=== block 1 ===
==> block_1/port_nets.png <==
The bar under the picture is 20 um long.
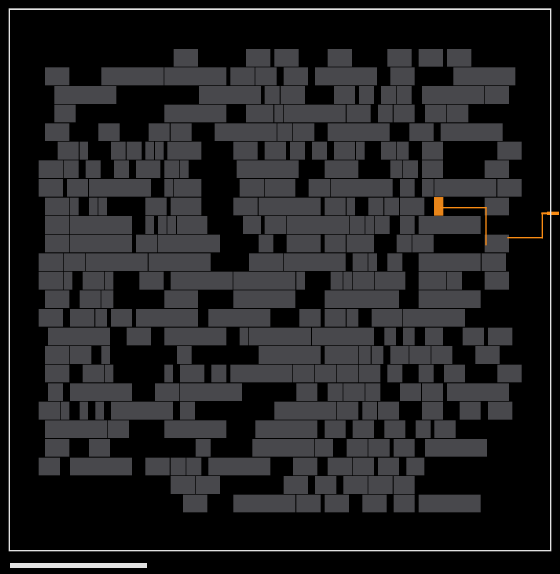

$ cat config.mk
export PLATFORM = sky130hd
export DESIGN_NAME = pipeline_hazard_controller
export DESIGN_NICKNAME = d
export VERILOG_FILES = /design/src/rtl/pipeline_hazard_controller.sv
export SDC_FILE = /design/constraint.sdc
export NUM_CORES = 1
export LEC_CHECK = 0
export CORE_MARGIN = 4
export CORE_UTILIZATION = 50
export DETAILED_ROUTE_END_ITERATION = 12
export PLACE_DENSITY = 0.78
export SLEW_MARGIN = 5
export SYNTH_ARGS = -nofsm -noshare
export SYNTH_HDL_FRONTEND = slang
export SYNTH_SLANG_ARGS = --single-unit
$ cat constraint.sdc
create_clock -name clk_i -period 4.65 [get_ports clk_i]
set_clock_uncertainty 0.2 [all_clocks]
set_input_delay 0.465 -clock clk_i [delete_from_list [all_inputs] [get_ports clk_i]]
set_output_delay 0.465 -clock clk_i [all_outputs]
set_load 0.03 [all_outputs]
$ cat src/rtl/pipeline_hazard_controller.sv
// -----------------------------------------------------------------------------
// pipeline_hazard_controller
//
// Hazard and flush sequencer for a 5-stage fetch/decode/execute/memory/
// writeback pipeline. A 3-entry scoreboard records the destination register
// of each instruction currently in EX, MEM and WB. A decode-stage reader of
// a register that one of those entries still has to write gets stalled. A
// taken branch or jump resolved in EX flushes the front end. Saturating
// counters record the number of stalled cycles and taken redirects.
//
// Parameters:
//   REG_AW     register address width (x0 never hazards)
//   CNT_W      width of the stall / flush statistic counters
//   WB_HAZARD  1 = WB entry still blocks readers, 0 = register bank is
//              write-through and the WB entry is ignored
//
// Ports:
//   clk_i           pipeline clock, rising edge
//   reset_i         asynchronous active-high reset, clears all state
//   dec_valid_i     decode stage holds a real instruction
//   dec_rs1_i       decode source register 1
//   dec_rs2_i       decode source register 2
//   dec_use_rs1_i   instruction reads rs1
//   dec_use_rs2_i   instruction reads rs2
//   dec_rd_i        decode destination register
//   dec_regwrite_i  decode instruction writes rd
//   ex_redirect_i   branch taken / jump in execute
//   pc_en_o         pc register load enable
//   ifid_en_o       fetch-to-decode buffer load enable
//   ifid_flush_o    load a bubble into the fetch-to-decode buffer
//   idex_flush_o    load a bubble into the decode-to-execute buffers
//   stall_o         RAW hazard stall active this cycle
//   stall_count_o   cycles stalled, saturating
//   flush_count_o   redirects taken, saturating
// -----------------------------------------------------------------------------
module pipeline_hazard_controller #(
    parameter int REG_AW    = 5,
    parameter int CNT_W     = 16,
    parameter int WB_HAZARD = 1
) (
    input  logic              clk_i,
    input  logic              reset_i,
    input  logic              dec_valid_i,
    input  logic [REG_AW-1:0] dec_rs1_i,
    input  logic [REG_AW-1:0] dec_rs2_i,
    input  logic              dec_use_rs1_i,
    input  logic              dec_use_rs2_i,
    input  logic [REG_AW-1:0] dec_rd_i,
    input  logic              dec_regwrite_i,
    input  logic              ex_redirect_i,
    output logic              pc_en_o,
    output logic              ifid_en_o,
    output logic              ifid_flush_o,
    output logic              idex_flush_o,
    output logic              stall_o,
    output logic [CNT_W-1:0]  stall_count_o,
    output logic [CNT_W-1:0]  flush_count_o
);

    typedef struct packed {
        logic              valid;
        logic [REG_AW-1:0] rd;
        logic              wr;
    } sb_entry_t;

    localparam logic [CNT_W-1:0]  CNT_ONE = {{(CNT_W-1){1'b0}}, 1'b1};
    localparam logic [CNT_W-1:0]  CNT_MAX = {CNT_W{1'b1}};
    localparam logic [REG_AW-1:0] REG_X0  = '0;

    sb_entry_t        ex_q, mem_q, wb_q;
    sb_entry_t        ex_d;
    logic [CNT_W-1:0] stall_count_q, stall_count_d;
    logic [CNT_W-1:0] flush_count_q, flush_count_d;

    logic rs1_hit, rs2_hit;
    logic hazard, stall, issue;

    // Compare each used, non-x0 source against every scoreboard entry that
    // will still write the register file. The WB entry only counts when the
    // register bank cannot forward a same-cycle write to its read ports.
    always_comb begin
        rs1_hit = 1'b0;
        rs2_hit = 1'b0;
        if (dec_use_rs1_i && (dec_rs1_i != REG_X0)) begin
            if (ex_q.valid && ex_q.wr && (ex_q.rd == dec_rs1_i))
                rs1_hit = 1'b1;
            if (mem_q.valid && mem_q.wr && (mem_q.rd == dec_rs1_i))
                rs1_hit = 1'b1;
            if ((WB_HAZARD != 0) && wb_q.valid && wb_q.wr && (wb_q.rd == dec_rs1_i))
                rs1_hit = 1'b1;
        end
        if (dec_use_rs2_i && (dec_rs2_i != REG_X0)) begin
            if (ex_q.valid && ex_q.wr && (ex_q.rd == dec_rs2_i))
                rs2_hit = 1'b1;
            if (mem_q.valid && mem_q.wr && (mem_q.rd == dec_rs2_i))
                rs2_hit = 1'b1;
            if ((WB_HAZARD != 0) && wb_q.valid && wb_q.wr && (wb_q.rd == dec_rs2_i))
                rs2_hit = 1'b1;
        end
    end

    // A redirect wins over a stall: the stalled instruction is on the wrong
    // path and is about to be replaced by a bubble anyway.
    always_comb begin
        hazard = dec_valid_i && (rs1_hit || rs2_hit);
        stall  = hazard && !ex_redirect_i;
        issue  = dec_valid_i && !stall && !ex_redirect_i;
    end

    assign stall_o      = stall;
    assign pc_en_o      = !stall;
    assign ifid_en_o    = !stall;
    assign ifid_flush_o = ex_redirect_i;
    assign idex_flush_o = stall || ex_redirect_i;

    // Next EX entry: the issuing instruction, or an all-zero bubble when
    // decode stalls, is flushed or is empty. Writes to x0 are never tracked.
    always_comb begin
        ex_d = '0;
        if (issue) begin
            ex_d.valid = 1'b1;
            ex_d.rd    = dec_rd_i;
            ex_d.wr    = dec_regwrite_i && (dec_rd_i != REG_X0);
        end
    end

    // Saturating statistics: hold at all-ones rather than wrapping.
    always_comb begin
        stall_count_d = stall_count_q;
        flush_count_d = flush_count_q;
        if (stall && (stall_count_q != CNT_MAX))
            stall_count_d = stall_count_q + CNT_ONE;
        if (ex_redirect_i && (flush_count_q != CNT_MAX))
            flush_count_d = flush_count_q + CNT_ONE;
    end

    // Scoreboard shifts every cycle; the redirecting instruction in EX moves
    // on to MEM/WB untouched so a jump's link write stays tracked.
    always_ff @(posedge clk_i or posedge reset_i) begin
        if (reset_i) begin
            ex_q          <= '0;
            mem_q         <= '0;
            wb_q          <= '0;
            stall_count_q <= '0;
            flush_count_q <= '0;
        end else begin
            ex_q          <= ex_d;
            mem_q         <= ex_q;
            wb_q          <= mem_q;
            stall_count_q <= stall_count_d;
            flush_count_q <= flush_count_d;
        end
    end

    assign stall_count_o = stall_count_q;
    assign flush_count_o = flush_count_q;

endmodule

=== block 2 ===
===== src/rtl/regfile_port_arbiter.sv =====
// regfile_port_arbiter: round-robin sequencer that shares the register_memory
// read/write ports between the pipeline core (C) and the debug unit (D).
// One transaction is in flight at a time; read data is captured one cycle
// after the addresses are presented (registered read in register_memory).
// Optional feature: define RF_XZR_EN to make register 31 a zero register
// (writes dropped but acknowledged, reads return zero per lane).
module regfile_port_arbiter #(
    parameter int unsigned DATA_W = 64,
    parameter int unsigned ADDR_W = 5
) (
    input  logic              clk,
    input  logic              reset_n,

    input  logic              c_req_valid,
    output logic              c_req_ready,
    input  logic              c_req_write,
    input  logic [ADDR_W-1:0] c_req_addr1,
    input  logic [ADDR_W-1:0] c_req_addr2,
    input  logic [DATA_W-1:0] c_req_wdata,
    output logic              c_rsp_valid,
    input  logic              c_rsp_ready,

    input  logic              d_req_valid,
    output logic              d_req_ready,
    input  logic              d_req_write,
    input  logic [ADDR_W-1:0] d_req_addr1,
    input  logic [ADDR_W-1:0] d_req_addr2,
    input  logic [DATA_W-1:0] d_req_wdata,
    output logic              d_rsp_valid,
    input  logic              d_rsp_ready,

    output logic [DATA_W-1:0] rsp_data1,
    output logic [DATA_W-1:0] rsp_data2,

    output logic [ADDR_W-1:0] rf_read_reg1,
    output logic [ADDR_W-1:0] rf_read_reg2,
    output logic [ADDR_W-1:0] rf_write_reg,
    output logic [DATA_W-1:0] rf_write_data,
    output logic              rf_reg_write,
    input  logic [DATA_W-1:0] rf_read_data1,
    input  logic [DATA_W-1:0] rf_read_data2
);

    typedef enum logic [1:0] {
        StIdle,
        StAccess,
        StCapture,
        StResp
    } state_e;

    localparam logic OwnC = 1'b0;
    localparam logic OwnD = 1'b1;

    state_e state_q, state_d;
    logic   last_grant_q;
    logic   cmd_write_q;
    logic   cmd_owner_q;

    logic              grant_c, grant_d;
    logic              accept;
    logic              owner_rsp_ready;
    logic              sel_write;
    logic              sel_commit;
    logic [ADDR_W-1:0] sel_addr1, sel_addr2;
    logic [DATA_W-1:0] sel_wdata;
    logic [DATA_W-1:0] rd1, rd2;

    // Round-robin grant: a lone requester wins, on contention the one not granted last time wins
    always_comb begin
        grant_c = c_req_valid && (!d_req_valid || (last_grant_q == OwnD));
        grant_d = d_req_valid && (!c_req_valid || (last_grant_q == OwnC));
    end

    // Ready only in IDLE; gated by reset_n so it stays low while reset is asserted
    assign c_req_ready = reset_n && (state_q == StIdle) && grant_c;
    assign d_req_ready = reset_n && (state_q == StIdle) && grant_d;
    assign accept      = c_req_ready || d_req_ready;

    assign owner_rsp_ready = (cmd_owner_q == OwnD) ? d_rsp_ready : c_rsp_ready;
    assign c_rsp_valid     = (state_q == StResp) && (cmd_owner_q == OwnC);
    assign d_rsp_valid     = (state_q == StResp) && (cmd_owner_q == OwnD);

    // Mux the request fields of the granted requester
    always_comb begin
        if (d_req_ready) begin
            sel_write = d_req_write;
            sel_addr1 = d_req_addr1;
            sel_addr2 = d_req_addr2;
            sel_wdata = d_req_wdata;
        end else begin
            sel_write = c_req_write;
            sel_addr1 = c_req_addr1;
            sel_addr2 = c_req_addr2;
            sel_wdata = c_req_wdata;
        end
    end

`ifdef RF_XZR_EN
    localparam logic [ADDR_W-1:0] XzrReg = ADDR_W'(31);
    // Writes to the zero register are acknowledged but never committed
    assign sel_commit = sel_write && (sel_addr1 != XzrReg);
    assign rd1 = (rf_read_reg1 == XzrReg) ? '0 : rf_read_data1;
    assign rd2 = (rf_read_reg2 == XzrReg) ? '0 : rf_read_data2;
`else
    assign sel_commit = sel_write;
    assign rd1 = rf_read_data1;
    assign rd2 = rf_read_data2;
`endif

    // Next-state logic for the transaction sequencer
    always_comb begin
        state_d = state_q;
        unique case (state_q)
            StIdle:    if (accept) state_d = StAccess;
            StAccess:  state_d = cmd_write_q ? StResp : StCapture;
            StCapture: state_d = StResp;
            StResp:    if (owner_rsp_ready) state_d = StIdle;
            default:   state_d = StIdle;
        endcase
    end

    // State, arbitration history and command ownership
    always_ff @(posedge clk or negedge reset_n) begin
        if (!reset_n) begin
            state_q      <= StIdle;
            last_grant_q <= OwnD;
            cmd_write_q  <= 1'b0;
            cmd_owner_q  <= OwnC;
        end else begin
            state_q <= state_d;
            if (accept) begin
                last_grant_q <= d_req_ready ? OwnD : OwnC;
                cmd_write_q  <= sel_write;
                cmd_owner_q  <= d_req_ready ? OwnD : OwnC;
            end
        end
    end

    // rf_* registers double as the address/data command registers; loaded on accept so
    // they are valid during ACCESS and hold their value afterwards
    always_ff @(posedge clk or negedge reset_n) begin
        if (!reset_n) begin
            rf_read_reg1  <= '0;
            rf_read_reg2  <= '0;
            rf_write_reg  <= '0;
            rf_write_data <= '0;
            rf_reg_write  <= 1'b0;
        end else begin
            rf_reg_write <= accept && sel_commit;
            if (accept) begin
                if (sel_write) begin
                    rf_write_reg  <= sel_addr1;
                    rf_write_data <= sel_wdata;
                end else begin
                    rf_read_reg1 <= sel_addr1;
                    rf_read_reg2 <= sel_addr2;
                end
            end
        end
    end

    // Response data: captured in CAPTURE for reads, zeroed in ACCESS for writes
    always_ff @(posedge clk or negedge reset_n) begin
        if (!reset_n) begin
            rsp_data1 <= '0;
            rsp_data2 <= '0;
        end else if (state_q == StCapture) begin
            rsp_data1 <= rd1;
            rsp_data2 <= rd2;
        end else if ((state_q == StAccess) && cmd_write_q) begin
            rsp_data1 <= '0;
            rsp_data2 <= '0;
        end
    end

endmodule


===== config.mk =====
export PLATFORM = sky130hd
export DESIGN_NAME = regfile_port_arbiter
export DESIGN_NICKNAME = d
export VERILOG_FILES = /design/src/rtl/regfile_port_arbiter.sv
export SDC_FILE = /design/constraint.sdc
export NUM_CORES = 1
export LEC_CHECK = 0
export ABC_CLOCK_PERIOD_IN_PS = 1980
export CORE_AREA = 2 2 192 194
export CTS_CLUSTER_DIAMETER = 120
export DETAILED_ROUTE_END_ITERATION = 10
export DIE_AREA = 0 0 194 196
export HOLD_SLACK_MARGIN = 0.02
export SYNTH_ARGS = -nofsm -noshare
export SYNTH_HDL_FRONTEND = slang
export SYNTH_SLANG_ARGS = --single-unit

===== constraint.sdc =====
create_clock -name clk -period 1.98 [get_ports clk]
set_input_delay 0.198 -clock clk [delete_from_list [all_inputs] [get_ports clk]]
set_output_delay 0.198 -clock clk [all_outputs]
set_load 0.02 [all_outputs]

==> block_1/registers.png <==
The bar under the picture is 20 um long. Other sequential cells in the stronger grey, the rest of the logic in the fainter grey.
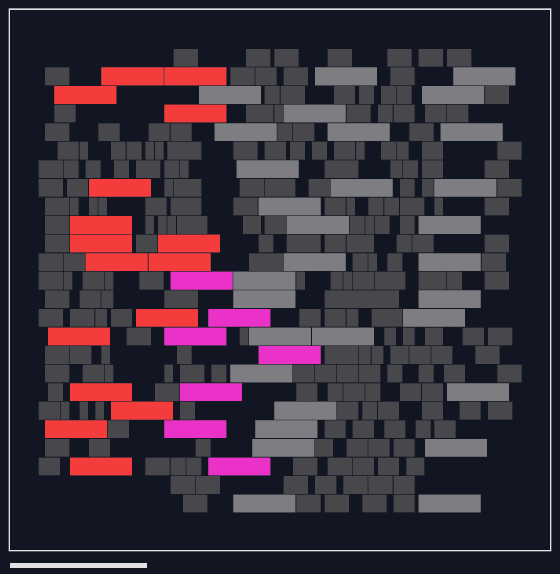
`ex_q`: marked magenta, sequential cells 7. `flush_count_o`: marked red, sequential cells 16.
P_seq: 0.000542 W
post-layout util: 0.675
FF/Latch Area: 0.00133 mm2
sequential cell area share: 0.408

==> block_1/final_clocks.png <==
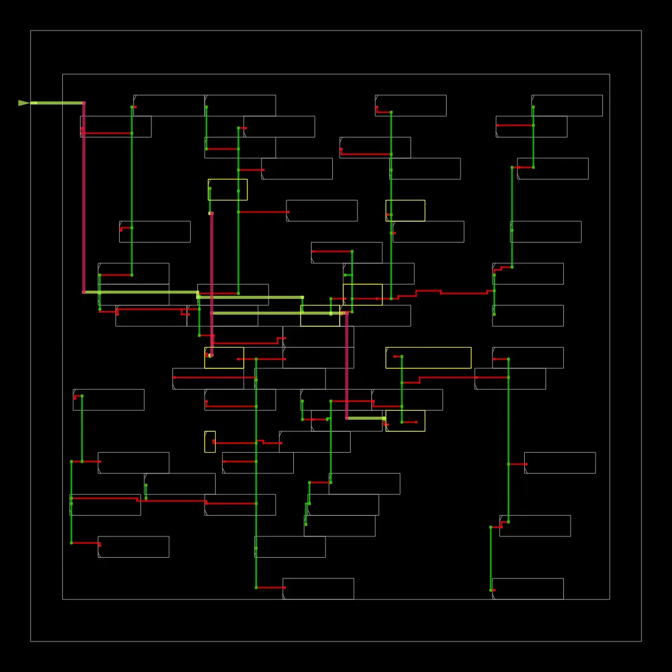
total CTS buffers: 5
Clk power: 0.000317 W

About block_1/port_nets.png:
`ifid_en_o`: marked orange, bits 1, direction output, end cells 1, buffers 1, wire 21.4 um.
I/O Pins: 59
Port Buffers: 58

==> out/results.ini, block 1 <==
[outcome]
status=completed

[setup_path]
critical_path_class=in2out
startpoint=dec_rs1_i[0]
worstSetupEndpoint=stall_o
worstSetupEndpointType=output pin
crit_cells=7

[floorplan]
dieWidth_um=79.1
die_h_um=79.1

[route]
routed_via_density=5.13
ant_nets=0

[final_timing]
period_minus_slack_ps=3570
final-setup-viol-count=0

[synthesis]
most_common_cell=dfrtp_1
ys_sh_xor=0.201
syn_inst=220
synth_top_area_share=0.525

[clock_network]
post_cts_resize_count=0
path_clk_slew_ps=90
clockRootBuffer=clkbuf_8

[power_and_ir_drop]
netSwitchingFraction=0.286
p_seq_frac=0.499

[global_routing]
busiest_layer=met2

[run]
warnings=26

[placement]
hpwl_um=3820

[hold_path]
holdCritStartpoint=mem_q[6]

-- block 1: power by group through the flow --
stage / combinational (W) / clock (W) / sequential [W]
after detailed placement: 0.000229 / 0 / 0.000550
after CTS: 0.000231 / 0.000325 / 0.000542
after global routing: 0.000245 / 0.000346 / 0.000549
after global placement: 0.000227 / 0 / 0.000549
after floorplan: 0.0000817 / 0 / 0.000595
final: 0.000227 / 0.000317 / 0.000542
-- block 1: layout make-up --
type / count / area [um2]
flip-flops and latches: 53 / 1330
clock inverters: 1 / 30.0
repair buffers: 58 / 581
well taps: 67 / 83.8
clock buffers: 7 / 86.3
multi-input cells: 156 / 1130
inverters: 3 / 11.3
fillers: 395 / 1570
-- block 1: cells in the final DEF, fill, tap and decap left out, types with 2 or more instances in the layout --
cell             instances
nand4_1                 19
dfrtp_1                 53
inv_1                    2
ha_1                     2
nand2_1                 18
nand3_1                  4
clkbuf_8                 6
and3_1                  11
nor3_1                   6
nor2_1                   6
xor2_1                  13
and4_1                   4
or4_1                    2
and2_1                   6
xnor2_1                 45
mux2_2                   2
o31ai_2                  2
clkdlybuf4s50_1         58
o21a_1                   2
==> block_2/port_nets.png <==
The bar under the picture is 50 um long.
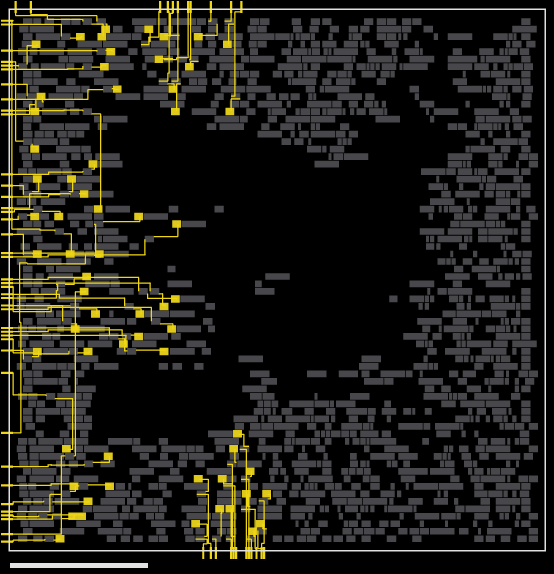
`rf_read_data2`: marked yellow, bits 64, direction input, end cells 64, buffers 64, wire 2230 um.

==> block_2/final_clocks.png <==
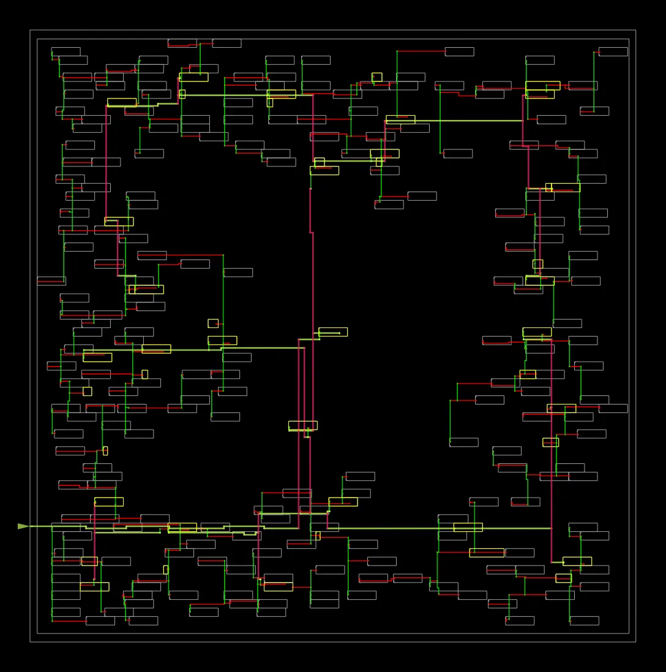
worst clock skew: 30.3 ps
CTS sink cnt: 213
Clk power: 0.00466 W

==> out/results.ini, block 2 <==
[setup_path]
reg2reg_slack_ps=80
cpMaxStageDelayCell=dfrtp_1
crit_cells=5
critPathMaxFanout=3
cpPeakStageDelay_ps=390
r2r_cells=7
worstPathArrival_ps=1710

[clock_network]
cts_buffers=25
cts_max_level=1
post_cts_resize_count=15
clockRootBuffer=clkbuf_16

[finish]
post-route-util=0.438
nonClkBufAreaFrac=0.341
top_regs=rf_write_data: 64 flops, rsp_data1: 64 flops, rsp_data2: 64 flops
n_clock_buffer=32
diodes=0
area_growth_syn_to_layout_pct=68.9
buffers=533

[floorplan]
coreArea_mm2=0.0361
dieWidth_um=194
fp_util=0.260
io_pins=496

[final_timing]
period_used_share=0.964
setup_ws_ps=71.5
hold_viol=0
maxSlewHeadroom=0.475

[global_routing]
grt_overflow=0
busiest_layer=met2
gr-usage-met2=0.300
grt_pass1_wl_um=54300

[route]
wl_per_cell_um=20.5
drt_pass1_iterations=4
first_iter_violations=231
wl_met3_um=3250
remaining_drc_errors=0

[synthesis]
ys_sh_adder=0.00668
yosys-top-cells-area=dfrtp_1, a22o_1, a311oi_2
ys.flop_type=dfrtp_1

[placement]
gp_congestion=0.794
placed_cell_area_mm2=0.0150

[power_and_ir_drop]
p_leak_nw=6.78
irDropWorstVdd_v=0.000955

[outcome]
status=completed

[run]
warnings=34

block 2: report_power, final:
part / internal, W / switching, W
sequential: 0.00637 / 0.00117
clock: 0.00274 / 0.00192
combinational: 0.00625 / 0.00647
total: 0.0154 / 0.00956
block 2: worst register-to-register path, cell delays in order, from the launching register on:
cell and delay (ps):
dfrtp_1 390, inv_2 70, ha_2 200, buf_6 150, nand4_4 110, or2_4 320, buf_12 190, a311oi_2 370
block 2: worst paths after layout:
| path | from | end |
|---|---|---|
| setup reg to reg | state_q[1] | rf_write_data[25] |
| hold reg to reg | rsp_data2[43] | rsp_data2[43] |
| max in group asynchronous | reset_n | rsp_data2[44] |
| min in group clk | rf_read_data2[3] | rsp_data2[3] |
| hold / removal | reset_n | cmd_owner_q |
| setup / recovery | state_q[1] | c_req_ready |
block 2: layout by cell type, fill, tap and decap left out, types with 4 or more instances in the layout:
cell	Yosys	layout
a311oi_1	10	10
a22o_1	128	128
clkbuf_8	0	4
inv_1	81	80
dfrtp_1	212	212
buf_4	3	25
clkbuf_16	0	25
a311oi_2	69	69
clkdlybuf4s50_1	0	489
clkinv_2	0	6
nor3_1	158	158
buf_12	0	12

=== block 3 ===
==> block_3/wire_density.png <==
The die is cut into 10 by 12 equal tiles; dark blue is low, red is high, scaled to the fullest tile. Values are wire area over tile area, all layers added.
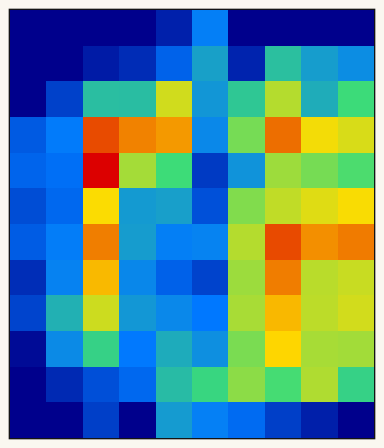

[src/rtl/axis_fifo_arbiter_4_1.sv]
// axis_fifo_arbiter_4_1
// Per-FIFO 4:1 frame arbiter. It grants one of four frame decoders (fd0..fd3)
// in round-robin order and holds the grant for a whole AXI-Stream frame. It
// muxes the winner's tvalid/tdata/tlast onto the FIFO write port and drives
// bus_sel, which the downstream tready demux uses to steer tready back.
//
// Ports:
//   clk, rst                  clock, asynchronous active-high reset
//   fifo_req[3:0]             per-decoder level request for this FIFO
//   axis_in_N_t*              decoder N stream (N = 0..3)
//   axis_out_t*               FIFO write stream (tready used only to detect beats)
//   bus_sel[3:0]              registered grant code for the tready demux
//   arb_timeout               one-cycle pulse on a forced release
//
// Optional feature: define ARB_TIMEOUT_EN to release a grant that has stalled
// for TIMEOUT_CYCLES cycles. Without it arb_timeout is tied low.
module axis_fifo_arbiter_4_1 #(
    parameter int unsigned DATA_WIDTH      = 8,
    parameter logic [3:0]  CHOOSE_FIFO_0   = 4'b0100,
    parameter logic [3:0]  CHOOSE_FIFO_1   = 4'b0101,
    parameter logic [3:0]  CHOOSE_FIFO_2   = 4'b0110,
    parameter logic [3:0]  CHOOSE_FIFO_3   = 4'b0111,
    parameter logic [3:0]  NON_FIFO_CHOOSE = 4'b0000,
    parameter int unsigned TIMEOUT_CYCLES  = 1024
) (
    input  logic                  clk,
    input  logic                  rst,
    input  logic [3:0]            fifo_req,
    input  logic                  axis_in_0_tvalid,
    input  logic [DATA_WIDTH-1:0] axis_in_0_tdata,
    input  logic                  axis_in_0_tlast,
    input  logic                  axis_in_1_tvalid,
    input  logic [DATA_WIDTH-1:0] axis_in_1_tdata,
    input  logic                  axis_in_1_tlast,
    input  logic                  axis_in_2_tvalid,
    input  logic [DATA_WIDTH-1:0] axis_in_2_tdata,
    input  logic                  axis_in_2_tlast,
    input  logic                  axis_in_3_tvalid,
    input  logic [DATA_WIDTH-1:0] axis_in_3_tdata,
    input  logic                  axis_in_3_tlast,
    output logic                  axis_out_tvalid,
    output logic [DATA_WIDTH-1:0] axis_out_tdata,
    output logic                  axis_out_tlast,
    input  logic                  axis_out_tready,
    output logic [3:0]            bus_sel,
    output logic                  arb_timeout
);

    // Reject parameter sets that would produce an invalid grant code or limit.
    if (TIMEOUT_CYCLES < 1 || TIMEOUT_CYCLES > 65535 ||
        CHOOSE_FIFO_0 == 4'b0000 || CHOOSE_FIFO_1 == 4'b0000 ||
        CHOOSE_FIFO_2 == 4'b0000 || CHOOSE_FIFO_3 == 4'b0000) begin : g_bad_params
        $error("axis_fifo_arbiter_4_1: invalid parameter set");
    end

    typedef enum logic {ST_IDLE, ST_GRANT} state_t;

    state_t     state, state_nxt;
    logic [1:0] gnt, gnt_nxt;
    logic [1:0] last_g, last_g_nxt;
    logic [3:0] bus_sel_nxt;
    logic       pick_valid;
    logic [1:0] pick;
    logic [1:0] cand;
    logic       beat_ok;
    logic       last_beat;
    logic       stall_expired;

    function automatic logic [3:0] sel_code(input logic [1:0] idx);
        case (idx)
            2'd0:    return CHOOSE_FIFO_0;
            2'd1:    return CHOOSE_FIFO_1;
            2'd2:    return CHOOSE_FIFO_2;
            default: return CHOOSE_FIFO_3;
        endcase
    endfunction

    // Round-robin search from last_g+1; walking the offsets downwards lets the
    // nearest requester overwrite any farther one.
    always_comb begin : rr_pick
        pick_valid = 1'b0;
        pick       = last_g;
        cand       = last_g;
        for (int i = 4; i >= 1; i--) begin
            cand = last_g + 2'(i);
            if (fifo_req[cand]) begin
                pick_valid = 1'b1;
                pick       = cand;
            end
        end
    end

    // Combinational stream mux driven by the registered grant.
    always_comb begin : out_mux
        axis_out_tvalid = 1'b0;
        axis_out_tdata  = '0;
        axis_out_tlast  = 1'b0;
        if (state == ST_GRANT) begin
            case (gnt)
                2'd0: begin
                    axis_out_tvalid = axis_in_0_tvalid;
                    axis_out_tdata  = axis_in_0_tdata;
                    axis_out_tlast  = axis_in_0_tlast;
                end
                2'd1: begin
                    axis_out_tvalid = axis_in_1_tvalid;
                    axis_out_tdata  = axis_in_1_tdata;
                    axis_out_tlast  = axis_in_1_tlast;
                end
                2'd2: begin
                    axis_out_tvalid = axis_in_2_tvalid;
                    axis_out_tdata  = axis_in_2_tdata;
                    axis_out_tlast  = axis_in_2_tlast;
                end
                default: begin
                    axis_out_tvalid = axis_in_3_tvalid;
                    axis_out_tdata  = axis_in_3_tdata;
                    axis_out_tlast  = axis_in_3_tlast;
                end
            endcase
        end
    end

    assign beat_ok   = axis_out_tvalid & axis_out_tready;
    assign last_beat = beat_ok & axis_out_tlast;

    // State register.
    always_ff @(posedge clk or posedge rst) begin
        if (rst) begin
            state   <= ST_IDLE;
            gnt     <= 2'd0;
            last_g  <= 2'd3;
            bus_sel <= NON_FIFO_CHOOSE;
        end else begin
            state   <= state_nxt;
            gnt     <= gnt_nxt;
            last_g  <= last_g_nxt;
            bus_sel <= bus_sel_nxt;
        end
    end

    // Next-state logic: arbitrate in IDLE, hold the grant until tlast or timeout.
    always_comb begin : fsm_next
        state_nxt   = state;
        gnt_nxt     = gnt;
        last_g_nxt  = last_g;
        bus_sel_nxt = bus_sel;
        case (state)
            ST_IDLE: begin
                if (pick_valid) begin
                    state_nxt   = ST_GRANT;
                    gnt_nxt     = pick;
                    last_g_nxt  = pick;
                    bus_sel_nxt = sel_code(pick);
                end
            end
            default: begin
                if (last_beat || stall_expired) begin
                    state_nxt   = ST_IDLE;
                    bus_sel_nxt = NON_FIFO_CHOOSE;
                end
            end
        endcase
    end

`ifdef ARB_TIMEOUT_EN
    logic [15:0] stall_cnt;

    // Stall counter: zero outside GRANT and on every accepted beat.
    always_ff @(posedge clk or posedge rst) begin
        if (rst) begin
            stall_cnt   <= '0;
            arb_timeout <= 1'b0;
        end else begin
            if (state != ST_GRANT || beat_ok) begin
                stall_cnt <= '0;
            end else if (stall_cnt != 16'hFFFF) begin
                stall_cnt <= stall_cnt + 16'd1;
            end
            arb_timeout <= (state == ST_GRANT) && stall_expired && !last_beat;
        end
    end

    assign stall_expired = (stall_cnt >= 16'(TIMEOUT_CYCLES));
`else
    assign stall_expired = 1'b0;
    assign arb_timeout   = 1'b0;
`endif

endmodule

[config.mk]
export PLATFORM = sky130hd
export DESIGN_NAME = axis_fifo_arbiter_4_1
export DESIGN_NICKNAME = d
export VERILOG_FILES = /design/src/rtl/axis_fifo_arbiter_4_1.sv
export SDC_FILE = /design/constraint.sdc
export NUM_CORES = 1
export LEC_CHECK = 0
export CAP_MARGIN = 40
export CORE_ASPECT_RATIO = 1.2
export CORE_MARGIN = 3
export CORE_UTILIZATION = 33
export DETAILED_ROUTE_END_ITERATION = 7
export GPL_ROUTABILITY_DRIVEN = 0
export PLACE_DENSITY_LB_ADDON = 0.15
export SLEW_MARGIN = 20
export SYNTH_ARGS = -nofsm -noshare
export SYNTH_HDL_FRONTEND = slang
export SYNTH_SLANG_ARGS = --single-unit
export TNS_END_PERCENT = 100
[constraint.sdc]
create_clock -name clk -period 1.9 [get_ports clk]
set_clock_uncertainty 0.2 [all_clocks]
set_input_delay 0.19 -clock clk [delete_from_list [all_inputs] [get_ports clk]]
set_output_delay 0.19 -clock clk [all_outputs]
set_load 0.05 [all_outputs]
=== block 4 ===
[src/rtl/sync_mem_loader_if.sv]
// Stream-in, memory-write and load-status bundle between a word source and the loader.
// The master side drives the stream and start; the slave side is the loader.
interface sync_mem_loader_if #(
    parameter int AWIDTH = 10,
    parameter int DWIDTH = 32
);
    logic              start;
    logic [DWIDTH-1:0] in_data;
    logic              in_valid;
    logic              in_last;
    logic              in_ready;
    logic              mem_we;
    logic [AWIDTH-1:0] mem_addr;
    logic [DWIDTH-1:0] mem_din;
    logic [31:0]       size;
    logic              loaded;
    logic              sum_start;
    logic              overflow;

    modport master (
        output start, in_data, in_valid, in_last,
        input  in_ready, mem_we, mem_addr, mem_din, size, loaded, sum_start, overflow
    );

    modport slave (
        input  start, in_data, in_valid, in_last,
        output in_ready, mem_we, mem_addr, mem_din, size, loaded, sum_start, overflow
    );
endinterface

[src/rtl/sync_mem_loader.sv]
// Writes an accepted valid/ready word stream to memory addresses 0.. in order; zero-latency write path,
// in_ready only while loading; on in_last or full memory reports size, raises loaded, pulses sum_start.
module sync_mem_loader #(
    parameter int AWIDTH = 10,
    parameter int DWIDTH = 32,
    parameter int DEPTH  = 1024
) (
    input logic               clk,
    input logic               reset,
    sync_mem_loader_if.slave  bus
);
    typedef enum logic [1:0] {IDLE, LOAD, DONE} state_t;

    localparam logic [AWIDTH:0] LAST_PTR = (AWIDTH+1)'(DEPTH - 1);

    state_t          state;
    state_t          state_nxt;
    logic [AWIDTH:0] ptr;
    logic [AWIDTH:0] ptr_inc;
    logic [31:0]     size_q;
    logic            ovf_q;
    logic            pulse_q;
    logic            ready;
    logic            accept;
    logic            finish;
    logic            load_go;

    assign ready   = (state == LOAD);
    assign accept  = bus.in_valid & ready;
    assign load_go = bus.start & (state != LOAD);
    assign ptr_inc = ptr + (AWIDTH+1)'(1);

    always_ff @(posedge clk or negedge reset) begin
        if (!reset) state <= IDLE;
        else        state <= state_nxt;
    end

    always_comb begin
        state_nxt = state;
        finish    = 1'b0;
        case (state)
            IDLE: if (bus.start) state_nxt = LOAD;
            LOAD: begin
                // The word landing at DEPTH-1 fills memory even without in_last
                if (accept && (bus.in_last || ptr == LAST_PTR)) begin
                    finish    = 1'b1;
                    state_nxt = DONE;
                end
            end
            DONE: if (bus.start) state_nxt = LOAD;
            default: state_nxt = IDLE;
        endcase
    end

    always_ff @(posedge clk or negedge reset) begin
        if (!reset) begin
            ptr     <= '0;
            size_q  <= '0;
            ovf_q   <= 1'b0;
            pulse_q <= 1'b0;
        end else begin
            pulse_q <= finish;
            if (load_go) begin
                ptr    <= '0;
                size_q <= '0;
                ovf_q  <= 1'b0;
            end else if (accept) begin
                ptr <= ptr_inc;
                if (finish) begin
                    size_q <= 32'(ptr_inc);
                    ovf_q  <= ~bus.in_last;
                end
            end
        end
    end

    assign bus.in_ready  = ready;
    assign bus.mem_we    = accept;
    assign bus.mem_addr  = ptr[AWIDTH-1:0];
    assign bus.mem_din   = bus.in_data;
    assign bus.size      = size_q;
    assign bus.loaded    = (state == DONE);
    assign bus.sum_start = pulse_q;
    assign bus.overflow  = ovf_q;
endmodule

[src/flat_wrapper.sv]
// flat-port wrapper written by rule: the top's interface ports become plain ports
module sync_mem_loader_flat 
#(
    parameter int AWIDTH = 10,
    parameter int DWIDTH = 32,
    parameter int DEPTH  = 1024
)
  (clk, reset, bus_start, bus_in_data, bus_in_valid, bus_in_last, bus_in_ready, bus_mem_we, bus_mem_addr, bus_mem_din, bus_size, bus_loaded, bus_sum_start, bus_overflow);
  sync_mem_loader_if #(.AWIDTH(AWIDTH), .DWIDTH(DWIDTH)) bus_i ();
  input logic clk;
  input logic reset;
  input wire logic [$bits(bus_i.start)-1:0] bus_start;
  input wire logic [$bits(bus_i.in_data)-1:0] bus_in_data;
  input wire logic [$bits(bus_i.in_valid)-1:0] bus_in_valid;
  input wire logic [$bits(bus_i.in_last)-1:0] bus_in_last;
  output wire logic [$bits(bus_i.in_ready)-1:0] bus_in_ready;
  output wire logic [$bits(bus_i.mem_we)-1:0] bus_mem_we;
  output wire logic [$bits(bus_i.mem_addr)-1:0] bus_mem_addr;
  output wire logic [$bits(bus_i.mem_din)-1:0] bus_mem_din;
  output wire logic [$bits(bus_i.size)-1:0] bus_size;
  output wire logic [$bits(bus_i.loaded)-1:0] bus_loaded;
  output wire logic [$bits(bus_i.sum_start)-1:0] bus_sum_start;
  output wire logic [$bits(bus_i.overflow)-1:0] bus_overflow;
  assign bus_i.start = bus_start;
  assign bus_i.in_data = bus_in_data;
  assign bus_i.in_valid = bus_in_valid;
  assign bus_i.in_last = bus_in_last;
  assign bus_in_ready = bus_i.in_ready;
  assign bus_mem_we = bus_i.mem_we;
  assign bus_mem_addr = bus_i.mem_addr;
  assign bus_mem_din = bus_i.mem_din;
  assign bus_size = bus_i.size;
  assign bus_loaded = bus_i.loaded;
  assign bus_sum_start = bus_i.sum_start;
  assign bus_overflow = bus_i.overflow;
  sync_mem_loader #(.AWIDTH(AWIDTH), .DWIDTH(DWIDTH), .DEPTH(DEPTH)) u_core (.clk(clk), .reset(reset), .bus(bus_i));
endmodule
[config.mk]
export PLATFORM = sky130hd
export DESIGN_NAME = sync_mem_loader_flat
export DESIGN_NICKNAME = d
export VERILOG_FILES = /design/src/rtl/sync_mem_loader_if.sv /design/src/rtl/sync_mem_loader.sv /design/src/flat_wrapper.sv
export SDC_FILE = /design/constraint.sdc
export NUM_CORES = 1
export LEC_CHECK = 0
export CORE_ASPECT_RATIO = 0.6
export CORE_MARGIN = 2
export CORE_UTILIZATION = 25
export DETAILED_ROUTE_END_ITERATION = 10
export PLACE_DENSITY = 0.63
export SYNTH_ARGS = -nofsm -noshare
export SYNTH_HDL_FRONTEND = slang
export SYNTH_SLANG_ARGS = --single-unit
[constraint.sdc]
create_clock -name clk -period 4.4 [get_ports clk]
set_clock_uncertainty 0.05 [all_clocks]
set_input_delay 0.88 -clock clk [delete_from_list [all_inputs] [get_ports clk]]
set_output_delay 0.88 -clock clk [all_outputs]
set_load 0.01 [all_outputs]
=== block 5 ===
## src/rtl/rf_writeback.sv

```systemverilog
// rf_writeback: write-side front end of the register file.
// Buffers ALU / load results in an in-order FIFO, drains one entry per cycle
// into a registered RF write port, and tracks outstanding writes per register.
module rf_writeback #(
  parameter int unsigned DW    = 8,
  parameter int unsigned RFW   = 2,
  parameter int unsigned DEPTH = 2
) (
  input  logic              clk,
  input  logic              rst,
  input  logic              alu_valid,
  output logic              alu_ready,
  input  logic [RFW-1:0]    alu_rd,
  input  logic [DW-1:0]     alu_data,
  input  logic              mem_valid,
  output logic              mem_ready,
  input  logic [RFW-1:0]    mem_rd,
  input  logic [DW-1:0]     mem_data,
  output logic              rf_we,
  output logic [RFW-1:0]    rf_wr_address,
  output logic [DW-1:0]     rf_wr_data,
  output logic [2**RFW-1:0] busy,
  output logic              empty
);

  localparam int unsigned NREG = 2 ** RFW;
  localparam int unsigned PW   = (DEPTH > 1) ? $clog2(DEPTH) : 1;
  localparam int unsigned CW   = $clog2(DEPTH + 1);
  localparam int unsigned SW   = $clog2(DEPTH + 2);

  typedef enum logic {IDLE, WRITE} state_e;

  state_e         state_q, state_d;
  logic [RFW-1:0] fifo_rd_q   [DEPTH];
  logic [DW-1:0]  fifo_data_q [DEPTH];
  logic [PW-1:0]  wr_ptr_q, rd_ptr_q;
  logic [CW-1:0]  count_q, count_d;
  logic [RFW-1:0] addr_q;
  logic [DW-1:0]  data_q;
  logic [SW-1:0]  pend_q [NREG];
  logic [SW-1:0]  pend_d [NREG];

  logic           full, push, pop;
  logic [RFW-1:0] push_rd, head_rd;
  logic [DW-1:0]  push_data, head_data;

  // Acceptance: loads win over ALU results; readiness ignores same-cycle pops.
  assign full      = (count_q == CW'(DEPTH));
  assign mem_ready = !full;
  assign alu_ready = !full && !mem_valid;
  assign push      = (mem_valid && mem_ready) || (alu_valid && alu_ready);
  assign push_rd   = mem_valid ? mem_rd   : alu_rd;
  assign push_data = mem_valid ? mem_data : alu_data;
  assign pop       = (count_q != '0);
  assign head_rd   = fifo_rd_q[rd_ptr_q];
  assign head_data = fifo_data_q[rd_ptr_q];

  // FIFO storage: written at the tail on accept; contents need no reset.
  always_ff @(posedge clk) begin
    if (push) begin
      fifo_rd_q[wr_ptr_q]   <= push_rd;
      fifo_data_q[wr_ptr_q] <= push_data;
    end
  end

  // Occupancy next-state: simultaneous push and pop leave the count unchanged.
  always_comb begin
    count_d = count_q;
    if (push && !pop)      count_d = count_q + CW'(1);
    else if (!push && pop) count_d = count_q - CW'(1);
  end

  // FIFO pointers and occupancy; pointers wrap at the power-of-two depth.
  always_ff @(posedge clk) begin
    if (rst) begin
      wr_ptr_q <= '0;
      rd_ptr_q <= '0;
      count_q  <= '0;
    end else begin
      if (push) wr_ptr_q <= wr_ptr_q + PW'(1);
      if (pop)  rd_ptr_q <= rd_ptr_q + PW'(1);
      count_q <= count_d;
    end
  end

  // Drain FSM next state: WRITE only when a non-r0 head is popped.
  always_comb begin
    state_d = IDLE;
    if (pop && (head_rd != '0)) state_d = WRITE;
  end

  // Drain FSM state register; its WRITE state is the registered write enable.
  always_ff @(posedge clk) begin
    if (rst) state_q <= IDLE;
    else     state_q <= state_d;
  end

  // RF address/data register: loads the head on pop, otherwise holds.
  always_ff @(posedge clk) begin
    if (rst) begin
      addr_q <= '0;
      data_q <= '0;
    end else if (pop) begin
      addr_q <= head_rd;
      data_q <= head_data;
    end
  end

  assign rf_we         = (state_q == WRITE);
  assign rf_wr_address = addr_q;
  assign rf_wr_data    = data_q;
  assign empty         = (count_q == '0) && !rf_we;

  // Pending counters: +1 on accept of a non-r0 write, -1 as its write cycle ends.
  always_comb begin
    for (int unsigned r = 0; r < NREG; r++) begin
      pend_d[r] = pend_q[r];
      if (push && (push_rd == RFW'(r)) && (r != 0)) pend_d[r] = pend_d[r] + SW'(1);
      if (rf_we && (addr_q == RFW'(r)))             pend_d[r] = pend_d[r] - SW'(1);
    end
  end

  // Pending counter registers.
  always_ff @(posedge clk) begin
    for (int unsigned r = 0; r < NREG; r++) begin
      if (rst) pend_q[r] <= '0;
      else     pend_q[r] <= pend_d[r];
    end
  end

  // Busy flags derived from the pending counters.
  always_comb begin
    busy = '0;
    for (int unsigned r = 1; r < NREG; r++) busy[r] = (pend_q[r] != '0);
  end

endmodule

```

## config.mk

```make
export PLATFORM = sky130hd
export DESIGN_NAME = rf_writeback
export DESIGN_NICKNAME = d
export VERILOG_FILES = /design/src/rtl/rf_writeback.sv
export SDC_FILE = /design/constraint.sdc
export NUM_CORES = 1
export LEC_CHECK = 0
export CORE_UTILIZATION = 50
export CTS_BUF_LIST = sky130_fd_sc_hd__clkbuf_8 sky130_fd_sc_hd__clkbuf_16
export CTS_CLUSTER_DIAMETER = 40
export CTS_CLUSTER_SIZE = 28
export DETAILED_ROUTE_END_ITERATION = 6
export HOLD_SLACK_MARGIN = 0.08
export PLACE_DENSITY_LB_ADDON = 0.25
export SYNTH_ARGS = -nofsm -noshare
export SYNTH_HDL_FRONTEND = slang
export SYNTH_SLANG_ARGS = --single-unit
```

## constraint.sdc

```tcl
create_clock -name clk -period 2.2 [get_ports clk]
set_input_delay 0.22 -clock clk [delete_from_list [all_inputs] [get_ports clk]]
set_output_delay 0.22 -clock clk [all_outputs]
set_load 0.05 [all_outputs]
```


==> gallery <==
Wires at chosen ports, followed through buffers.
The bar under the picture is 20 um long.
shot_01.png
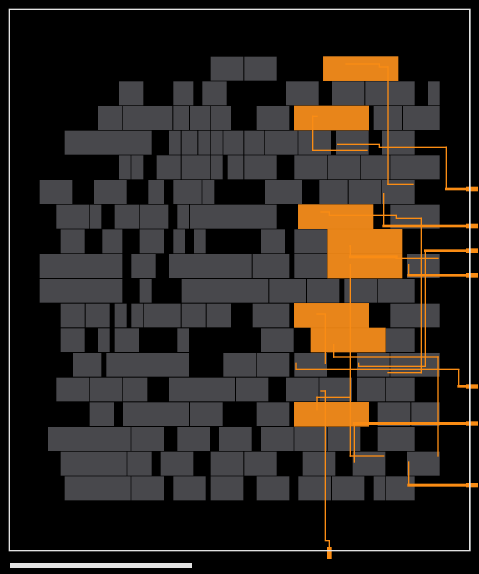
shot_02.png
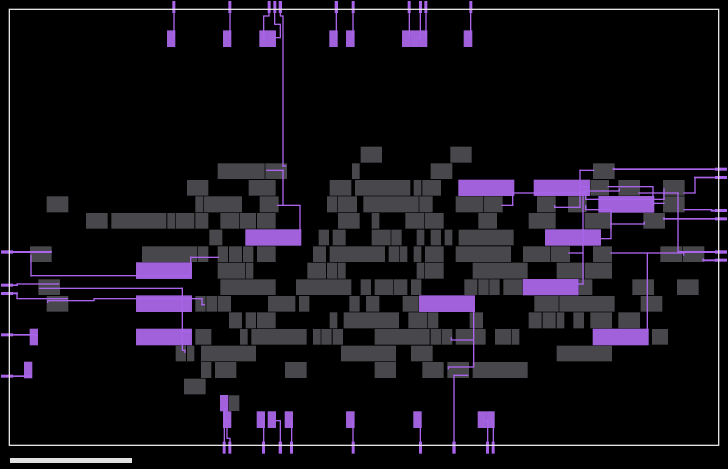
shot_03.png
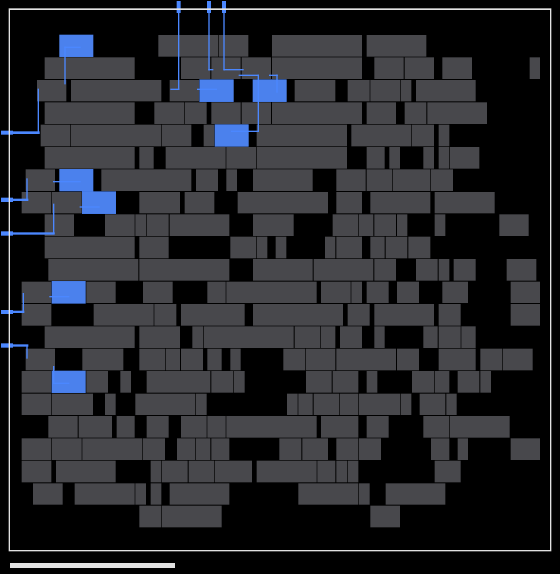
- largest die: shot_02.png
- fewest cells: shot_01.png
Block 3 is shot_01.png.
Block 4 is shot_02.png.
Block 5 is shot_03.png.

==> block_5/final_clocks.png <==
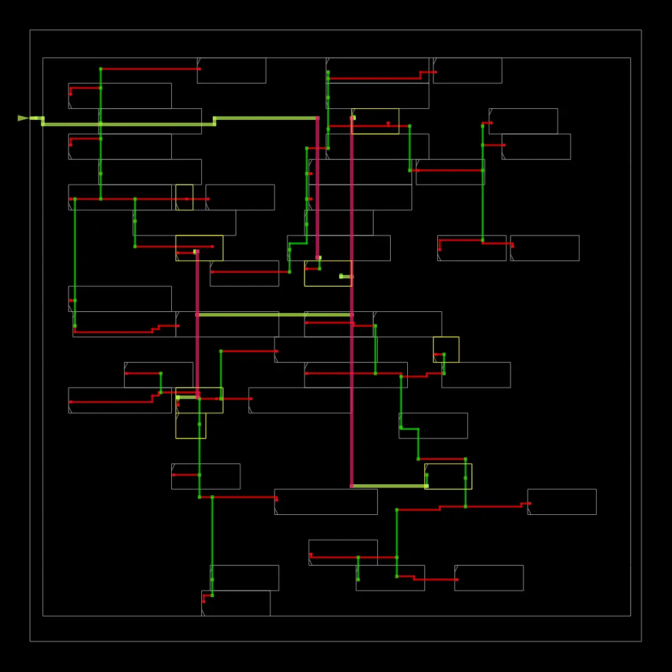
flop count: 42
CTS sink cnt: 42
Worst-Skew Late Latency: 300 ps

==> out/results.ini, block 5 <==
[outcome]
status=completed

[placement]
dp_cells=262

[finish]
largest_register_ffs=16
stdcell_area_mm2=0.00258
regMostFlops=fifo_data_q
instances_no_fill=270
diodes=0

[route]
wl_met3_um=158
vias=1473

[final_timing]
maxSlewHeadroom=0.656
final-setup-viol-count=0
holdWs_ps=503
finalSetupTns_ps=0

[synthesis]
yosysCellCount=177
synth_top_area_share=0.297
ys.flop_type=dfxtp_1
yosys-top-cells-area=edfxtp_1, dfxtp_1, mux2i_1
top_area_cell=edfxtp_1
common_cells=dfxtp_1, nor2_1, edfxtp_1
synth_cell_types=39

[global_routing]
grt_max_degree=23
gr-usage-met2=0.347
grt_pass1_vias=1438

[setup_path]
worstPathArrival_ps=1820
crit_chain=inv_1 -> ha_1 -> inv_1 -> clkdlybuf4s50_1
path_buffers=3
cpMaxStageDelayCell=clkdlybuf4s50_1

[clock_network]
hold_buffers=0
cts_tree=built
cts_buffer_depth=2

[power_and_ir_drop]
finalPower_w=0.00320

[floorplan]
coreArea_mm2=0.00377

-- block 5: tightest hold or removal path, delay by kind of cell, from the launching register on --
kind | cells | cell delay, ps
DFF | 1 | 320
and+or+nand+nor | 1 | 90
AOI/OAI and AO/OA | 1 | 50
-- block 5: layout make-up --
cell class                      count  share of cell area
Clock buffer                        5              0.0266
Tap cell                           48              0.0232
Timing Repair Buffer               48               0.180
Sequential cell                    42               0.403
Multi-Input combinational cell    111               0.340
Inverter                           13              0.0189
Clock inverter                      3             0.00823
-- block 5: path summary, 6_finish.rpt --
path,start,end,slack (ps),cells after the start
worst max-delay path,pend_q[0][2],busy[1],160,4
worst min-delay path,rf_wr_data[3],rf_wr_data[3],500,2
worst max register to register,count_q[0],count_q[1],560,5
worst min register to register,rf_wr_data[3],rf_wr_data[3],500,2
-- block 5: kinds of logic after synthesis --
logic type,count (synthesis)
buf+inv,24
xor+xnor,10
compound gates,21
other cells,1
flops,42
fa+ha+maj,4
mux,20
simple gates,55
-- block 5: where the power goes --
part | total, W | switching [W] | internal (W)
sequential | 0.00123 | 0.000162 | 0.00107
combinational | 0.00148 | 0.000910 | 0.000567
clock | 0.000498 | 0.000275 | 0.000223
total | 0.00320 | 0.00135 | 0.00186
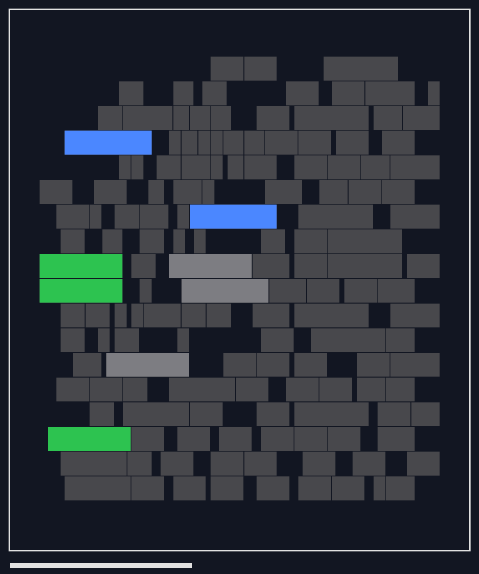
(block_3/registers.png)
The bar under the picture is 20 um long. Other sequential cells in the stronger grey, the rest of the logic in the fainter grey.
`bus_sel`: marked green, sequential cells 3. `last_g`: marked blue, sequential cells 2.
Another 3 sequential cells are not coloured.

==> block_3/metal_stack.png <==
Only two layers are drawn.
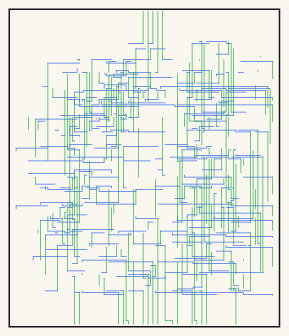
met2: marked green, wire length 1370 um. met1: marked blue, wire length 1090 um.
Via Count: 871
routed wire length per instance: 15.8 um
GRT Overall Usage: 0.198

About block_3/wire_density.png:
13% of the tiles are nearly empty. The densest ninth of the die: right middle. The fullest tile reaches 0.40.
final wirelength: 2770 um

==> out/results.ini, block 3 <==
[outcome]
status=finished, violations left
violations=setup timing

[synthesis]
yosysWarnings=0
yosysCellCount=72

[setup_path]
r2r_cells=7
reg2reg_slack_ps=60
cpPeakStageDelay_ps=490
crit_family=multiplexers
rr_startpoint=gnt[0]
cpMaxStageDelayCell=mux4_2

[finish]
buffers=73
logic_area_um2=548

[final_timing]
setup_ws_ps=-89.4
period_used_share=1.05
hold_viol=0
final-setup-viol-count=10

[clock_network]
cts_tree=built
path_clk_slew_ps=60
hold_buffers=1
clockRootBuffer=clkbuf_4

[route]
wl_met3_um=255

[hold_path]
min_path_cells=1

[global_routing]
grt_overflow=0
met1_usage=0.246
gr-usage-met2=0.340
grt_pass1_vias=894

[floorplan]
coreArea_mm2=0.00216
dieWidth_um=50.6

[run]
warnings=28

[power_and_ir_drop]
irDropWorstVdd_v=0.00135

[placement]
portBuffers=59

## block 3: flip-flops by register name, summed over array words and instances (netlist names)
name	cells
last_g	2
state	1
gnt	2
bus_sel	3
## block 3: synth_stat cells, types with 3 or more instances
library cell / count / area, um2
and2_1: 9 / 56.3
mux4_1: 8 / 210
nand2_1: 5 / 18.8
mux2i_1: 4 / 40.0
nand2b_1: 3 / 18.8
dfrtp_1: 6 / 150
nor2_1: 8 / 30.0
## block 3: power by group
group	leakage (nW)	internal (W)	switching, W
clock	0.0150	0.0000812	0.0000722
combinational	0.555	0.00110	0.00110
sequential	0.0879	0.000270	0.0000707
## block 3: cells by family (layout without fill, tap and decap cells)
family | after synthesis | in the layout | synth area share
buf+inv | 7 | 79 | 0.0620
compound gates | 15 | 15 | 0.162
mux | 12 | 12 | 0.318
simple gates | 29 | 29 | 0.196
flops | 8 | 8 | 0.258
other cells | 1 | 2 | 0.00476
## block 3: per-stage QoR
step	setup slack [ps]	instance area, um2	TNS, ps	util
after floorplan	51.7	791	0	-
after detailed placement	-11.9	1430	-24.8	0.661
after CTS	-76.2	1580	-634	0.730
final	-89.4	1580	-588	0.730
after global placement	6.61	1430	0	0.661
after global routing	-146	1580	-1170	0.730
==> block_4/zoom.png <==
Window x 9 to 49, y 31 to 71 um. Cells in grey, sequential cells in the stronger grey; small squares are vias.
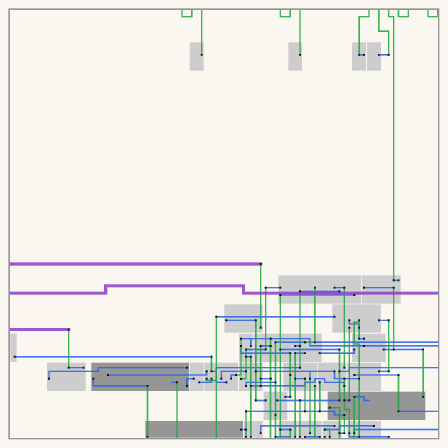
met1: marked blue. met2: marked green. met3: marked purple.
27 logic cells have their middle in the window. Most frequent: conb_1 (4). Sequential cells in the window: 3.

==> out/results.ini, block 4 <==
[route]
ant_nets=0
vias=1206
first_iter_violations=37

[setup_path]
critPathMaxFanout=17
required_ps=3470
cpMaxStageDelayCell=clkdlybuf4s50_1
cpPeakStageDelay_ps=540

[global_routing]
grt_max_degree=27

[finish]
post-route-util=0.269
buffers=32
logic_gates=118
drive_above_1_share=0.153
nonClkBufAreaFrac=0.160
seq_share=0.331
logic_area_um2=769

[placement]
hpwl_um=2840

[final_timing]
period_minus_slack_ps=3320
finalSetupTns_ps=0
tightestPinTransition_ps=936

[synthesis]
yosysCellCount=198
syn_inst=198
yosysWarnings=0

[hold_path]
min_path_cells=2

[clock_network]
post_cts_resize_count=0

[run]
drv_cap=0

[outcome]
status=completed

-- block 4: sequential cells by signal, indices dropped and copies added (netlist names) --
register	cells
u_core.bus.overflow	1
u_core.bus.sum_start	1
u_core.state	2
u_core.ptr	11
u_core.bus.size	11
-- block 4: through the flow --
stage	hold WS (ps)	setup slack, ps	total power, W
floorplan	436	2060	0.000571
global placement	475	1100	0.000659
detailed placement	482	1060	0.000668
CTS	491	1050	0.000891
global route	501	1000	0.000938
finish	498	1080	0.000884
-- block 4: cell families after synthesis --
group | count (synthesis) | share of synthesized area
buffers and inverters | 74 | 0.289
AND/OR/NAND/NOR | 42 | 0.119
AND-OR/OR-AND | 40 | 0.175
flip-flops | 26 | 0.344
XOR/XNOR | 14 | 0.0649
adder cells (fa/ha/maj) | 1 | 0.00662
other | 1 | 0.00198
-- block 4: layer usage --
layer	vias up	routed length, um
met5	-	0
met4	0	35
met3	5	300
met2	46	1660
met1	593	1900
li1	562	-
-- block 4: power by group --
group,leakage (nW),internal (W),switching [W]
combinational,0.371,0.000159,0.000162
clock,0.0442,0.000139,0.0000836
sequential,0.348,0.000291,0.0000490

=== block 6 ===
==> block_6/registers.png <==
The bar under the picture is 50 um long. Other sequential cells in the stronger grey, the rest of the logic in the fainter grey.
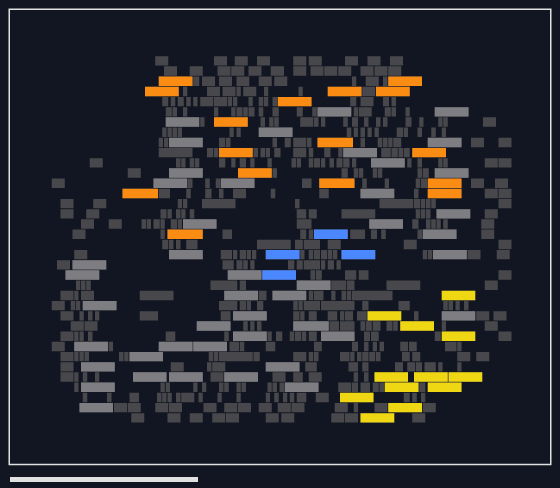

File: config.mk
export PLATFORM = sky130hd
export DESIGN_NAME = alu_op_sequencer
export DESIGN_NICKNAME = d
export VERILOG_FILES = /design/src/rtl/alu_op_sequencer.sv
export SDC_FILE = /design/constraint.sdc
export NUM_CORES = 1
export LEC_CHECK = 0
export ABC_AREA = 1
export CAP_MARGIN = 10
export CORE_AREA = 10 10 134 111
export DETAILED_ROUTE_END_ITERATION = 10
export DIE_AREA = 0 0 144 121
export PLACE_DENSITY = 0.61
export SYNTH_ARGS = -nofsm -noshare
export SYNTH_HDL_FRONTEND = slang
export SYNTH_SLANG_ARGS = --single-unit
File: constraint.sdc
create_clock -name clk -period 1.8 [get_ports clk]
set_clock_uncertainty 0.05 [all_clocks]
set_input_delay 0.36 -clock clk [delete_from_list [all_inputs] [get_ports clk]]
set_output_delay 0.36 -clock clk [all_outputs]
set_load 0.01 [all_outputs]
File: src/rtl/alu_op_sequencer.sv
// alu_op_sequencer: command-driven controller for the 16-bit ALU datapath.
// It accepts one command at a time and drives the operands and the one-hot
// result-mux select for ALU_LAT cycles. It then captures the ALU result into
// the accumulator and returns the result with its flags on a valid/ready
// response port.
module alu_op_sequencer #(
  parameter int unsigned ALU_LAT = 1
) (
  input  logic        clk,
  input  logic        reset_n,
  input  logic        cmd_valid,
  output logic        cmd_ready,
  input  logic [3:0]  cmd_op,
  input  logic [15:0] cmd_operand,
  output logic [15:0] alu_a,
  output logic [15:0] alu_b,
  output logic [11:0] alu_sel,
  output logic        alu_sub,
  input  logic [15:0] alu_res,
  output logic        rsp_valid,
  input  logic        rsp_ready,
  output logic [15:0] rsp_data,
  output logic        rsp_zero,
  output logic        rsp_ovf,
  output logic        rsp_err,
  output logic [15:0] acc
);

  localparam int unsigned DW      = 16;
  localparam int unsigned OPW     = 4;
  localparam int unsigned SELW    = 12;
  localparam int unsigned CW      = 4;
  localparam int unsigned NUM_OPS = 12;

  localparam logic [OPW-1:0] OP_ADD = OPW'(7);
  localparam logic [OPW-1:0] OP_SUB = OPW'(8);
  localparam logic [CW-1:0]  LAT_M1 = CW'(ALU_LAT - 1);

  typedef enum logic [1:0] {
    ST_IDLE = 2'd0,
    ST_EXEC = 2'd1,
    ST_RESP = 2'd2
  } state_t;

  state_t          r_state,     w_state;
  logic [OPW-1:0]  r_op,        w_op;
  logic [CW-1:0]   r_cnt,       w_cnt;
  logic [DW-1:0]   r_acc,       w_acc;
  logic [DW-1:0]   r_alu_b,     w_alu_b;
  logic [SELW-1:0] r_alu_sel,   w_alu_sel;
  logic            r_alu_sub,   w_alu_sub;
  logic            r_cmd_ready, w_cmd_ready;
  logic            r_rsp_valid, w_rsp_valid;
  logic [DW-1:0]   r_rsp_data,  w_rsp_data;
  logic            r_rsp_zero,  w_rsp_zero;
  logic            r_rsp_ovf,   w_rsp_ovf;
  logic            r_rsp_err,   w_rsp_err;

  logic            w_ovf_add;
  logic            w_ovf_sub;
  logic            w_ovf;

  // Signed overflow of the result currently presented by the ALU
  always_comb begin
    w_ovf_add = (r_acc[DW-1] == r_alu_b[DW-1]) && (alu_res[DW-1] != r_acc[DW-1]);
    w_ovf_sub = (r_acc[DW-1] != r_alu_b[DW-1]) && (alu_res[DW-1] != r_acc[DW-1]);
    if (r_op == OP_ADD) begin
      w_ovf = w_ovf_add;
    end else if (r_op == OP_SUB) begin
      w_ovf = w_ovf_sub;
    end else begin
      w_ovf = 1'b0;
    end
  end

  // Next-state and next-register logic; every register holds unless changed
  always_comb begin
    w_state     = r_state;
    w_op        = r_op;
    w_cnt       = r_cnt;
    w_acc       = r_acc;
    w_alu_b     = r_alu_b;
    w_alu_sel   = r_alu_sel;
    w_alu_sub   = r_alu_sub;
    w_cmd_ready = r_cmd_ready;
    w_rsp_valid = r_rsp_valid;
    w_rsp_data  = r_rsp_data;
    w_rsp_zero  = r_rsp_zero;
    w_rsp_ovf   = r_rsp_ovf;
    w_rsp_err   = r_rsp_err;

    case (r_state)
      ST_IDLE: begin
        if (cmd_valid && r_cmd_ready) begin
          w_op        = cmd_op;
          w_alu_b     = cmd_operand;
          w_cmd_ready = 1'b0;
          if (cmd_op < OPW'(NUM_OPS)) begin
            w_state   = ST_EXEC;
            w_cnt     = LAT_M1;
            w_alu_sel = SELW'(1) << cmd_op;
            w_alu_sub = (cmd_op == OP_SUB);
          end else begin
            // Illegal opcode: report the untouched accumulator with an error
            w_state     = ST_RESP;
            w_rsp_valid = 1'b1;
            w_rsp_data  = r_acc;
            w_rsp_zero  = (r_acc == DW'(0));
            w_rsp_ovf   = 1'b0;
            w_rsp_err   = 1'b1;
          end
        end
      end
      ST_EXEC: begin
        if (r_cnt == CW'(0)) begin
          w_state     = ST_RESP;
          w_acc       = alu_res;
          w_alu_sel   = SELW'(0);
          w_alu_sub   = 1'b0;
          w_rsp_valid = 1'b1;
          w_rsp_data  = alu_res;
          w_rsp_zero  = (alu_res == DW'(0));
          w_rsp_ovf   = w_ovf;
          w_rsp_err   = 1'b0;
        end else begin
          w_cnt = r_cnt - CW'(1);
        end
      end
      ST_RESP: begin
        if (rsp_ready) begin
          w_state     = ST_IDLE;
          w_rsp_valid = 1'b0;
          w_cmd_ready = 1'b1;
        end
      end
      default: begin
        w_state     = ST_IDLE;
        w_alu_sel   = SELW'(0);
        w_alu_sub   = 1'b0;
        w_rsp_valid = 1'b0;
        w_cmd_ready = 1'b1;
      end
    endcase
  end

  // State register
  always_ff @(posedge clk or negedge reset_n) begin
    if (!reset_n) begin
      r_state <= ST_IDLE;
    end else begin
      r_state <= w_state;
    end
  end

  // Datapath and output registers
  always_ff @(posedge clk or negedge reset_n) begin
    if (!reset_n) begin
      r_op        <= OPW'(0);
      r_cnt       <= CW'(0);
      r_acc       <= DW'(0);
      r_alu_b     <= DW'(0);
      r_alu_sel   <= SELW'(0);
      r_alu_sub   <= 1'b0;
      r_cmd_ready <= 1'b1;
      r_rsp_valid <= 1'b0;
      r_rsp_data  <= DW'(0);
      r_rsp_zero  <= 1'b0;
      r_rsp_ovf   <= 1'b0;
      r_rsp_err   <= 1'b0;
    end else begin
      r_op        <= w_op;
      r_cnt       <= w_cnt;
      r_acc       <= w_acc;
      r_alu_b     <= w_alu_b;
      r_alu_sel   <= w_alu_sel;
      r_alu_sub   <= w_alu_sub;
      r_cmd_ready <= w_cmd_ready;
      r_rsp_valid <= w_rsp_valid;
      r_rsp_data  <= w_rsp_data;
      r_rsp_zero  <= w_rsp_zero;
      r_rsp_ovf   <= w_rsp_ovf;
      r_rsp_err   <= w_rsp_err;
    end
  end

  assign cmd_ready = r_cmd_ready;
  assign alu_a     = r_acc;
  assign alu_b     = r_alu_b;
  assign alu_sel   = r_alu_sel;
  assign alu_sub   = r_alu_sub;
  assign rsp_valid = r_rsp_valid;
  assign rsp_data  = r_rsp_data;
  assign rsp_zero  = r_rsp_zero;
  assign rsp_ovf   = r_rsp_ovf;
  assign rsp_err   = r_rsp_err;
  assign acc       = r_acc;

endmodule

=== block 7 ===
File: src/rtl/shift_deser_if.sv
// Handshake and serial-side bundle for the shift_deser receiver.
// The master drives the serial strobe and consumer handshake; the slave is the deserializer.
interface shift_deser_if #(
  parameter int WIDTH = 8,
  parameter int CW    = $clog2(WIDTH)
);
  logic             start;
  logic             dir;
  logic             sdi;
  logic             sdi_en;
  logic             out_ready;
  logic             clr_ovr;
  logic [WIDTH-1:0] data_out;
  logic             out_valid;
  logic             busy;
  logic [CW-1:0]    bit_cnt;
  logic             overrun;

  modport master (
    output start, dir, sdi, sdi_en, out_ready, clr_ovr,
    input  data_out, out_valid, busy, bit_cnt, overrun
  );

  modport slave (
    input  start, dir, sdi, sdi_en, out_ready, clr_ovr,
    output data_out, out_valid, busy, bit_cnt, overrun
  );
endinterface

File: src/rtl/shift_deser.sv
// Serial-to-parallel receiver: gathers WIDTH strobed bits (MSB or LSB first)
// into a word and parks it in a one-entry valid/ready output buffer.
module shift_deser #(
  parameter int WIDTH = 8,
  parameter int CW    = $clog2(WIDTH)
) (
  input logic        clk,
  input logic        rst,
  shift_deser_if.slave bus
);

  typedef enum logic {IDLE, SHIFT} state_t;

  state_t           r_state;
  logic [WIDTH-1:0] r_shreg;
  logic [WIDTH-1:0] r_data;
  logic [CW-1:0]    r_bit_cnt;
  logic             r_dir;
  logic             r_valid;
  logic             r_ovr;
  logic             r_busy;

  logic [WIDTH-1:0] w_base;
  logic [WIDTH-1:0] w_word;
  logic             w_dir;
  logic             w_done;
  logic             w_pop;

  // Shift register contents after accepting sdi; a start discards the partial
  // frame and uses the freshly sampled direction for a same-cycle first bit.
  always_comb begin
    w_base = bus.start ? '0 : r_shreg;
    w_dir  = bus.start ? bus.dir : r_dir;
    if (w_dir) begin
      w_word = {bus.sdi, w_base[WIDTH-1:1]};
    end else begin
      w_word = {w_base[WIDTH-2:0], bus.sdi};
    end
  end

  // Final strobe of a frame (a restart in the same cycle wins), and consumer pop.
  assign w_done = (r_state == SHIFT) && !bus.start && bus.sdi_en &&
                  (r_bit_cnt == CW'(WIDTH - 1));
  assign w_pop  = r_valid && bus.out_ready;

  // Frame FSM: IDLE waits for start, SHIFT accumulates strobed bits.
  always_ff @(posedge clk or posedge rst) begin
    if (rst) begin
      r_state   <= IDLE;
      r_shreg   <= '0;
      r_bit_cnt <= '0;
      r_dir     <= 1'b0;
      r_busy    <= 1'b0;
    end else begin
      case (r_state)
        IDLE: begin
          if (bus.start) begin
            r_state   <= SHIFT;
            r_busy    <= 1'b1;
            r_dir     <= bus.dir;
            r_shreg   <= bus.sdi_en ? w_word : '0;
            r_bit_cnt <= bus.sdi_en ? CW'(1) : '0;
          end
        end
        SHIFT: begin
          if (bus.start) begin
            r_dir     <= bus.dir;
            r_shreg   <= bus.sdi_en ? w_word : '0;
            r_bit_cnt <= bus.sdi_en ? CW'(1) : '0;
          end else if (bus.sdi_en) begin
            r_shreg <= w_word;
            if (w_done) begin
              r_state   <= IDLE;
              r_busy    <= 1'b0;
              r_bit_cnt <= '0;
            end else begin
              r_bit_cnt <= r_bit_cnt + CW'(1);
            end
          end
        end
        default: begin
          r_state <= IDLE;
          r_busy  <= 1'b0;
        end
      endcase
    end
  end

  // One-entry output buffer with sticky overrun on a dropped word.
  always_ff @(posedge clk or posedge rst) begin
    if (rst) begin
      r_data  <= '0;
      r_valid <= 1'b0;
      r_ovr   <= 1'b0;
    end else begin
      if (bus.clr_ovr) begin
        r_ovr <= 1'b0;
      end
      if (w_done) begin
        if (!r_valid || w_pop) begin
          r_data  <= w_word;
          r_valid <= 1'b1;
        end else begin
          r_ovr <= 1'b1;
        end
      end else if (w_pop) begin
        r_valid <= 1'b0;
      end
    end
  end

  assign bus.data_out  = r_data;
  assign bus.out_valid = r_valid;
  assign bus.busy      = r_busy;
  assign bus.bit_cnt   = r_bit_cnt;
  assign bus.overrun   = r_ovr;

endmodule

File: src/flat_wrapper.sv
// flat-port wrapper written by rule: the top's interface ports become plain ports
module shift_deser_flat 
#(
  parameter int WIDTH = 8,
  parameter int CW    = $clog2(WIDTH)
)
  (clk, rst, bus_start, bus_dir, bus_sdi, bus_sdi_en, bus_out_ready, bus_clr_ovr, bus_data_out, bus_out_valid, bus_busy, bus_bit_cnt, bus_overrun);
  shift_deser_if #(.WIDTH(WIDTH), .CW(CW)) bus_i ();
  input logic clk;
  input logic rst;
  input wire logic [$bits(bus_i.start)-1:0] bus_start;
  input wire logic [$bits(bus_i.dir)-1:0] bus_dir;
  input wire logic [$bits(bus_i.sdi)-1:0] bus_sdi;
  input wire logic [$bits(bus_i.sdi_en)-1:0] bus_sdi_en;
  input wire logic [$bits(bus_i.out_ready)-1:0] bus_out_ready;
  input wire logic [$bits(bus_i.clr_ovr)-1:0] bus_clr_ovr;
  output wire logic [$bits(bus_i.data_out)-1:0] bus_data_out;
  output wire logic [$bits(bus_i.out_valid)-1:0] bus_out_valid;
  output wire logic [$bits(bus_i.busy)-1:0] bus_busy;
  output wire logic [$bits(bus_i.bit_cnt)-1:0] bus_bit_cnt;
  output wire logic [$bits(bus_i.overrun)-1:0] bus_overrun;
  assign bus_i.start = bus_start;
  assign bus_i.dir = bus_dir;
  assign bus_i.sdi = bus_sdi;
  assign bus_i.sdi_en = bus_sdi_en;
  assign bus_i.out_ready = bus_out_ready;
  assign bus_i.clr_ovr = bus_clr_ovr;
  assign bus_data_out = bus_i.data_out;
  assign bus_out_valid = bus_i.out_valid;
  assign bus_busy = bus_i.busy;
  assign bus_bit_cnt = bus_i.bit_cnt;
  assign bus_overrun = bus_i.overrun;
  shift_deser #(.WIDTH(WIDTH), .CW(CW)) u_core (.clk(clk), .rst(rst), .bus(bus_i));
endmodule
File: config.mk
export PLATFORM = sky130hd
export DESIGN_NAME = shift_deser_flat
export DESIGN_NICKNAME = d
export VERILOG_FILES = /design/src/rtl/shift_deser_if.sv /design/src/rtl/shift_deser.sv /design/src/flat_wrapper.sv
export SDC_FILE = /design/constraint.sdc
export NUM_CORES = 1
export LEC_CHECK = 0
export CELL_PAD_IN_SITES_DETAIL_PLACEMENT = 1
export CELL_PAD_IN_SITES_GLOBAL_PLACEMENT = 1
export CORE_AREA = 2 2 55 57
export DETAILED_ROUTE_END_ITERATION = 12
export DIE_AREA = 0 0 57 59
export GPL_ROUTABILITY_DRIVEN = 0
export PLACE_DENSITY_LB_ADDON = 0.1
export RECOVER_POWER = 50
export SYNTH_ARGS = -nofsm -noshare
export SYNTH_HDL_FRONTEND = slang
export SYNTH_SLANG_ARGS = --single-unit
File: constraint.sdc
create_clock -name clk -period 2.3 [get_ports clk]
set_input_delay 0.23 -clock clk [delete_from_list [all_inputs] [get_ports clk]]
set_output_delay 0.23 -clock clk [all_outputs]
set_load 0.03 [all_outputs]
=== block 8 ===
$ cat src/rtl/fastica_pkg.sv
// -----------------------------------------------------------------------------
// fastica_pkg
//   Definitions shared by the FastICA core blocks.
//   - Z buffer geometry: Z_DEPTH samples per frame, Z_CNT_W-bit sample counters.
//   - Iteration limit default: Z_MAX_ITER, counted in Z_ITER_W bits.
//   - z_state_t: encoding of the Z buffer sequencer states. The same encoding
//     is visible on the sequencer's state_dbg port.
// -----------------------------------------------------------------------------
package fastica_pkg;

   localparam int Z_DEPTH    = 128;
   localparam int Z_CNT_W    = 8;
   localparam int Z_MAX_ITER = 16;
   localparam int Z_ITER_W   = 5;

   typedef enum logic [2:0] {
      ST_IDLE     = 3'd0,
      ST_LOAD     = 3'd1,
      ST_GAP      = 3'd2,
      ST_READ     = 3'd3,
      ST_WAIT_UPD = 3'd4,
      ST_DONE     = 3'd5
   } z_state_t;

endpackage

$ cat src/rtl/z_buffer_sequencer.sv
// -----------------------------------------------------------------------------
// z_buffer_sequencer
//   Sequences the 4-channel whitened-sample buffer (Z RAM) of the FastICA core:
//   one gap-free load of DEPTH samples, then one read pass per weight-update
//   iteration until the update unit reports convergence or MAX_ITER passes
//   have been made. Only the buffer control strobes and pass framing are
//   produced here; the data buses bypass this block.
//
// Ports
//   clk, rst_n            clock (rising edge), asynchronous active-low reset
//   start                 pulse: begin load + iterate (ignored while busy)
//   abort                 synchronous return to IDLE, wins over all other events
//   in_valid / in_ready   load handshake (see below)
//   upd_done, upd_conv    update unit finished a pass / converged flag
//   buf_en, buf_rw        buffer En and R_w (1 = write, 0 = read)
//   pass_valid            buffer q carries a valid sample this cycle
//   pass_first/pass_last  with pass_valid: sample index 0 / DEPTH-1
//   iter_cnt              completed passes in this run (saturates at MAX_ITER)
//   busy, done, timeout   run status; timeout qualifies done
//   load_err              1-cycle pulse: frame restarted because in_valid dropped
//   state_dbg             current FSM state (fastica_pkg::z_state_t encoding)
//
// Load handshake: a sample is written on every cycle where in_ready and
// in_valid are both high. Once the first sample of a frame is accepted,
// in_valid must stay high until the frame is complete; a low cycle mid-frame
// discards the partial frame and the load restarts from index 0.
// -----------------------------------------------------------------------------
module z_buffer_sequencer
   import fastica_pkg::*;
#(
   parameter int DEPTH    = Z_DEPTH,
   parameter int CNT_W    = Z_CNT_W,
   parameter int MAX_ITER = Z_MAX_ITER,
   parameter int ITER_W   = Z_ITER_W
) (
   input  logic              clk,
   input  logic              rst_n,
   input  logic              start,
   input  logic              abort,
   input  logic              in_valid,
   output logic              in_ready,
   input  logic              upd_done,
   input  logic              upd_conv,
   output logic              buf_en,
   output logic              buf_rw,
   output logic              pass_valid,
   output logic              pass_first,
   output logic              pass_last,
   output logic [ITER_W-1:0] iter_cnt,
   output logic              busy,
   output logic              done,
   output logic              timeout,
   output logic              load_err,
   output logic [2:0]        state_dbg
);

   z_state_t          state, state_nx;
   logic [CNT_W-1:0]  ld_cnt, ld_cnt_nx;
   logic [CNT_W-1:0]  rd_cnt, rd_cnt_nx;
   logic [ITER_W-1:0] iter_nx;
   logic              timeout_nx;
   logic              load_err_nx;

   // State and counter registers.
   always_ff @(posedge clk or negedge rst_n) begin
      if (!rst_n) begin
         state    <= ST_IDLE;
         ld_cnt   <= '0;
         rd_cnt   <= '0;
         iter_cnt <= '0;
         timeout  <= 1'b0;
         load_err <= 1'b0;
      end else begin
         state    <= state_nx;
         ld_cnt   <= ld_cnt_nx;
         rd_cnt   <= rd_cnt_nx;
         iter_cnt <= iter_nx;
         timeout  <= timeout_nx;
         load_err <= load_err_nx;
      end
   end

   // Read data out of the buffer is registered, so the framing is delayed by
   // one cycle to line up with q. This register deliberately ignores abort:
   // an abort on the last READ cycle still lets the final valid through.
   always_ff @(posedge clk or negedge rst_n) begin
      if (!rst_n) begin
         pass_valid <= 1'b0;
         pass_first <= 1'b0;
         pass_last  <= 1'b0;
      end else begin
         pass_valid <= buf_en & ~buf_rw;
         pass_first <= (state == ST_READ) && (rd_cnt == '0);
         pass_last  <= (state == ST_READ) && (rd_cnt == CNT_W'(DEPTH - 1));
      end
   end

   // Next-state and strobe logic.
   always_comb begin
      state_nx    = state;
      ld_cnt_nx   = ld_cnt;
      rd_cnt_nx   = rd_cnt;
      iter_nx     = iter_cnt;
      timeout_nx  = timeout;
      load_err_nx = 1'b0;
      in_ready    = 1'b0;
      buf_en      = 1'b0;
      buf_rw      = 1'b0;

      case (state)
         ST_IDLE, ST_DONE: begin
            if (start) begin
               state_nx   = ST_LOAD;
               ld_cnt_nx  = '0;
               rd_cnt_nx  = '0;
               iter_nx    = '0;
               timeout_nx = 1'b0;
            end
         end

         ST_LOAD: begin
            in_ready = 1'b1;
            buf_rw   = 1'b1;
            buf_en   = in_valid;
            if (in_valid) begin
               ld_cnt_nx = ld_cnt + CNT_W'(1);
               if (ld_cnt == CNT_W'(DEPTH - 1)) begin
                  state_nx = ST_GAP;
               end
            end else if (ld_cnt != '0) begin
               // Partial frame: buf_en is low this cycle, which also rewinds
               // the buffer's address counter, so the reload starts at 0.
               load_err_nx = 1'b1;
               ld_cnt_nx   = '0;
            end
         end

         // One En-low cycle between the write burst and the first read burst
         // so the buffer address counter is back at 0.
         ST_GAP: begin
            state_nx  = ST_READ;
            rd_cnt_nx = '0;
         end

         ST_READ: begin
            buf_en = 1'b1;
            if (rd_cnt == CNT_W'(DEPTH - 1)) begin
               rd_cnt_nx = '0;
               state_nx  = ST_WAIT_UPD;
            end else begin
               rd_cnt_nx = rd_cnt + CNT_W'(1);
            end
         end

         // En is low here for at least one cycle, which doubles as the gap
         // before the next read pass.
         ST_WAIT_UPD: begin
            if (upd_done) begin
               if (iter_cnt != ITER_W'(MAX_ITER)) begin
                  iter_nx = iter_cnt + ITER_W'(1);
               end
               if (upd_conv) begin
                  state_nx   = ST_DONE;
                  timeout_nx = 1'b0;
               end else if (iter_cnt == ITER_W'(MAX_ITER - 1)) begin
                  state_nx   = ST_DONE;
                  timeout_nx = 1'b1;
               end else begin
                  state_nx  = ST_READ;
                  rd_cnt_nx = '0;
               end
            end
         end

         default: state_nx = ST_IDLE;
      endcase

      if (abort) begin
         state_nx    = ST_IDLE;
         ld_cnt_nx   = '0;
         rd_cnt_nx   = '0;
         iter_nx     = '0;
         timeout_nx  = 1'b0;
         load_err_nx = 1'b0;
      end
   end

   assign busy      = (state != ST_IDLE) && (state != ST_DONE);
   assign done      = (state == ST_DONE);
   assign state_dbg = state;

endmodule
$ cat config.mk
export PLATFORM = sky130hd
export DESIGN_NAME = z_buffer_sequencer
export DESIGN_NICKNAME = d
export VERILOG_FILES = /design/src/rtl/fastica_pkg.sv /design/src/rtl/z_buffer_sequencer.sv
export SDC_FILE = /design/constraint.sdc
export NUM_CORES = 1
export LEC_CHECK = 0
export CAP_MARGIN = 20
export CORE_MARGIN = 5
export CORE_UTILIZATION = 54
export CTS_CLUSTER_DIAMETER = 40
export DETAILED_ROUTE_END_ITERATION = 10
export PLACE_DENSITY_LB_ADDON = 0.08
export SYNTH_ARGS = -nofsm -noshare
export SYNTH_HDL_FRONTEND = slang
export SYNTH_SLANG_ARGS = --single-unit
$ cat constraint.sdc
create_clock -name clk -period 2.85 [get_ports clk]
set_input_delay 0.57 -clock clk [delete_from_list [all_inputs] [get_ports clk]]
set_output_delay 0.57 -clock clk [all_outputs]
set_load 0.03 [all_outputs]
==> block_7/registers.png <==
The bar under the picture is 20 um long. Other sequential cells in the stronger grey, the rest of the logic in the fainter grey.
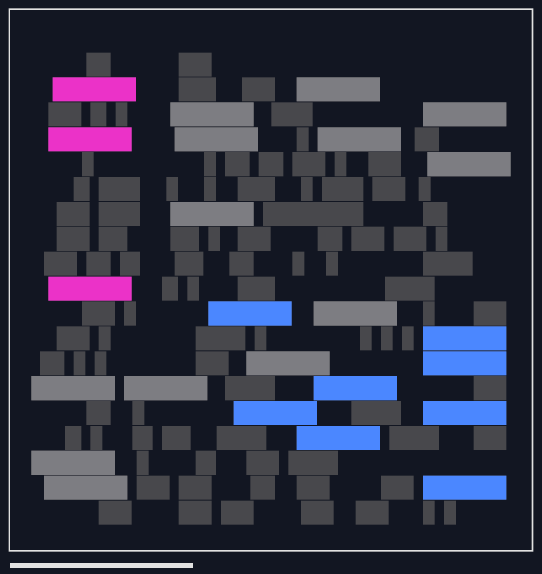
`u_core.bus.data_out`: marked blue, sequential cells 8. `u_core.bus.bit_cnt`: marked magenta, sequential cells 3.
Another 13 sequential cells are not coloured.
post-layout util: 0.522
sequential cell area share: 0.424
P_seq: 0.000460 W
FF/Latch Area: 601 um2

==> out/results.ini, block 7 <==
[outcome]
status=completed

[synthesis]
common_cells=dfrtp_1, nor2_1, mux2_4
ys_seq_frac=0.518
synth_cell_types=27
yosysCellCount=97
ys_sh_adder=0.0216
top_area_cell=dfrtp_1

[global_routing]
antenna_found_initial=0
grt_usage=0.164
grt_pass1_vias=856

[floorplan]
rows=19
chip_area_mm2=0.00336

[finish]
nNetsFinal=129
drive_above_1_share=0.136
comb_share=0.344
nonClkBufAreaFrac=0.154
logic_gates=62
inverters=5

[hold_path]
hold_path.class=in2reg
holdPathEnd=u_core.bus.overrun
min_path_cells=2

[setup_path]
worst_path_most_repeated_cell=ha_1
critical_path_class=reg2reg
path_buffers=0
required_ps=2530
crit_family=simple AND/OR/NAND/NOR gates
cpMaxStageDelayCell=nor2b_2

[power_and_ir_drop]
p_int_w=0.000668

[clock_network]
path_clk_slew_ps=140
hold_buffers=0

[final_timing]
tightestPinTransition_ps=1280
rsz0062_at_grt=no
setup_ws_ps=236

[placement]
pre_cts_ws_ps=276

[route]
routed_wl_um=2410
first_iter_violations=16

[block 7: per-stage QoR]
step	utilization	cell area (um2)
6_report	0.522	1420
2_1_floorplan	-	1160
4_1_cts	0.527	1430
3_3_place_gp	0.508	1380
3_5_place_dp	0.508	1380
5_1_grt	0.522	1420
[block 7: power by group through the flow]
stage | combinational (W) | clock, W | sequential, W
after detailed placement | 0.000120 | 0 | 0.000468
after CTS | 0.000121 | 0.000318 | 0.000460
final | 0.000115 | 0.000310 | 0.000460
after global routing | 0.000127 | 0.000329 | 0.000464
after floorplan | 0.0000740 | 0 | 0.000470
after global placement | 0.000116 | 0 | 0.000467
[block 7: routing by layer]
layer	vias to the layer above	part of all wire	track usage
met5	-	0	0
met4	0	0.020	0.0797
met3	5	0.024	0.0240
met2	12	0.52	0.282
met1	402	0.43	0.203
li1	383	-	-
[block 7: placed cells by master (no fill, tap or decap), types with 3 or more instances in the layout]
cell type	count
clkbuf_4	3
a211oi_1	4
mux2i_1	6
clkdlybuf4s50_1	19
nand2_1	5
nor2_1	16
dfrtp_1	24
inv_1	5
mux2_4	8
==> block_6/final_clocks.png <==
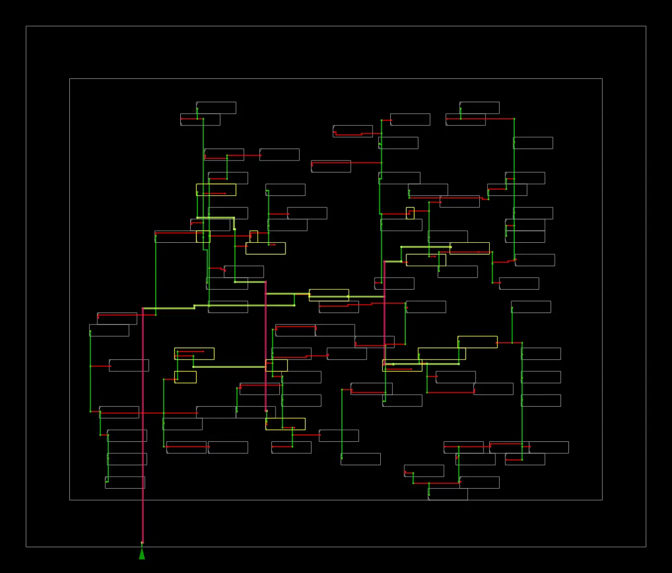
CTS sink cnt: 76
Clk power: 0.00183 W
Worst-Skew Late Latency: 330 ps
flop count: 76
clkbuf count: 11

Notes on block_6/registers.png above:
`alu_sel`: marked yellow, sequential cells 12, where bottom right. `r_cnt`: marked blue, sequential cells 4, where middle. `acc`: marked orange, sequential cells 16.
Another 44 sequential cells are not coloured.

==> out/results.ini, block 6 <==
[outcome]
status=completed

[setup_path]
rr_startpoint=r_cnt[0]
crit_cells=1
worstSetupEndpointType=output pin
worstPathArrival_ps=1350

[run]
warnings=28

[global_routing]
met1_usage=0.152
grt_usage=0.123
antenna_found_initial=0

[final_timing]
slew_viol_final=0
hold_viol=0
period_minus_slack_ps=1760
setup_ws_ps=40.7
tightestPinTransition_ps=389

[finish]
nNetsFinal=603
drive_above_1_share=0.106
post-route-util=0.433
stdcell_area_mm2=0.00525
final_common_cell=nand2_1

[clock_network]
hold_buffers=1
post_cts_resize_count=2
cts_buffer_depth=2
path_clk_slew_ps=60

[placement]
pre_cts_ws_ps=-136
gp_congestion=0.778
placed_cell_area_mm2=0.00491
hpwl_um=8110

[synthesis]
common_cells=nand2_1, dfrtp_1, o21ai_0
synth_cell_types=29
logic_family=simple AND/OR/NAND/NOR gates
simple_gate_area_frac=0.285
async_flop_share=1.00
muxShareOfSynthArea=0
ys_sh_xor=0.00732
ys_ff=76
synth_nets=486
syn_inst=444

[floorplan]
rows=36
die_h_um=121

[route]
first_iter_violations=159
routed_wl_um=10500
wl_per_cell_um=14.6

==> block 6: power breakdown <==
part	internal [W]	switching [W]
registers	0.00247	0.000637
clock network	0.00114	0.000696
logic	0.00218	0.00219
total	0.00578	0.00353
==> block 6: worst min-delay path by stage <==
| stage | startpoint | endpoint | slack (ps) | depth (start not counted) |
|---|---|---|---|---|
| after floorplan | reset_n | acc[0] | 10 | 0 |
| after global placement | reset_n | alu_b[6] | 260 | 1 |
| after detailed placement | reset_n | alu_b[6] | 260 | 1 |
| after CTS | alu_b[9] | alu_b[9] | 430 | 2 |
| after global routing | rsp_data[5] | rsp_data[5] | 450 | 2 |
| final | alu_b[6] | alu_b[6] | 420 | 2 |
==> block 6: state kept, by name, summed over array words and instances (netlist names) <==
name       flops
acc           16
alu_b         16
r_op           4
r_cnt          4
rsp_err        1
rsp_zero       1
rsp_valid      1
alu_sel       12
alu_sub        1
cmd_ready      1
rsp_data      16
rsp_ovf        1
r_state        2
==> block 6: cell type report <==
class                      instances  area (um2)
clock buffer                      11         253
clock inverter                     4        48.8
fill                            1207        6870
inverter                          30         115
multi-input combinational        306        1380
sequential                        76        1910
tap                              152         190
timing repair buffer             138        1350
==> block_8/port_nets.png <==
The bar under the picture is 20 um long.
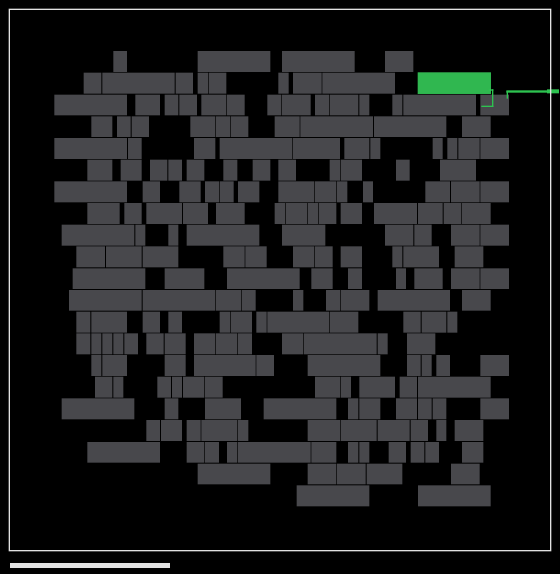
`pass_valid`: marked green, bits 1, direction output, end cells 1, buffers 1, wire 9.70 um.

==> block_8/zoom.png <==
Window x 0 to 40, y 28 to 68 um. Cells in grey, sequential cells in the stronger grey; small squares are vias.
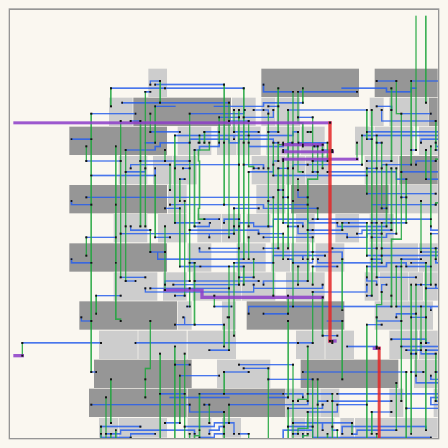
met1: marked blue. met3: marked purple. met4: marked red. met2: marked green.
Most frequent: dfrtp_1 (13), and3_1 (5). 85 logic cells have their middle in the window. Netlist names of flops here include `rd_cnt` (8), `ld_cnt` (4). Sequential cells in the window: 13.

==> out/results.ini, block 8 <==
[power_and_ir_drop]
irDropWorstVdd_v=0.000258
p_clk_frac=0.181
p_seq_w=0.000501
netSwitchingFraction=0.424
p_comb_w=0.000620
comb_power_share=0.453
power.density_mw_per_mm2=641

[synthesis]
synth_nets=198
synth_top_area_share=0.404
top_area_cell=dfrtp_1

[clock_network]
path_clk_slew_ps=110
cts_buffers=5
cts.sinks=29

[finish]
nonClkBufAreaFrac=0.127
buffers=28
fill_cells=278
drive_above_1_share=0.127
nNetsFinal=225
n_clock_buffer=6

[setup_path]
cpPeakStageDelay_ps=730
critical_path_class=reg2out

[run]
warnings=29

[route]
remaining_drc_errors=0
dr.max_layer_used=met4
wl_per_cell_um=14.9

[final_timing]
final-setup-viol-count=0
max_freq_ghz=0.385

[outcome]
status=completed

[hold_path]
holdCritStartpoint=timeout

[global_routing]
grt_overflow=0

block 8: cells in the final DEF (no fill, tap or decap), drive strengths merged, types with 6 or more instances in the layout:
master and n:
nor2 11, nand2 11, dfrtp 29, and3 8
clkdlybuf4s50 24, clkbuf 6, ha 7, nor3 6
inv 12, o21ai 10, nand3 9
block 8: through the flow:
stage	hold WS [ps]	total power [W]	setup WS, ps	utilization	instances
2_1_floorplan	274	0.000938	312	-	184
5_1_grt	534	0.00146	137	0.650	258
4_1_cts	491	0.00137	68.8	0.648	258
3_5_place_dp	480	0.00113	292	0.632	250
6_report	502	0.00137	250	0.650	258
3_3_place_gp	469	0.00111	390	0.632	250
block 8: worst max-delay path, delay by kind of cell (launching register included):
family,cells,cell delay (ps)
buffers and inverters,1,730
flip-flops,1,590
AND/OR/NAND/NOR,1,370
block 8: kinds of logic (layout without fill, tap and decap cells):
kind of cell    Yosys count  count (layout)  synth area share
buf+inv                  20              48            0.0509
flops                    29              29             0.404
fa+ha+maj                 7               7            0.0488
simple gates             79              79             0.271
mux                       2               2            0.0125
compound gates           46              46             0.208
xor+xnor                  1               1           0.00488

=== block 9 ===
==> block_9/final_clocks.png <==
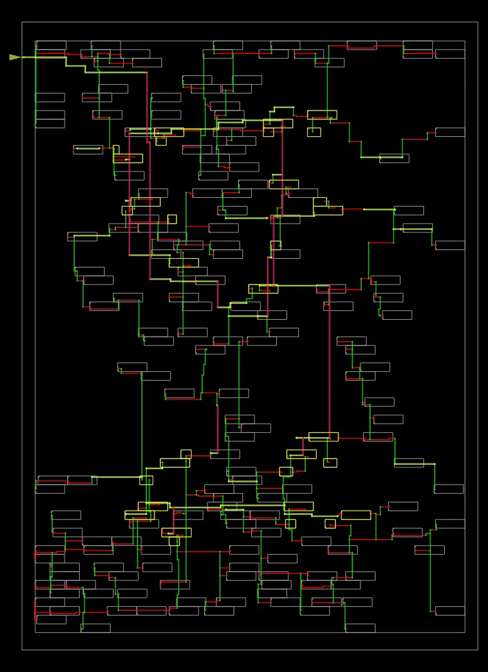

$ cat src/rtl/mdu_iterative.sv
// Iterative radix-2 multiply/divide unit owning HI/LO: shift-add multiply, restoring divide.
// Optional exception-flush input `cancel` is compiled in when MDU_CANCEL_EN is defined.
//
// state | meaning
// IDLE  | waiting for start, serving mthi/mtlo
// MUL   | one shift-add step per cycle
// DIV   | one restoring-division step per cycle
// FIX   | sign correction and HI/LO write-back
module mdu_iterative #(
   parameter int WIDTH = 32
) (
   input  logic             clk,
   input  logic             reset,
   input  logic [WIDTH-1:0] A,
   input  logic [WIDTH-1:0] B,
   input  logic             start,
   input  logic [2:0]       MDUOp,
   input  logic             HIWrite,
   input  logic             LOWrite,
`ifdef MDU_CANCEL_EN
   input  logic             cancel,
`endif
   output logic [WIDTH-1:0] HI,
   output logic [WIDTH-1:0] LO,
   output logic             busy
);

   localparam int CW = $clog2(WIDTH) + 1;

   localparam logic [1:0] S_IDLE = 2'd0;
   localparam logic [1:0] S_MUL  = 2'd1;
   localparam logic [1:0] S_DIV  = 2'd2;
   localparam logic [1:0] S_FIX  = 2'd3;

   logic [1:0]         state, state_nxt;
   logic [CW-1:0]      cnt;
   logic               op_div;
   logic               sign_a, sign_b;
   logic [WIDTH-1:0]   opr;
   logic [2*WIDTH-1:0] acc;
   logic               cncl;

`ifdef MDU_CANCEL_EN
   assign cncl = cancel;
`else
   assign cncl = 1'b0;
`endif

   logic             req_signed;
   logic [WIDTH-1:0] mag_a, mag_b;

   assign req_signed = ~MDUOp[0];
   assign mag_a      = (req_signed && A[WIDTH-1]) ? -A : A;
   assign mag_b      = (req_signed && B[WIDTH-1]) ? -B : B;

   // acc holds {partial product high, multiplier} for MUL and {remainder, dividend/quotient} for DIV
   logic [WIDTH:0]     mul_sum;
   logic [2*WIDTH-1:0] mul_next;

   assign mul_sum  = {1'b0, acc[2*WIDTH-1:WIDTH]} + (acc[0] ? {1'b0, opr} : {(WIDTH+1){1'b0}});
   assign mul_next = {mul_sum, acc[WIDTH-1:1]};

   logic [WIDTH:0]     div_shift;
   logic [WIDTH-1:0]   div_diff;
   logic               div_ge;
   logic [2*WIDTH-1:0] div_next;

   assign div_shift = acc[2*WIDTH-1:WIDTH-1];
   assign div_diff  = div_shift[WIDTH-1:0] - opr;
   assign div_ge    = (div_shift >= {1'b0, opr});
   assign div_next  = div_ge ? {div_diff, acc[WIDTH-2:0], 1'b1}
                             : {div_shift[WIDTH-1:0], acc[WIDTH-2:0], 1'b0};

   logic [2*WIDTH-1:0] prod_fix;
   logic [WIDTH-1:0]   quo_fix, rem_fix;

   assign prod_fix = (sign_a ^ sign_b) ? -acc : acc;
   assign quo_fix  = (sign_a ^ sign_b) ? -acc[WIDTH-1:0] : acc[WIDTH-1:0];
   assign rem_fix  = sign_a ? -acc[2*WIDTH-1:WIDTH] : acc[2*WIDTH-1:WIDTH];

   always_comb begin
      state_nxt = state;
      if (cncl) begin
         state_nxt = S_IDLE;
      end else begin
         case (state)
            S_IDLE: if (start && !MDUOp[2]) state_nxt = MDUOp[1] ? S_DIV : S_MUL;
            S_MUL:  if (cnt == CW'(1)) state_nxt = S_FIX;
            S_DIV:  if (cnt == CW'(1)) state_nxt = S_FIX;
            S_FIX:  state_nxt = S_IDLE;
            default: state_nxt = S_IDLE;
         endcase
      end
   end

   always_ff @(posedge clk or posedge reset) begin
      if (reset) begin
         state  <= S_IDLE;
         busy   <= 1'b0;
         cnt    <= '0;
         op_div <= 1'b0;
         sign_a <= 1'b0;
         sign_b <= 1'b0;
         opr    <= '0;
         acc    <= '0;
         HI     <= '0;
         LO     <= '0;
      end else begin
         state <= state_nxt;
         busy  <= (state_nxt != S_IDLE);
         if (!cncl) begin
            case (state)
               S_IDLE: begin
                  if (start) begin
                     if (!MDUOp[2]) begin
                        op_div <= MDUOp[1];
                        sign_a <= req_signed & A[WIDTH-1];
                        sign_b <= req_signed & B[WIDTH-1];
                        opr    <= MDUOp[1] ? mag_b : mag_a;
                        acc    <= {{WIDTH{1'b0}}, (MDUOp[1] ? mag_a : mag_b)};
                        cnt    <= CW'(WIDTH);
                     end
                  end else begin
                     if (HIWrite) HI <= A;
                     if (LOWrite) LO <= A;
                  end
               end
               S_MUL: begin
                  acc <= mul_next;
                  cnt <= cnt - CW'(1);
               end
               S_DIV: begin
                  acc <= div_next;
                  cnt <= cnt - CW'(1);
               end
               S_FIX: begin
                  if (op_div) begin
                     LO <= quo_fix;
                     HI <= rem_fix;
                  end else begin
                     {HI, LO} <= prod_fix;
                  end
               end
               default: ;
            endcase
         end
      end
   end

endmodule
$ cat config.mk
export PLATFORM = sky130hd
export DESIGN_NAME = mdu_iterative
export DESIGN_NICKNAME = d
export VERILOG_FILES = /design/src/rtl/mdu_iterative.sv
export SDC_FILE = /design/constraint.sdc
export NUM_CORES = 1
export LEC_CHECK = 0
export CAP_MARGIN = 25
export CORE_ASPECT_RATIO = 1.4
export CORE_MARGIN = 4
export CORE_UTILIZATION = 60
export DETAILED_ROUTE_END_ITERATION = 10
export PLACE_DENSITY = 0.83
export SKIP_CTS_REPAIR_TIMING = 1
export SLEW_MARGIN = 20
export SYNTH_ARGS = -nofsm -noshare
export SYNTH_HDL_FRONTEND = slang
export SYNTH_SLANG_ARGS = --single-unit
export TNS_END_PERCENT = 50
$ cat constraint.sdc
create_clock -name clk -period 6.2 [get_ports clk]
set_input_delay 0.62 -clock clk [delete_from_list [all_inputs] [get_ports clk]]
set_output_delay 0.62 -clock clk [all_outputs]
set_load 0.01 [all_outputs]
=== block 10 ===
[config.mk]
export PLATFORM = sky130hd
export DESIGN_NAME = keyb_scanner_flat
export DESIGN_NICKNAME = d
export VERILOG_FILES = /design/src/rtl/keyb_if.sv /design/src/rtl/keyb_scanner.sv /design/src/flat_wrapper.sv
export SDC_FILE = /design/constraint.sdc
export NUM_CORES = 1
export LEC_CHECK = 0
export ABC_AREA = 1
export CAP_MARGIN = 20
export CORE_MARGIN = 4
export CORE_UTILIZATION = 55
export CTS_CLUSTER_SIZE = 14
export DETAILED_ROUTE_END_ITERATION = 7
export PLACE_DENSITY_LB_ADDON = 0.2
export SYNTH_ARGS = -nofsm -noshare
export SYNTH_HDL_FRONTEND = slang
export SYNTH_SLANG_ARGS = --single-unit
[constraint.sdc]
create_clock -name clk -period 2.6 [get_ports clk]
set_input_delay 0.65 -clock clk [delete_from_list [all_inputs] [get_ports clk]]
set_output_delay 0.65 -clock clk [all_outputs]
set_load 0.01 [all_outputs]
[src/rtl/keyb_if.sv]
// Keypad scanner bus.
// Carries the keypad matrix lines (row_in in, col_drv out) and the decoded
// key event (key_valid pulse, key_held level, btn_id and class fields).
// master : the scanner (reads row_in, drives everything else)
// slave  : the keypad/consumer side
interface keyb_if #(
  parameter int N_COLS = 4,
  parameter int N_ROWS = 4
) ();
  logic [N_ROWS-1:0]        row_in;
  logic [N_COLS-1:0]        col_drv;
  logic                     key_valid;
  logic                     key_held;
  logic [N_COLS+N_ROWS-1:0] btn_id;
  logic                     is_number;
  logic                     is_op;
  logic                     is_eq;
  logic                     is_clr;
  logic [3:0]               num_val;
  logic [1:0]               op_val;

  modport master (
    input  row_in,
    output col_drv, key_valid, key_held, btn_id,
           is_number, is_op, is_eq, is_clr, num_val, op_val
  );

  modport slave (
    output row_in,
    input  col_drv, key_valid, key_held, btn_id,
           is_number, is_op, is_eq, is_clr, num_val, op_val
  );
endinterface

[src/rtl/keyb_scanner.sv]
// Matrix keypad scanner and decoder.
// Drives one column at a time for SCAN_DIV cycles, samples the synchronised
// rows on the last dwell cycle, debounces a single-row hit for DEBOUNCE_CNT
// cycles, then emits one key_valid pulse with registered btn_id and class
// fields. key_held stays high until release has been stable for
// DEBOUNCE_CNT cycles.
// Ports:
//   clk  - system clock
//   rst  - asynchronous active-high reset
//   bus  - keyb_if master: row_in in; col_drv, key_valid, key_held, btn_id,
//          is_number, is_op, is_eq, is_clr, num_val, op_val out
module keyb_scanner #(
  parameter int N_COLS       = 4,
  parameter int N_ROWS       = 4,
  parameter int SCAN_DIV     = 1000,
  parameter int DEBOUNCE_CNT = 20000
) (
  input  logic   clk,
  input  logic   rst,
  keyb_if.master bus
);
  localparam int CW = (N_COLS > 1) ? $clog2(N_COLS) : 1;
  localparam int DW = $clog2(SCAN_DIV);
  localparam int BW = $clog2(DEBOUNCE_CNT);
  localparam int IW = N_COLS + N_ROWS;
  localparam logic [DW-1:0] DWELL_LAST = DW'(SCAN_DIV - 1);
  localparam logic [BW-1:0] CNT_LAST   = BW'(DEBOUNCE_CNT - 1);
  localparam logic [CW-1:0] COL_LAST   = CW'(N_COLS - 1);
  localparam bit DECODE_EN = (N_COLS == 4) && (N_ROWS == 4);

  typedef enum logic [1:0] {SCAN, DEBOUNCE, HELD} state_t;

  state_t            state, state_n;
  logic [N_ROWS-1:0] row_meta, row_sync;
  logic [N_ROWS-1:0] row_cap, row_cap_n;
  logic [CW-1:0]     col_idx, col_n;
  logic [DW-1:0]     dwell, dwell_n;
  logic [BW-1:0]     cnt, cnt_n;
  logic              held_n;
  logic              load;
  logic [N_COLS-1:0] col_drv_n;
  logic [IW-1:0]     id_n;
  logic [9:0]        cls_n;

  function automatic logic [CW-1:0] next_col(input logic [CW-1:0] c);
    return (c == COL_LAST) ? '0 : c + CW'(1);
  endfunction

  // {col field, row field}; column c -> bit N_COLS-1-c of the col field,
  // row r -> bit N_ROWS-1-r of the row field.
  function automatic logic [IW-1:0] make_id(input logic [CW-1:0] c,
                                            input logic [N_ROWS-1:0] rows);
    logic [IW-1:0] id;
    id = '0;
    for (int i = 0; i < N_COLS; i++) id[IW-1-i] = (c == CW'(i));
    for (int i = 0; i < N_ROWS; i++) id[N_ROWS-1-i] = rows[i];
    return id;
  endfunction

  // Returns {is_number, is_op, is_eq, is_clr, num_val[3:0], op_val[1:0]}.
  // Indexed by col*4 + row for the 4x4 calculator layout.
  function automatic logic [9:0] decode_key(input logic [CW-1:0] c,
                                            input logic [N_ROWS-1:0] rows);
    int r;
    int key;
    logic [9:0] f;
    r = 0;
    for (int i = 0; i < N_ROWS; i++) if (rows[i]) r = i;
    key = int'(c) * 4 + r;
    f = '0;
    if (DECODE_EN) begin
      case (key)
        0:       f = {4'b1000, 4'd1, 2'd0};
        1:       f = {4'b1000, 4'd4, 2'd0};
        2:       f = {4'b1000, 4'd7, 2'd0};
        3:       f = {4'b0001, 4'd0, 2'd0};
        4:       f = {4'b1000, 4'd2, 2'd0};
        5:       f = {4'b1000, 4'd5, 2'd0};
        6:       f = {4'b1000, 4'd8, 2'd0};
        7:       f = {4'b1000, 4'd0, 2'd0};
        8:       f = {4'b1000, 4'd3, 2'd0};
        9:       f = {4'b1000, 4'd6, 2'd0};
        10:      f = {4'b1000, 4'd9, 2'd0};
        12:      f = {4'b0100, 4'd0, 2'd1};
        13:      f = {4'b0100, 4'd0, 2'd2};
        14:      f = {4'b0100, 4'd0, 2'd3};
        15:      f = {4'b0010, 4'd0, 2'd0};
        default: f = '0;
      endcase
    end
    return f;
  endfunction

  // Row synchroniser
  always_ff @(posedge clk or posedge rst) begin
    if (rst) begin
      row_meta <= '0;
      row_sync <= '0;
    end else begin
      row_meta <= bus.row_in;
      row_sync <= row_meta;
    end
  end

  // Next-state and counter logic
  always_comb begin
    state_n   = state;
    col_n     = col_idx;
    dwell_n   = dwell;
    cnt_n     = cnt;
    row_cap_n = row_cap;
    held_n    = bus.key_held;
    load      = 1'b0;
    case (state)
      SCAN: begin
        if (dwell == DWELL_LAST) begin
          dwell_n = '0;
          if ($onehot(row_sync)) begin
            row_cap_n = row_sync;
            cnt_n     = '0;
            state_n   = DEBOUNCE;
          end else begin
            // nothing pressed, or ghosting across rows: move on
            col_n = next_col(col_idx);
          end
        end else begin
          dwell_n = dwell + DW'(1);
        end
      end
      DEBOUNCE: begin
        if (row_sync != row_cap) begin
          // bounce: rescan the same column from a fresh dwell
          state_n = SCAN;
          dwell_n = '0;
        end else if (cnt == CNT_LAST) begin
          state_n = HELD;
          cnt_n   = '0;
          held_n  = 1'b1;
          load    = 1'b1;
        end else begin
          cnt_n = cnt + BW'(1);
        end
      end
      HELD: begin
        // any row in the driven column (not just the captured one) keeps it held
        if (row_sync != '0) begin
          cnt_n = '0;
        end else if (cnt == CNT_LAST) begin
          state_n = SCAN;
          held_n  = 1'b0;
          col_n   = next_col(col_idx);
          dwell_n = '0;
          cnt_n   = '0;
        end else begin
          cnt_n = cnt + BW'(1);
        end
      end
      default: state_n = SCAN;
    endcase
  end

  always_comb begin
    col_drv_n        = '0;
    col_drv_n[col_n] = 1'b1;
  end

  assign id_n  = make_id(col_idx, row_cap);
  assign cls_n = decode_key(col_idx, row_cap);

  // State and output registers
  always_ff @(posedge clk or posedge rst) begin
    if (rst) begin
      state         <= SCAN;
      col_idx       <= '0;
      dwell         <= '0;
      cnt           <= '0;
      row_cap       <= '0;
      bus.col_drv   <= N_COLS'(1);
      bus.key_valid <= 1'b0;
      bus.key_held  <= 1'b0;
      bus.btn_id    <= '0;
      bus.is_number <= 1'b0;
      bus.is_op     <= 1'b0;
      bus.is_eq     <= 1'b0;
      bus.is_clr    <= 1'b0;
      bus.num_val   <= '0;
      bus.op_val    <= '0;
    end else begin
      state         <= state_n;
      col_idx       <= col_n;
      dwell         <= dwell_n;
      cnt           <= cnt_n;
      row_cap       <= row_cap_n;
      bus.col_drv   <= col_drv_n;
      bus.key_valid <= load;
      bus.key_held  <= held_n;
      if (load) begin
        bus.btn_id    <= id_n;
        bus.is_number <= cls_n[9];
        bus.is_op     <= cls_n[8];
        bus.is_eq     <= cls_n[7];
        bus.is_clr    <= cls_n[6];
        bus.num_val   <= cls_n[5:2];
        bus.op_val    <= cls_n[1:0];
      end
    end
  end
endmodule

[src/flat_wrapper.sv]
// flat-port wrapper written by rule: the top's interface ports become plain ports
module keyb_scanner_flat 
#(
  parameter int N_COLS       = 4,
  parameter int N_ROWS       = 4,
  parameter int SCAN_DIV     = 1000,
  parameter int DEBOUNCE_CNT = 20000
)
  (clk, rst, bus_row_in, bus_col_drv, bus_key_valid, bus_key_held, bus_btn_id, bus_is_number, bus_is_op, bus_is_eq, bus_is_clr, bus_num_val, bus_op_val);
  keyb_if #(.N_COLS(N_COLS), .N_ROWS(N_ROWS)) bus_i ();
  input  logic clk;
  input  logic rst;
  input wire logic [$bits(bus_i.row_in)-1:0] bus_row_in;
  output wire logic [$bits(bus_i.col_drv)-1:0] bus_col_drv;
  output wire logic [$bits(bus_i.key_valid)-1:0] bus_key_valid;
  output wire logic [$bits(bus_i.key_held)-1:0] bus_key_held;
  output wire logic [$bits(bus_i.btn_id)-1:0] bus_btn_id;
  output wire logic [$bits(bus_i.is_number)-1:0] bus_is_number;
  output wire logic [$bits(bus_i.is_op)-1:0] bus_is_op;
  output wire logic [$bits(bus_i.is_eq)-1:0] bus_is_eq;
  output wire logic [$bits(bus_i.is_clr)-1:0] bus_is_clr;
  output wire logic [$bits(bus_i.num_val)-1:0] bus_num_val;
  output wire logic [$bits(bus_i.op_val)-1:0] bus_op_val;
  assign bus_i.row_in = bus_row_in;
  assign bus_col_drv = bus_i.col_drv;
  assign bus_key_valid = bus_i.key_valid;
  assign bus_key_held = bus_i.key_held;
  assign bus_btn_id = bus_i.btn_id;
  assign bus_is_number = bus_i.is_number;
  assign bus_is_op = bus_i.is_op;
  assign bus_is_eq = bus_i.is_eq;
  assign bus_is_clr = bus_i.is_clr;
  assign bus_num_val = bus_i.num_val;
  assign bus_op_val = bus_i.op_val;
  keyb_scanner #(.N_COLS(N_COLS), .N_ROWS(N_ROWS), .SCAN_DIV(SCAN_DIV), .DEBOUNCE_CNT(DEBOUNCE_CNT)) u_core (.clk(clk), .rst(rst), .bus(bus_i));
endmodule

## Gallery

Sequential cells grouped by signal name.
image #1
The bar under the picture is 20 um long. Other sequential cells in the stronger grey, the rest of the logic in the fainter grey.
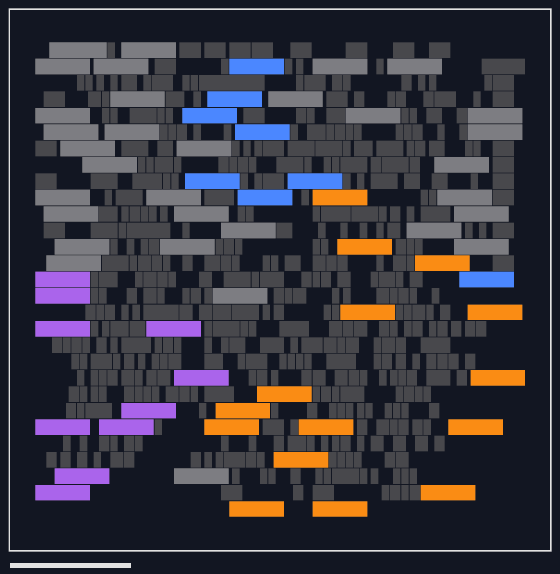
image #2
The bar under the picture is 50 um long. Other sequential cells in the stronger grey, the rest of the logic in the fainter grey.
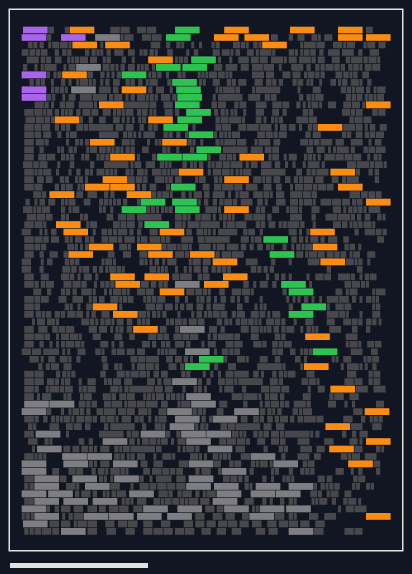
- most sequential cells: image #2
- largest die: image #2
block 10 -> image #1
block 9 -> image #2

Key to image #2:
`opr`: marked green, sequential cells 32. `acc`: marked orange, sequential cells 64, where spread over the die. `cnt`: marked purple, sequential cells 6, where top left.

==> block_10/port_nets.png <==
The bar under the picture is 20 um long.
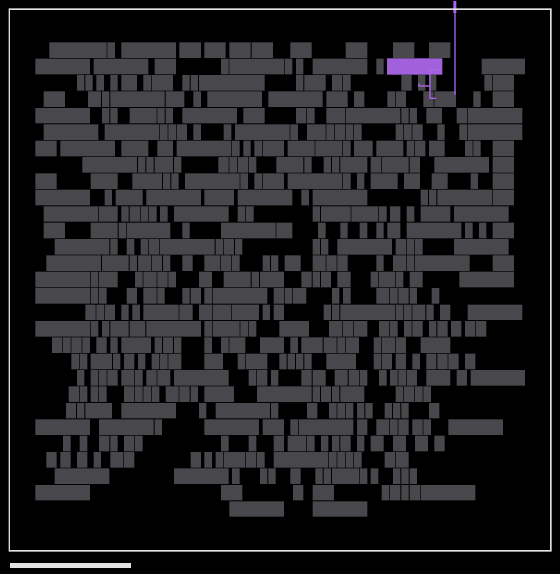
`bus_is_eq`: marked purple, bits 1, direction output, end cells 1, buffers 1, wire 23.5 um.

==> out/results.ini, block 10 <==
[finish]
stdcell_area_mm2=0.00424
flop-count=65
inverters=58
dominant_cells=logic gates
logic_area_mm2=0.00173
nNetsFinal=525
final_cell_mix=nand2_1, dfrtp_1, inv_1, nor2_1, nand3_1

[clock_network]
hold_buffers=0
cts_buffer_depth=2

[synthesis]
synth_area_mm2=0.00366
synth_nets=488
most_common_cell=nand2_1
simple_gate_area_frac=0.304
ys_sh_xor=0.0143
yosys-top-cells-area=dfrtp_1, nand2_1, ha_1

[outcome]
status=completed

[power_and_ir_drop]
maxPowerGroup=registers
p_leak_nw=2.01

[global_routing]
grt_overflow=0

[setup_path]
worst_path_most_repeated_cell=nor2_1
critical_path_class=reg2reg
cpMaxStageDelayCell=fa_1

[floorplan]
io_pins=30

[final_timing]
period_used_share=0.940
max_freq_ghz=0.409
slew_viol_final=0

[route]
ant_nets=0

[placement]
portBuffers=29

==> block 10: metal layers <==
metal | track usage | share of wire | vias up | wire length (um)
li1 | - | - | 1571 | -
met5 | 0 | 0 | - | 0
met3 | 0.0584 | 0.056 | 8 | 452
met2 | 0.354 | 0.49 | 96 | 4000
met4 | 0.0582 | 0.0099 | 0 | 80
met1 | 0.285 | 0.44 | 1533 | 3560
==> block 10: worst paths after layout <==
| check | from | end | slack [ps] | cells after the start |
|---|---|---|---|---|
| min | u_core.row_meta[3] | u_core.row_sync[3] | 360 | 0 |
| max | u_core.row_sync[2] | u_core.cnt[14] | 160 | 10 |
| max reg2reg | u_core.row_sync[2] | u_core.cnt[14] | 160 | 10 |
| min reg2reg | u_core.row_meta[3] | u_core.row_sync[3] | 360 | 0 |
| max in group asynchronous | rst | u_core.bus.col_drv[0] | 1580 | 3 |
| min in group asynchronous | rst | u_core.bus.num_val[3] | 670 | 3 |
==> block 10: cell families (layout without fill, tap and decap cells) <==
kind of cell    count (synthesis)  count (layout)
compound gates                 55              55
xor+xnor                        6               6
fa+ha+maj                      20              20
buf+inv                        67             109
flops                          65              65
simple gates                  249             249
==> block_9/metal_stack.png <==
Only two layers are drawn.
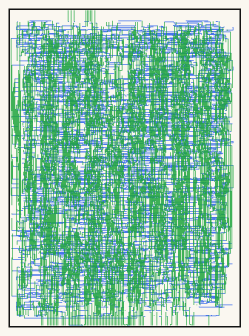
met1: marked blue, wire length 20.3 mm. met2: marked green, wire length 28.5 mm.
final wirelength: 60300 um
Via Count: 16346
GRT Overall Usage: 0.423
routed wire length per instance: 25.2 um

Notes on block_9/final_clocks.png above:
Worst-Skew Late Latency: 460 ps
Clk power: 0.00109 W
worst clock skew: 11.2 ps

==> out/results.ini, block 9 <==
[floorplan]
die_h_um=196
coreArea_mm2=0.0248

[finish]
nNetsFinal=2207

[route]
routed_via_density=6.85
first_iter_violations=1879

[synthesis]
yosysCellCount=2006
syn_inst=2006
simple_gate_area_frac=0.199
async_flop_share=1.00

[setup_path]
worstSetupEndpoint=acc[63]
crit_family=AND-OR/OR-AND gates
worstPathArrival_ps=5220

[final_timing]
period_minus_slack_ps=4860

[outcome]
status=completed

[clock_network]
cts_max_level=4

block 9: cell type report:
| type | instances | area, um2 | share of cell area |
|---|---|---|---|
| Sequential cell | 172 | 4300 | 0.249 |
| Timing Repair Buffer | 165 | 1590 | 0.0918 |
| Antenna cell | 1 | 2.50 | 0.000145 |
| Multi-Input combinational cell | 1627 | 10100 | 0.587 |
| Clock buffer | 17 | 425 | 0.0246 |
| Clock inverter | 15 | 139 | 0.00804 |
| Inverter | 76 | 290 | 0.0168 |
| Tap cell | 315 | 394 | 0.0228 |
block 9: sequential cells by signal (all words and copies together) (netlist names):
| signal | cells |
|---|---|
| LO | 32 |
| HI | 32 |
| state | 2 |
| op_div | 1 |
| sign_b | 1 |
| acc | 64 |
| cnt | 6 |
| sign_a | 1 |
| opr | 32 |
| busy | 1 |
block 9: power groups by stage:
stage / logic [W] / registers [W] / clock network (W)
2_1_floorplan: 0.00370 / 0.00203 / 0
3_3_place_gp: 0.00550 / 0.00215 / 0
3_5_place_dp: 0.00556 / 0.00218 / 0
4_1_cts: 0.00561 / 0.00216 / 0.00109
5_1_grt: 0.00621 / 0.00223 / 0.00113
6_report: 0.00580 / 0.00219 / 0.00109

=== block 11 ===
==> block_11/registers.png <==
The bar under the picture is 100 um long. Other sequential cells in the stronger grey, the rest of the logic in the fainter grey.
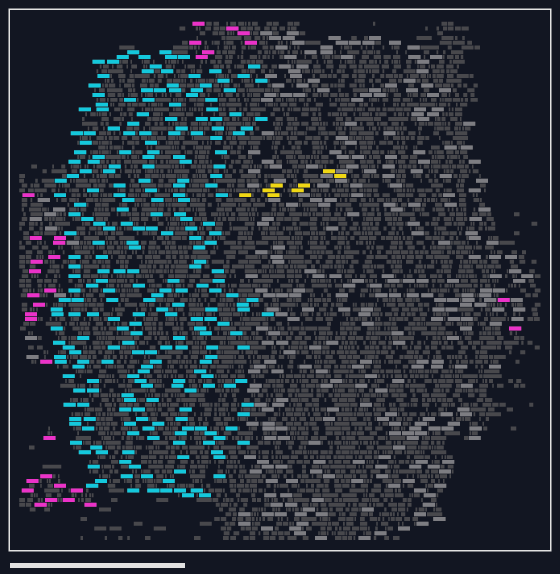
==> block_11/zoom.png <==
Window x 57 to 97, y 211 to 251 um. Cells in grey, sequential cells in the stronger grey; small squares are vias.
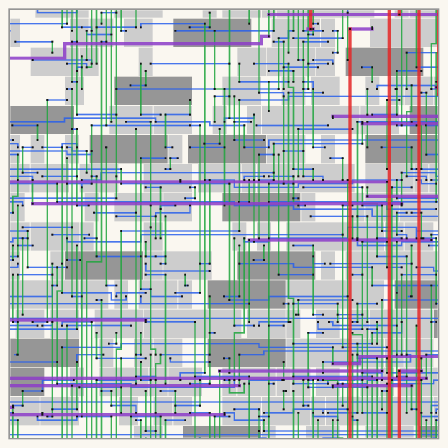
`config.mk`:
```
export PLATFORM = sky130hd
export DESIGN_NAME = ovf_range_cbuf
export DESIGN_NICKNAME = d
export VERILOG_FILES = /design/src/rtl/ovf_range_cbuf.sv
export SDC_FILE = /design/constraint.sdc
export NUM_CORES = 2
export LEC_CHECK = 0
export CORE_MARGIN = 5
export CORE_UTILIZATION = 45
export CTS_CLUSTER_SIZE = 10
export DETAILED_ROUTE_END_ITERATION = 10
export GPL_ROUTABILITY_DRIVEN = 0
export PLACE_DENSITY = 0.66
export SLEW_MARGIN = 20
export SYNTH_ARGS = -nofsm -noshare
export SYNTH_HDL_FRONTEND = slang
export SYNTH_SLANG_ARGS = --single-unit
```
`constraint.sdc`:
```
create_clock -name clk_i -period 5.3 [get_ports clk_i]
set_clock_uncertainty 0.15 [all_clocks]
set_input_delay 1.325 -clock clk_i [delete_from_list [all_inputs] [get_ports clk_i]]
set_output_delay 1.325 -clock clk_i [all_outputs]
set_load 0.01 [all_outputs]
```
`src/rtl/ovf_range_cbuf.sv`:
```
// Circular store of heap-overflow address ranges with same-cycle range lookup.
// Optional feature: define OVF_CBUF_MERGE_EN to widen an overlapping/adjacent entry instead of allocating.
module ovf_range_cbuf #(
  parameter int unsigned DEPTH = 8,
  parameter int unsigned AW    = 32
) (
  input  logic                       clk_i,
  input  logic                       rst_i,
  input  logic                       clear_i,
  input  logic                       wr_en_i,
  input  logic [AW-1:0]              wr_first_i,
  input  logic [AW-1:0]              wr_last_i,
  input  logic [AW-1:0]              find_addr_i,
  input  logic [AW-1:0]              base_addr_i,
  output logic                       addr_in_range_o,
  output logic [$clog2(DEPTH)-1:0]   hit_idx_o,
  output logic [AW-1:0]              read_o,
  output logic [AW-1:0]              read2_o,
  output logic                       read_overflow_o,
  output logic [$clog2(DEPTH+1)-1:0] count_o,
  output logic                       wr_drop_o,
  output logic                       evict_o
);

  localparam int unsigned IW = $clog2(DEPTH);
  localparam int unsigned CW = $clog2(DEPTH+1);

  logic [DEPTH-1:0] valid_q, valid_d;
  logic [AW-1:0]    first_q [DEPTH];
  logic [AW-1:0]    first_d [DEPTH];
  logic [AW-1:0]    last_q  [DEPTH];
  logic [AW-1:0]    last_d  [DEPTH];
  logic [IW-1:0]    wp_q, wp_d;
  logic [CW-1:0]    count_q, count_d;
  logic [AW-1:0]    read_q, read_d;
  logic [AW-1:0]    read2_q, read2_d;
  logic             wr_drop_q, wr_drop_d;
  logic             evict_q, evict_d;

  logic             wr_legal;
  logic [DEPTH-1:0] match;
  logic             hit;
  logic [IW-1:0]    hit_idx;
  logic             rd_ovf;

  assign wr_legal = wr_en_i && (wr_first_i <= wr_last_i);

  // Lookup: inclusive range match, lowest index wins.
  always_comb begin
    match   = '0;
    hit     = 1'b0;
    hit_idx = '0;
    rd_ovf  = 1'b0;
    for (int i = 0; i < DEPTH; i++) begin
      match[i] = valid_q[i] && (first_q[i] <= find_addr_i) && (find_addr_i <= last_q[i]);
      if (valid_q[i] && (base_addr_i < first_q[i]) && (find_addr_i >= first_q[i])) begin
        rd_ovf = 1'b1;
      end
    end
    for (int i = DEPTH - 1; i >= 0; i--) begin
      if (match[i]) begin
        hit     = 1'b1;
        hit_idx = IW'(i);
      end
    end
  end

`ifdef OVF_CBUF_MERGE_EN
  logic          merge_hit;
  logic [IW-1:0] merge_idx;
  logic [AW-1:0] merge_first;
  logic [AW-1:0] merge_last;

  // Overlap/adjacency uses AW+1-bit sums so an all-ones bound does not wrap.
  always_comb begin
    merge_hit = 1'b0;
    merge_idx = '0;
    for (int i = DEPTH - 1; i >= 0; i--) begin
      if (valid_q[i] &&
          ({1'b0, wr_first_i} <= ({1'b0, last_q[i]} + (AW+1)'(1))) &&
          (({1'b0, wr_last_i} + (AW+1)'(1)) >= {1'b0, first_q[i]})) begin
        merge_hit = 1'b1;
        merge_idx = IW'(i);
      end
    end
    merge_first = (wr_first_i < first_q[merge_idx]) ? wr_first_i : first_q[merge_idx];
    merge_last  = (wr_last_i  > last_q[merge_idx])  ? wr_last_i  : last_q[merge_idx];
  end
`endif

  // Next-state: clear beats write; illegal write only raises the drop pulse.
  always_comb begin
    valid_d   = valid_q;
    first_d   = first_q;
    last_d    = last_q;
    wp_d      = wp_q;
    count_d   = count_q;
    read_d    = read_q;
    read2_d   = read2_q;
    wr_drop_d = 1'b0;
    evict_d   = 1'b0;
    if (clear_i) begin
      valid_d = '0;
      wp_d    = '0;
      count_d = '0;
      read_d  = '0;
      read2_d = '0;
    end else if (wr_en_i && !wr_legal) begin
      wr_drop_d = 1'b1;
    end else if (wr_legal) begin
`ifdef OVF_CBUF_MERGE_EN
      if (merge_hit) begin
        first_d[merge_idx] = merge_first;
        last_d[merge_idx]  = merge_last;
        read_d             = merge_first;
        read2_d            = merge_last;
      end else begin
`else
      begin
`endif
        valid_d[wp_q] = 1'b1;
        first_d[wp_q] = wr_first_i;
        last_d[wp_q]  = wr_last_i;
        wp_d          = wp_q + IW'(1);
        read_d        = wr_first_i;
        read2_d       = wr_last_i;
        if (valid_q[wp_q]) begin
          evict_d = 1'b1;
        end else begin
          count_d = count_q + CW'(1);
        end
      end
    end
  end

  always_ff @(posedge clk_i) begin
    if (rst_i) begin
      valid_q   <= '0;
      wp_q      <= '0;
      count_q   <= '0;
      read_q    <= '0;
      read2_q   <= '0;
      wr_drop_q <= 1'b0;
      evict_q   <= 1'b0;
      for (int i = 0; i < DEPTH; i++) begin
        first_q[i] <= '0;
        last_q[i]  <= '0;
      end
    end else begin
      valid_q   <= valid_d;
      wp_q      <= wp_d;
      count_q   <= count_d;
      read_q    <= read_d;
      read2_q   <= read2_d;
      wr_drop_q <= wr_drop_d;
      evict_q   <= evict_d;
      for (int i = 0; i < DEPTH; i++) begin
        first_q[i] <= first_d[i];
        last_q[i]  <= last_d[i];
      end
    end
  end

  assign addr_in_range_o = hit;
  assign hit_idx_o       = hit_idx;
  assign read_overflow_o = rd_ovf;
  assign read_o          = read_q;
  assign read2_o         = read2_q;
  assign count_o         = count_q;
  assign wr_drop_o       = wr_drop_q;
  assign evict_o         = evict_q;

endmodule

```
==> out/results.ini <==
[outcome]
status=finished, violations left
violations=setup timing

[finish]
inverters=553
fill_cells=7645
top_regs=first_q: 256 flops, last_q: 256 flops
clk_share=0.0430
logic_area_mm2=0.0273

[placement]
pre_cts_ws_ps=-1680
hpwl_um=99100

[clock_network]
cts.sinks=593
clockRootBuffer=clkbuf_16

[setup_path]
critical_path_class=in2out
reg2reg_slack_ps=2810

[final_timing]
max_freq_ghz=0.176
final-setup-viol-count=5
tightestPinTransition_ps=1030
maxSlewHeadroom=0.311
setup_ws_ps=-390

[route]
first_iter_violations=2859

[synthesis]
ys_ff=593
synth_area_mm2=0.0401

[floorplan]
die_h_um=308
fp_util=0.453

[power_and_ir_drop]
p_leak_nw=24.3

[hold_path]
hold_path.class=reg2reg

[run]
drv_cap=0

About block_11/registers.png:
`last_q`: marked cyan, sequential cells 256. `read2_o`: marked magenta, sequential cells 32. `valid_q`: marked yellow, sequential cells 8.

About block_11/zoom.png:
met3: marked purple. met2: marked green. met1: marked blue. met4: marked red.
122 logic cells have their middle in the window. Sequential cells in the window: 14. Most frequent: inv_1 (15). Netlist names of flops here include `last_q` (14).

==> how the worst max path moves through the flow <==
| stage | startpoint | cells past startpoint | end | slack [ps] |
|---|---|---|---|---|
| global route | find_addr_i[0] | 13 | addr_in_range_o | -410 |
| detailed placement | find_addr_i[0] | 15 | hit_idx_o[1] | -1680 |
| floorplan | find_addr_i[0] | 10 | addr_in_range_o | 30 |
| finish | find_addr_i[0] | 13 | addr_in_range_o | -390 |
| CTS | find_addr_i[5] | 13 | addr_in_range_o | -400 |
| global placement | find_addr_i[0] | 15 | hit_idx_o[1] | -1750 |
==> cell usage in the layout, fill, tap and decap left out, types with 70 or more instances in the layout <==
cell type          n
ha_1             716
dfxtp_1          593
nor2_1           591
inv_1            552
mux2i_1          513
buf_4            424
a21oi_1          259
nand2_1          245
clkdlybuf4s50_1  148
a21o_1           132
nand4_1          110
o21ai_0           91
clkbuf_16         76
ha_4              70
==> kinds of logic after synthesis <==
group	Yosys count
flops	593
compound gates	758
fa+ha+maj	794
xor+xnor	2
buf+inv	759
simple gates	1199
mux	515
==> metal layers <==
metal	GRT usage	up-vias
li1	-	17268
met1	0.367	17351
met2	0.444	1268
met3	0.0433	315
met4	0.106	0
met5	0	-


==> gallery <==
Clock wiring as the flow saved it.
panel A
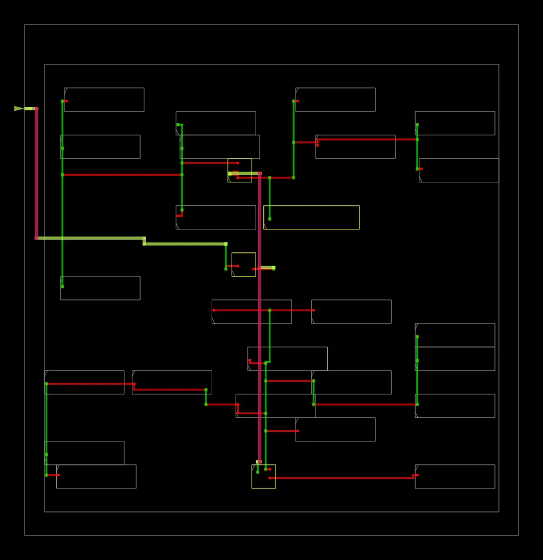
panel B
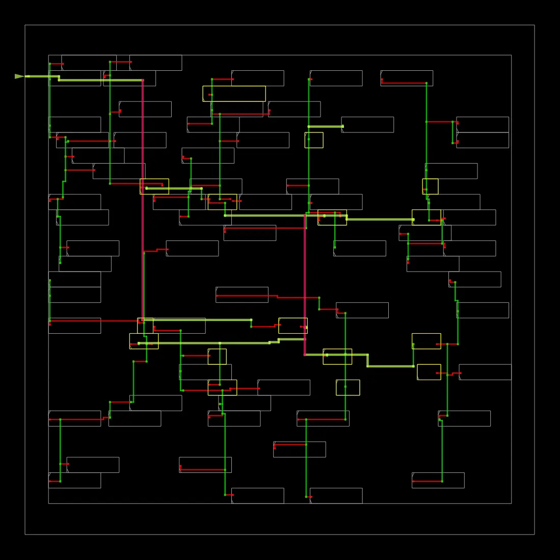
panel C
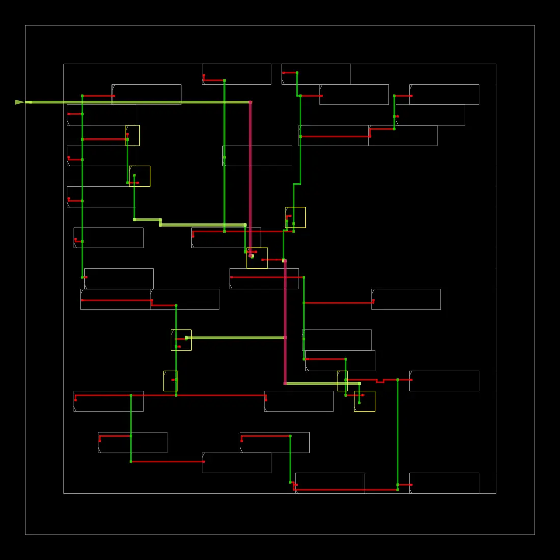
panel D
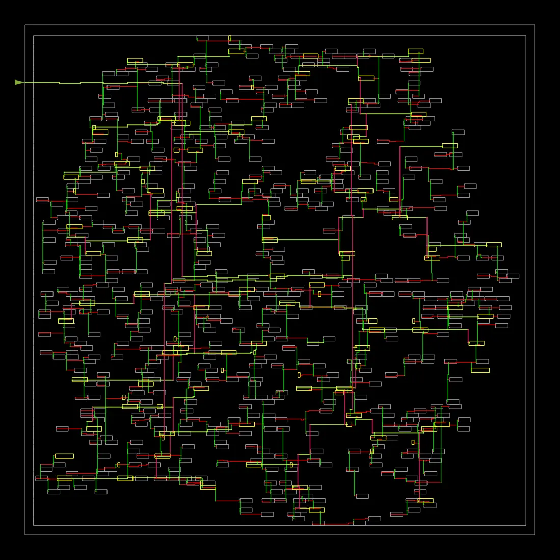
panel E
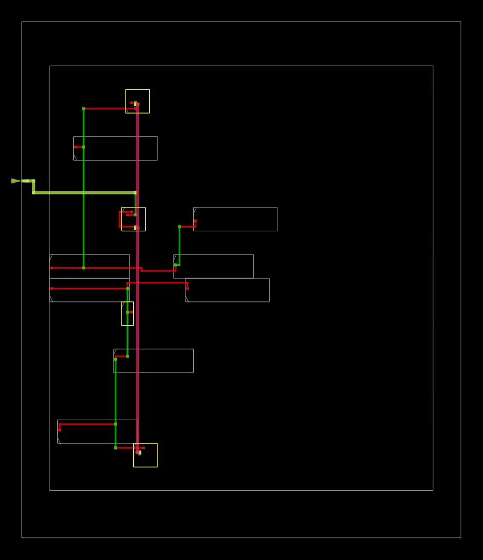
panel F
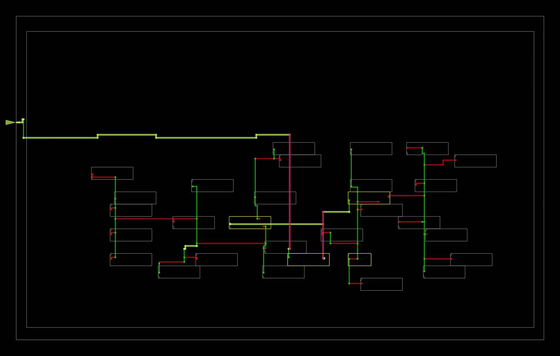
| from | picture |
|---|---|
| block 11 | panel D |
| block 10 | panel B |
| block 8 | panel C |
| block 7 | panel A |
| block 4 | panel F |
| block 3 | panel E |
- most clock buffers: panel D
- fewest sequential cells: panel E


==> gallery <==
Signal wires by layer.
Only two layers are drawn.
picture 1
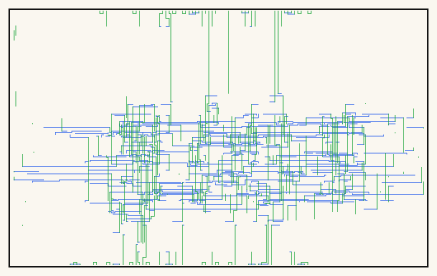
picture 2
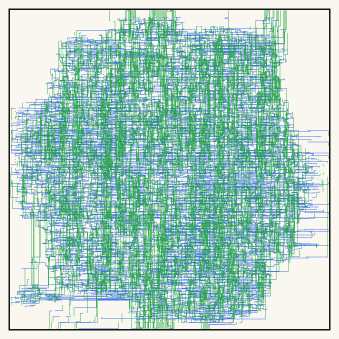
picture 3
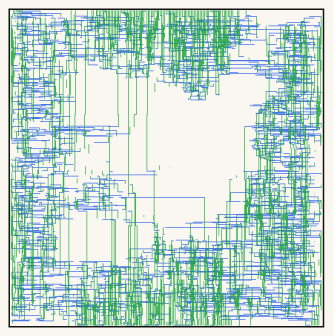
picture 4
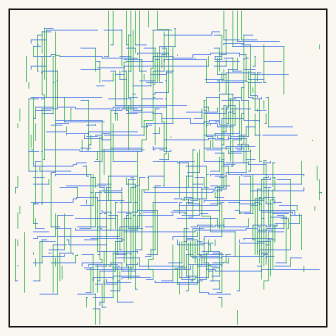
picture 5
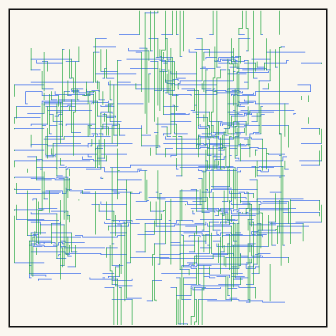
picture 6
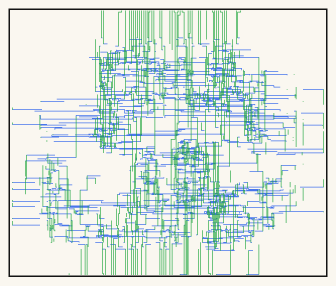
- most wire: picture 2
- block 5 = picture 4
- block 4 = picture 1
- block 1 = picture 5
- block 6 = picture 6
- block 11 = picture 2
- block 2 = picture 3

Power figures rest on the tool's default switching activity, not on a simulated workload.
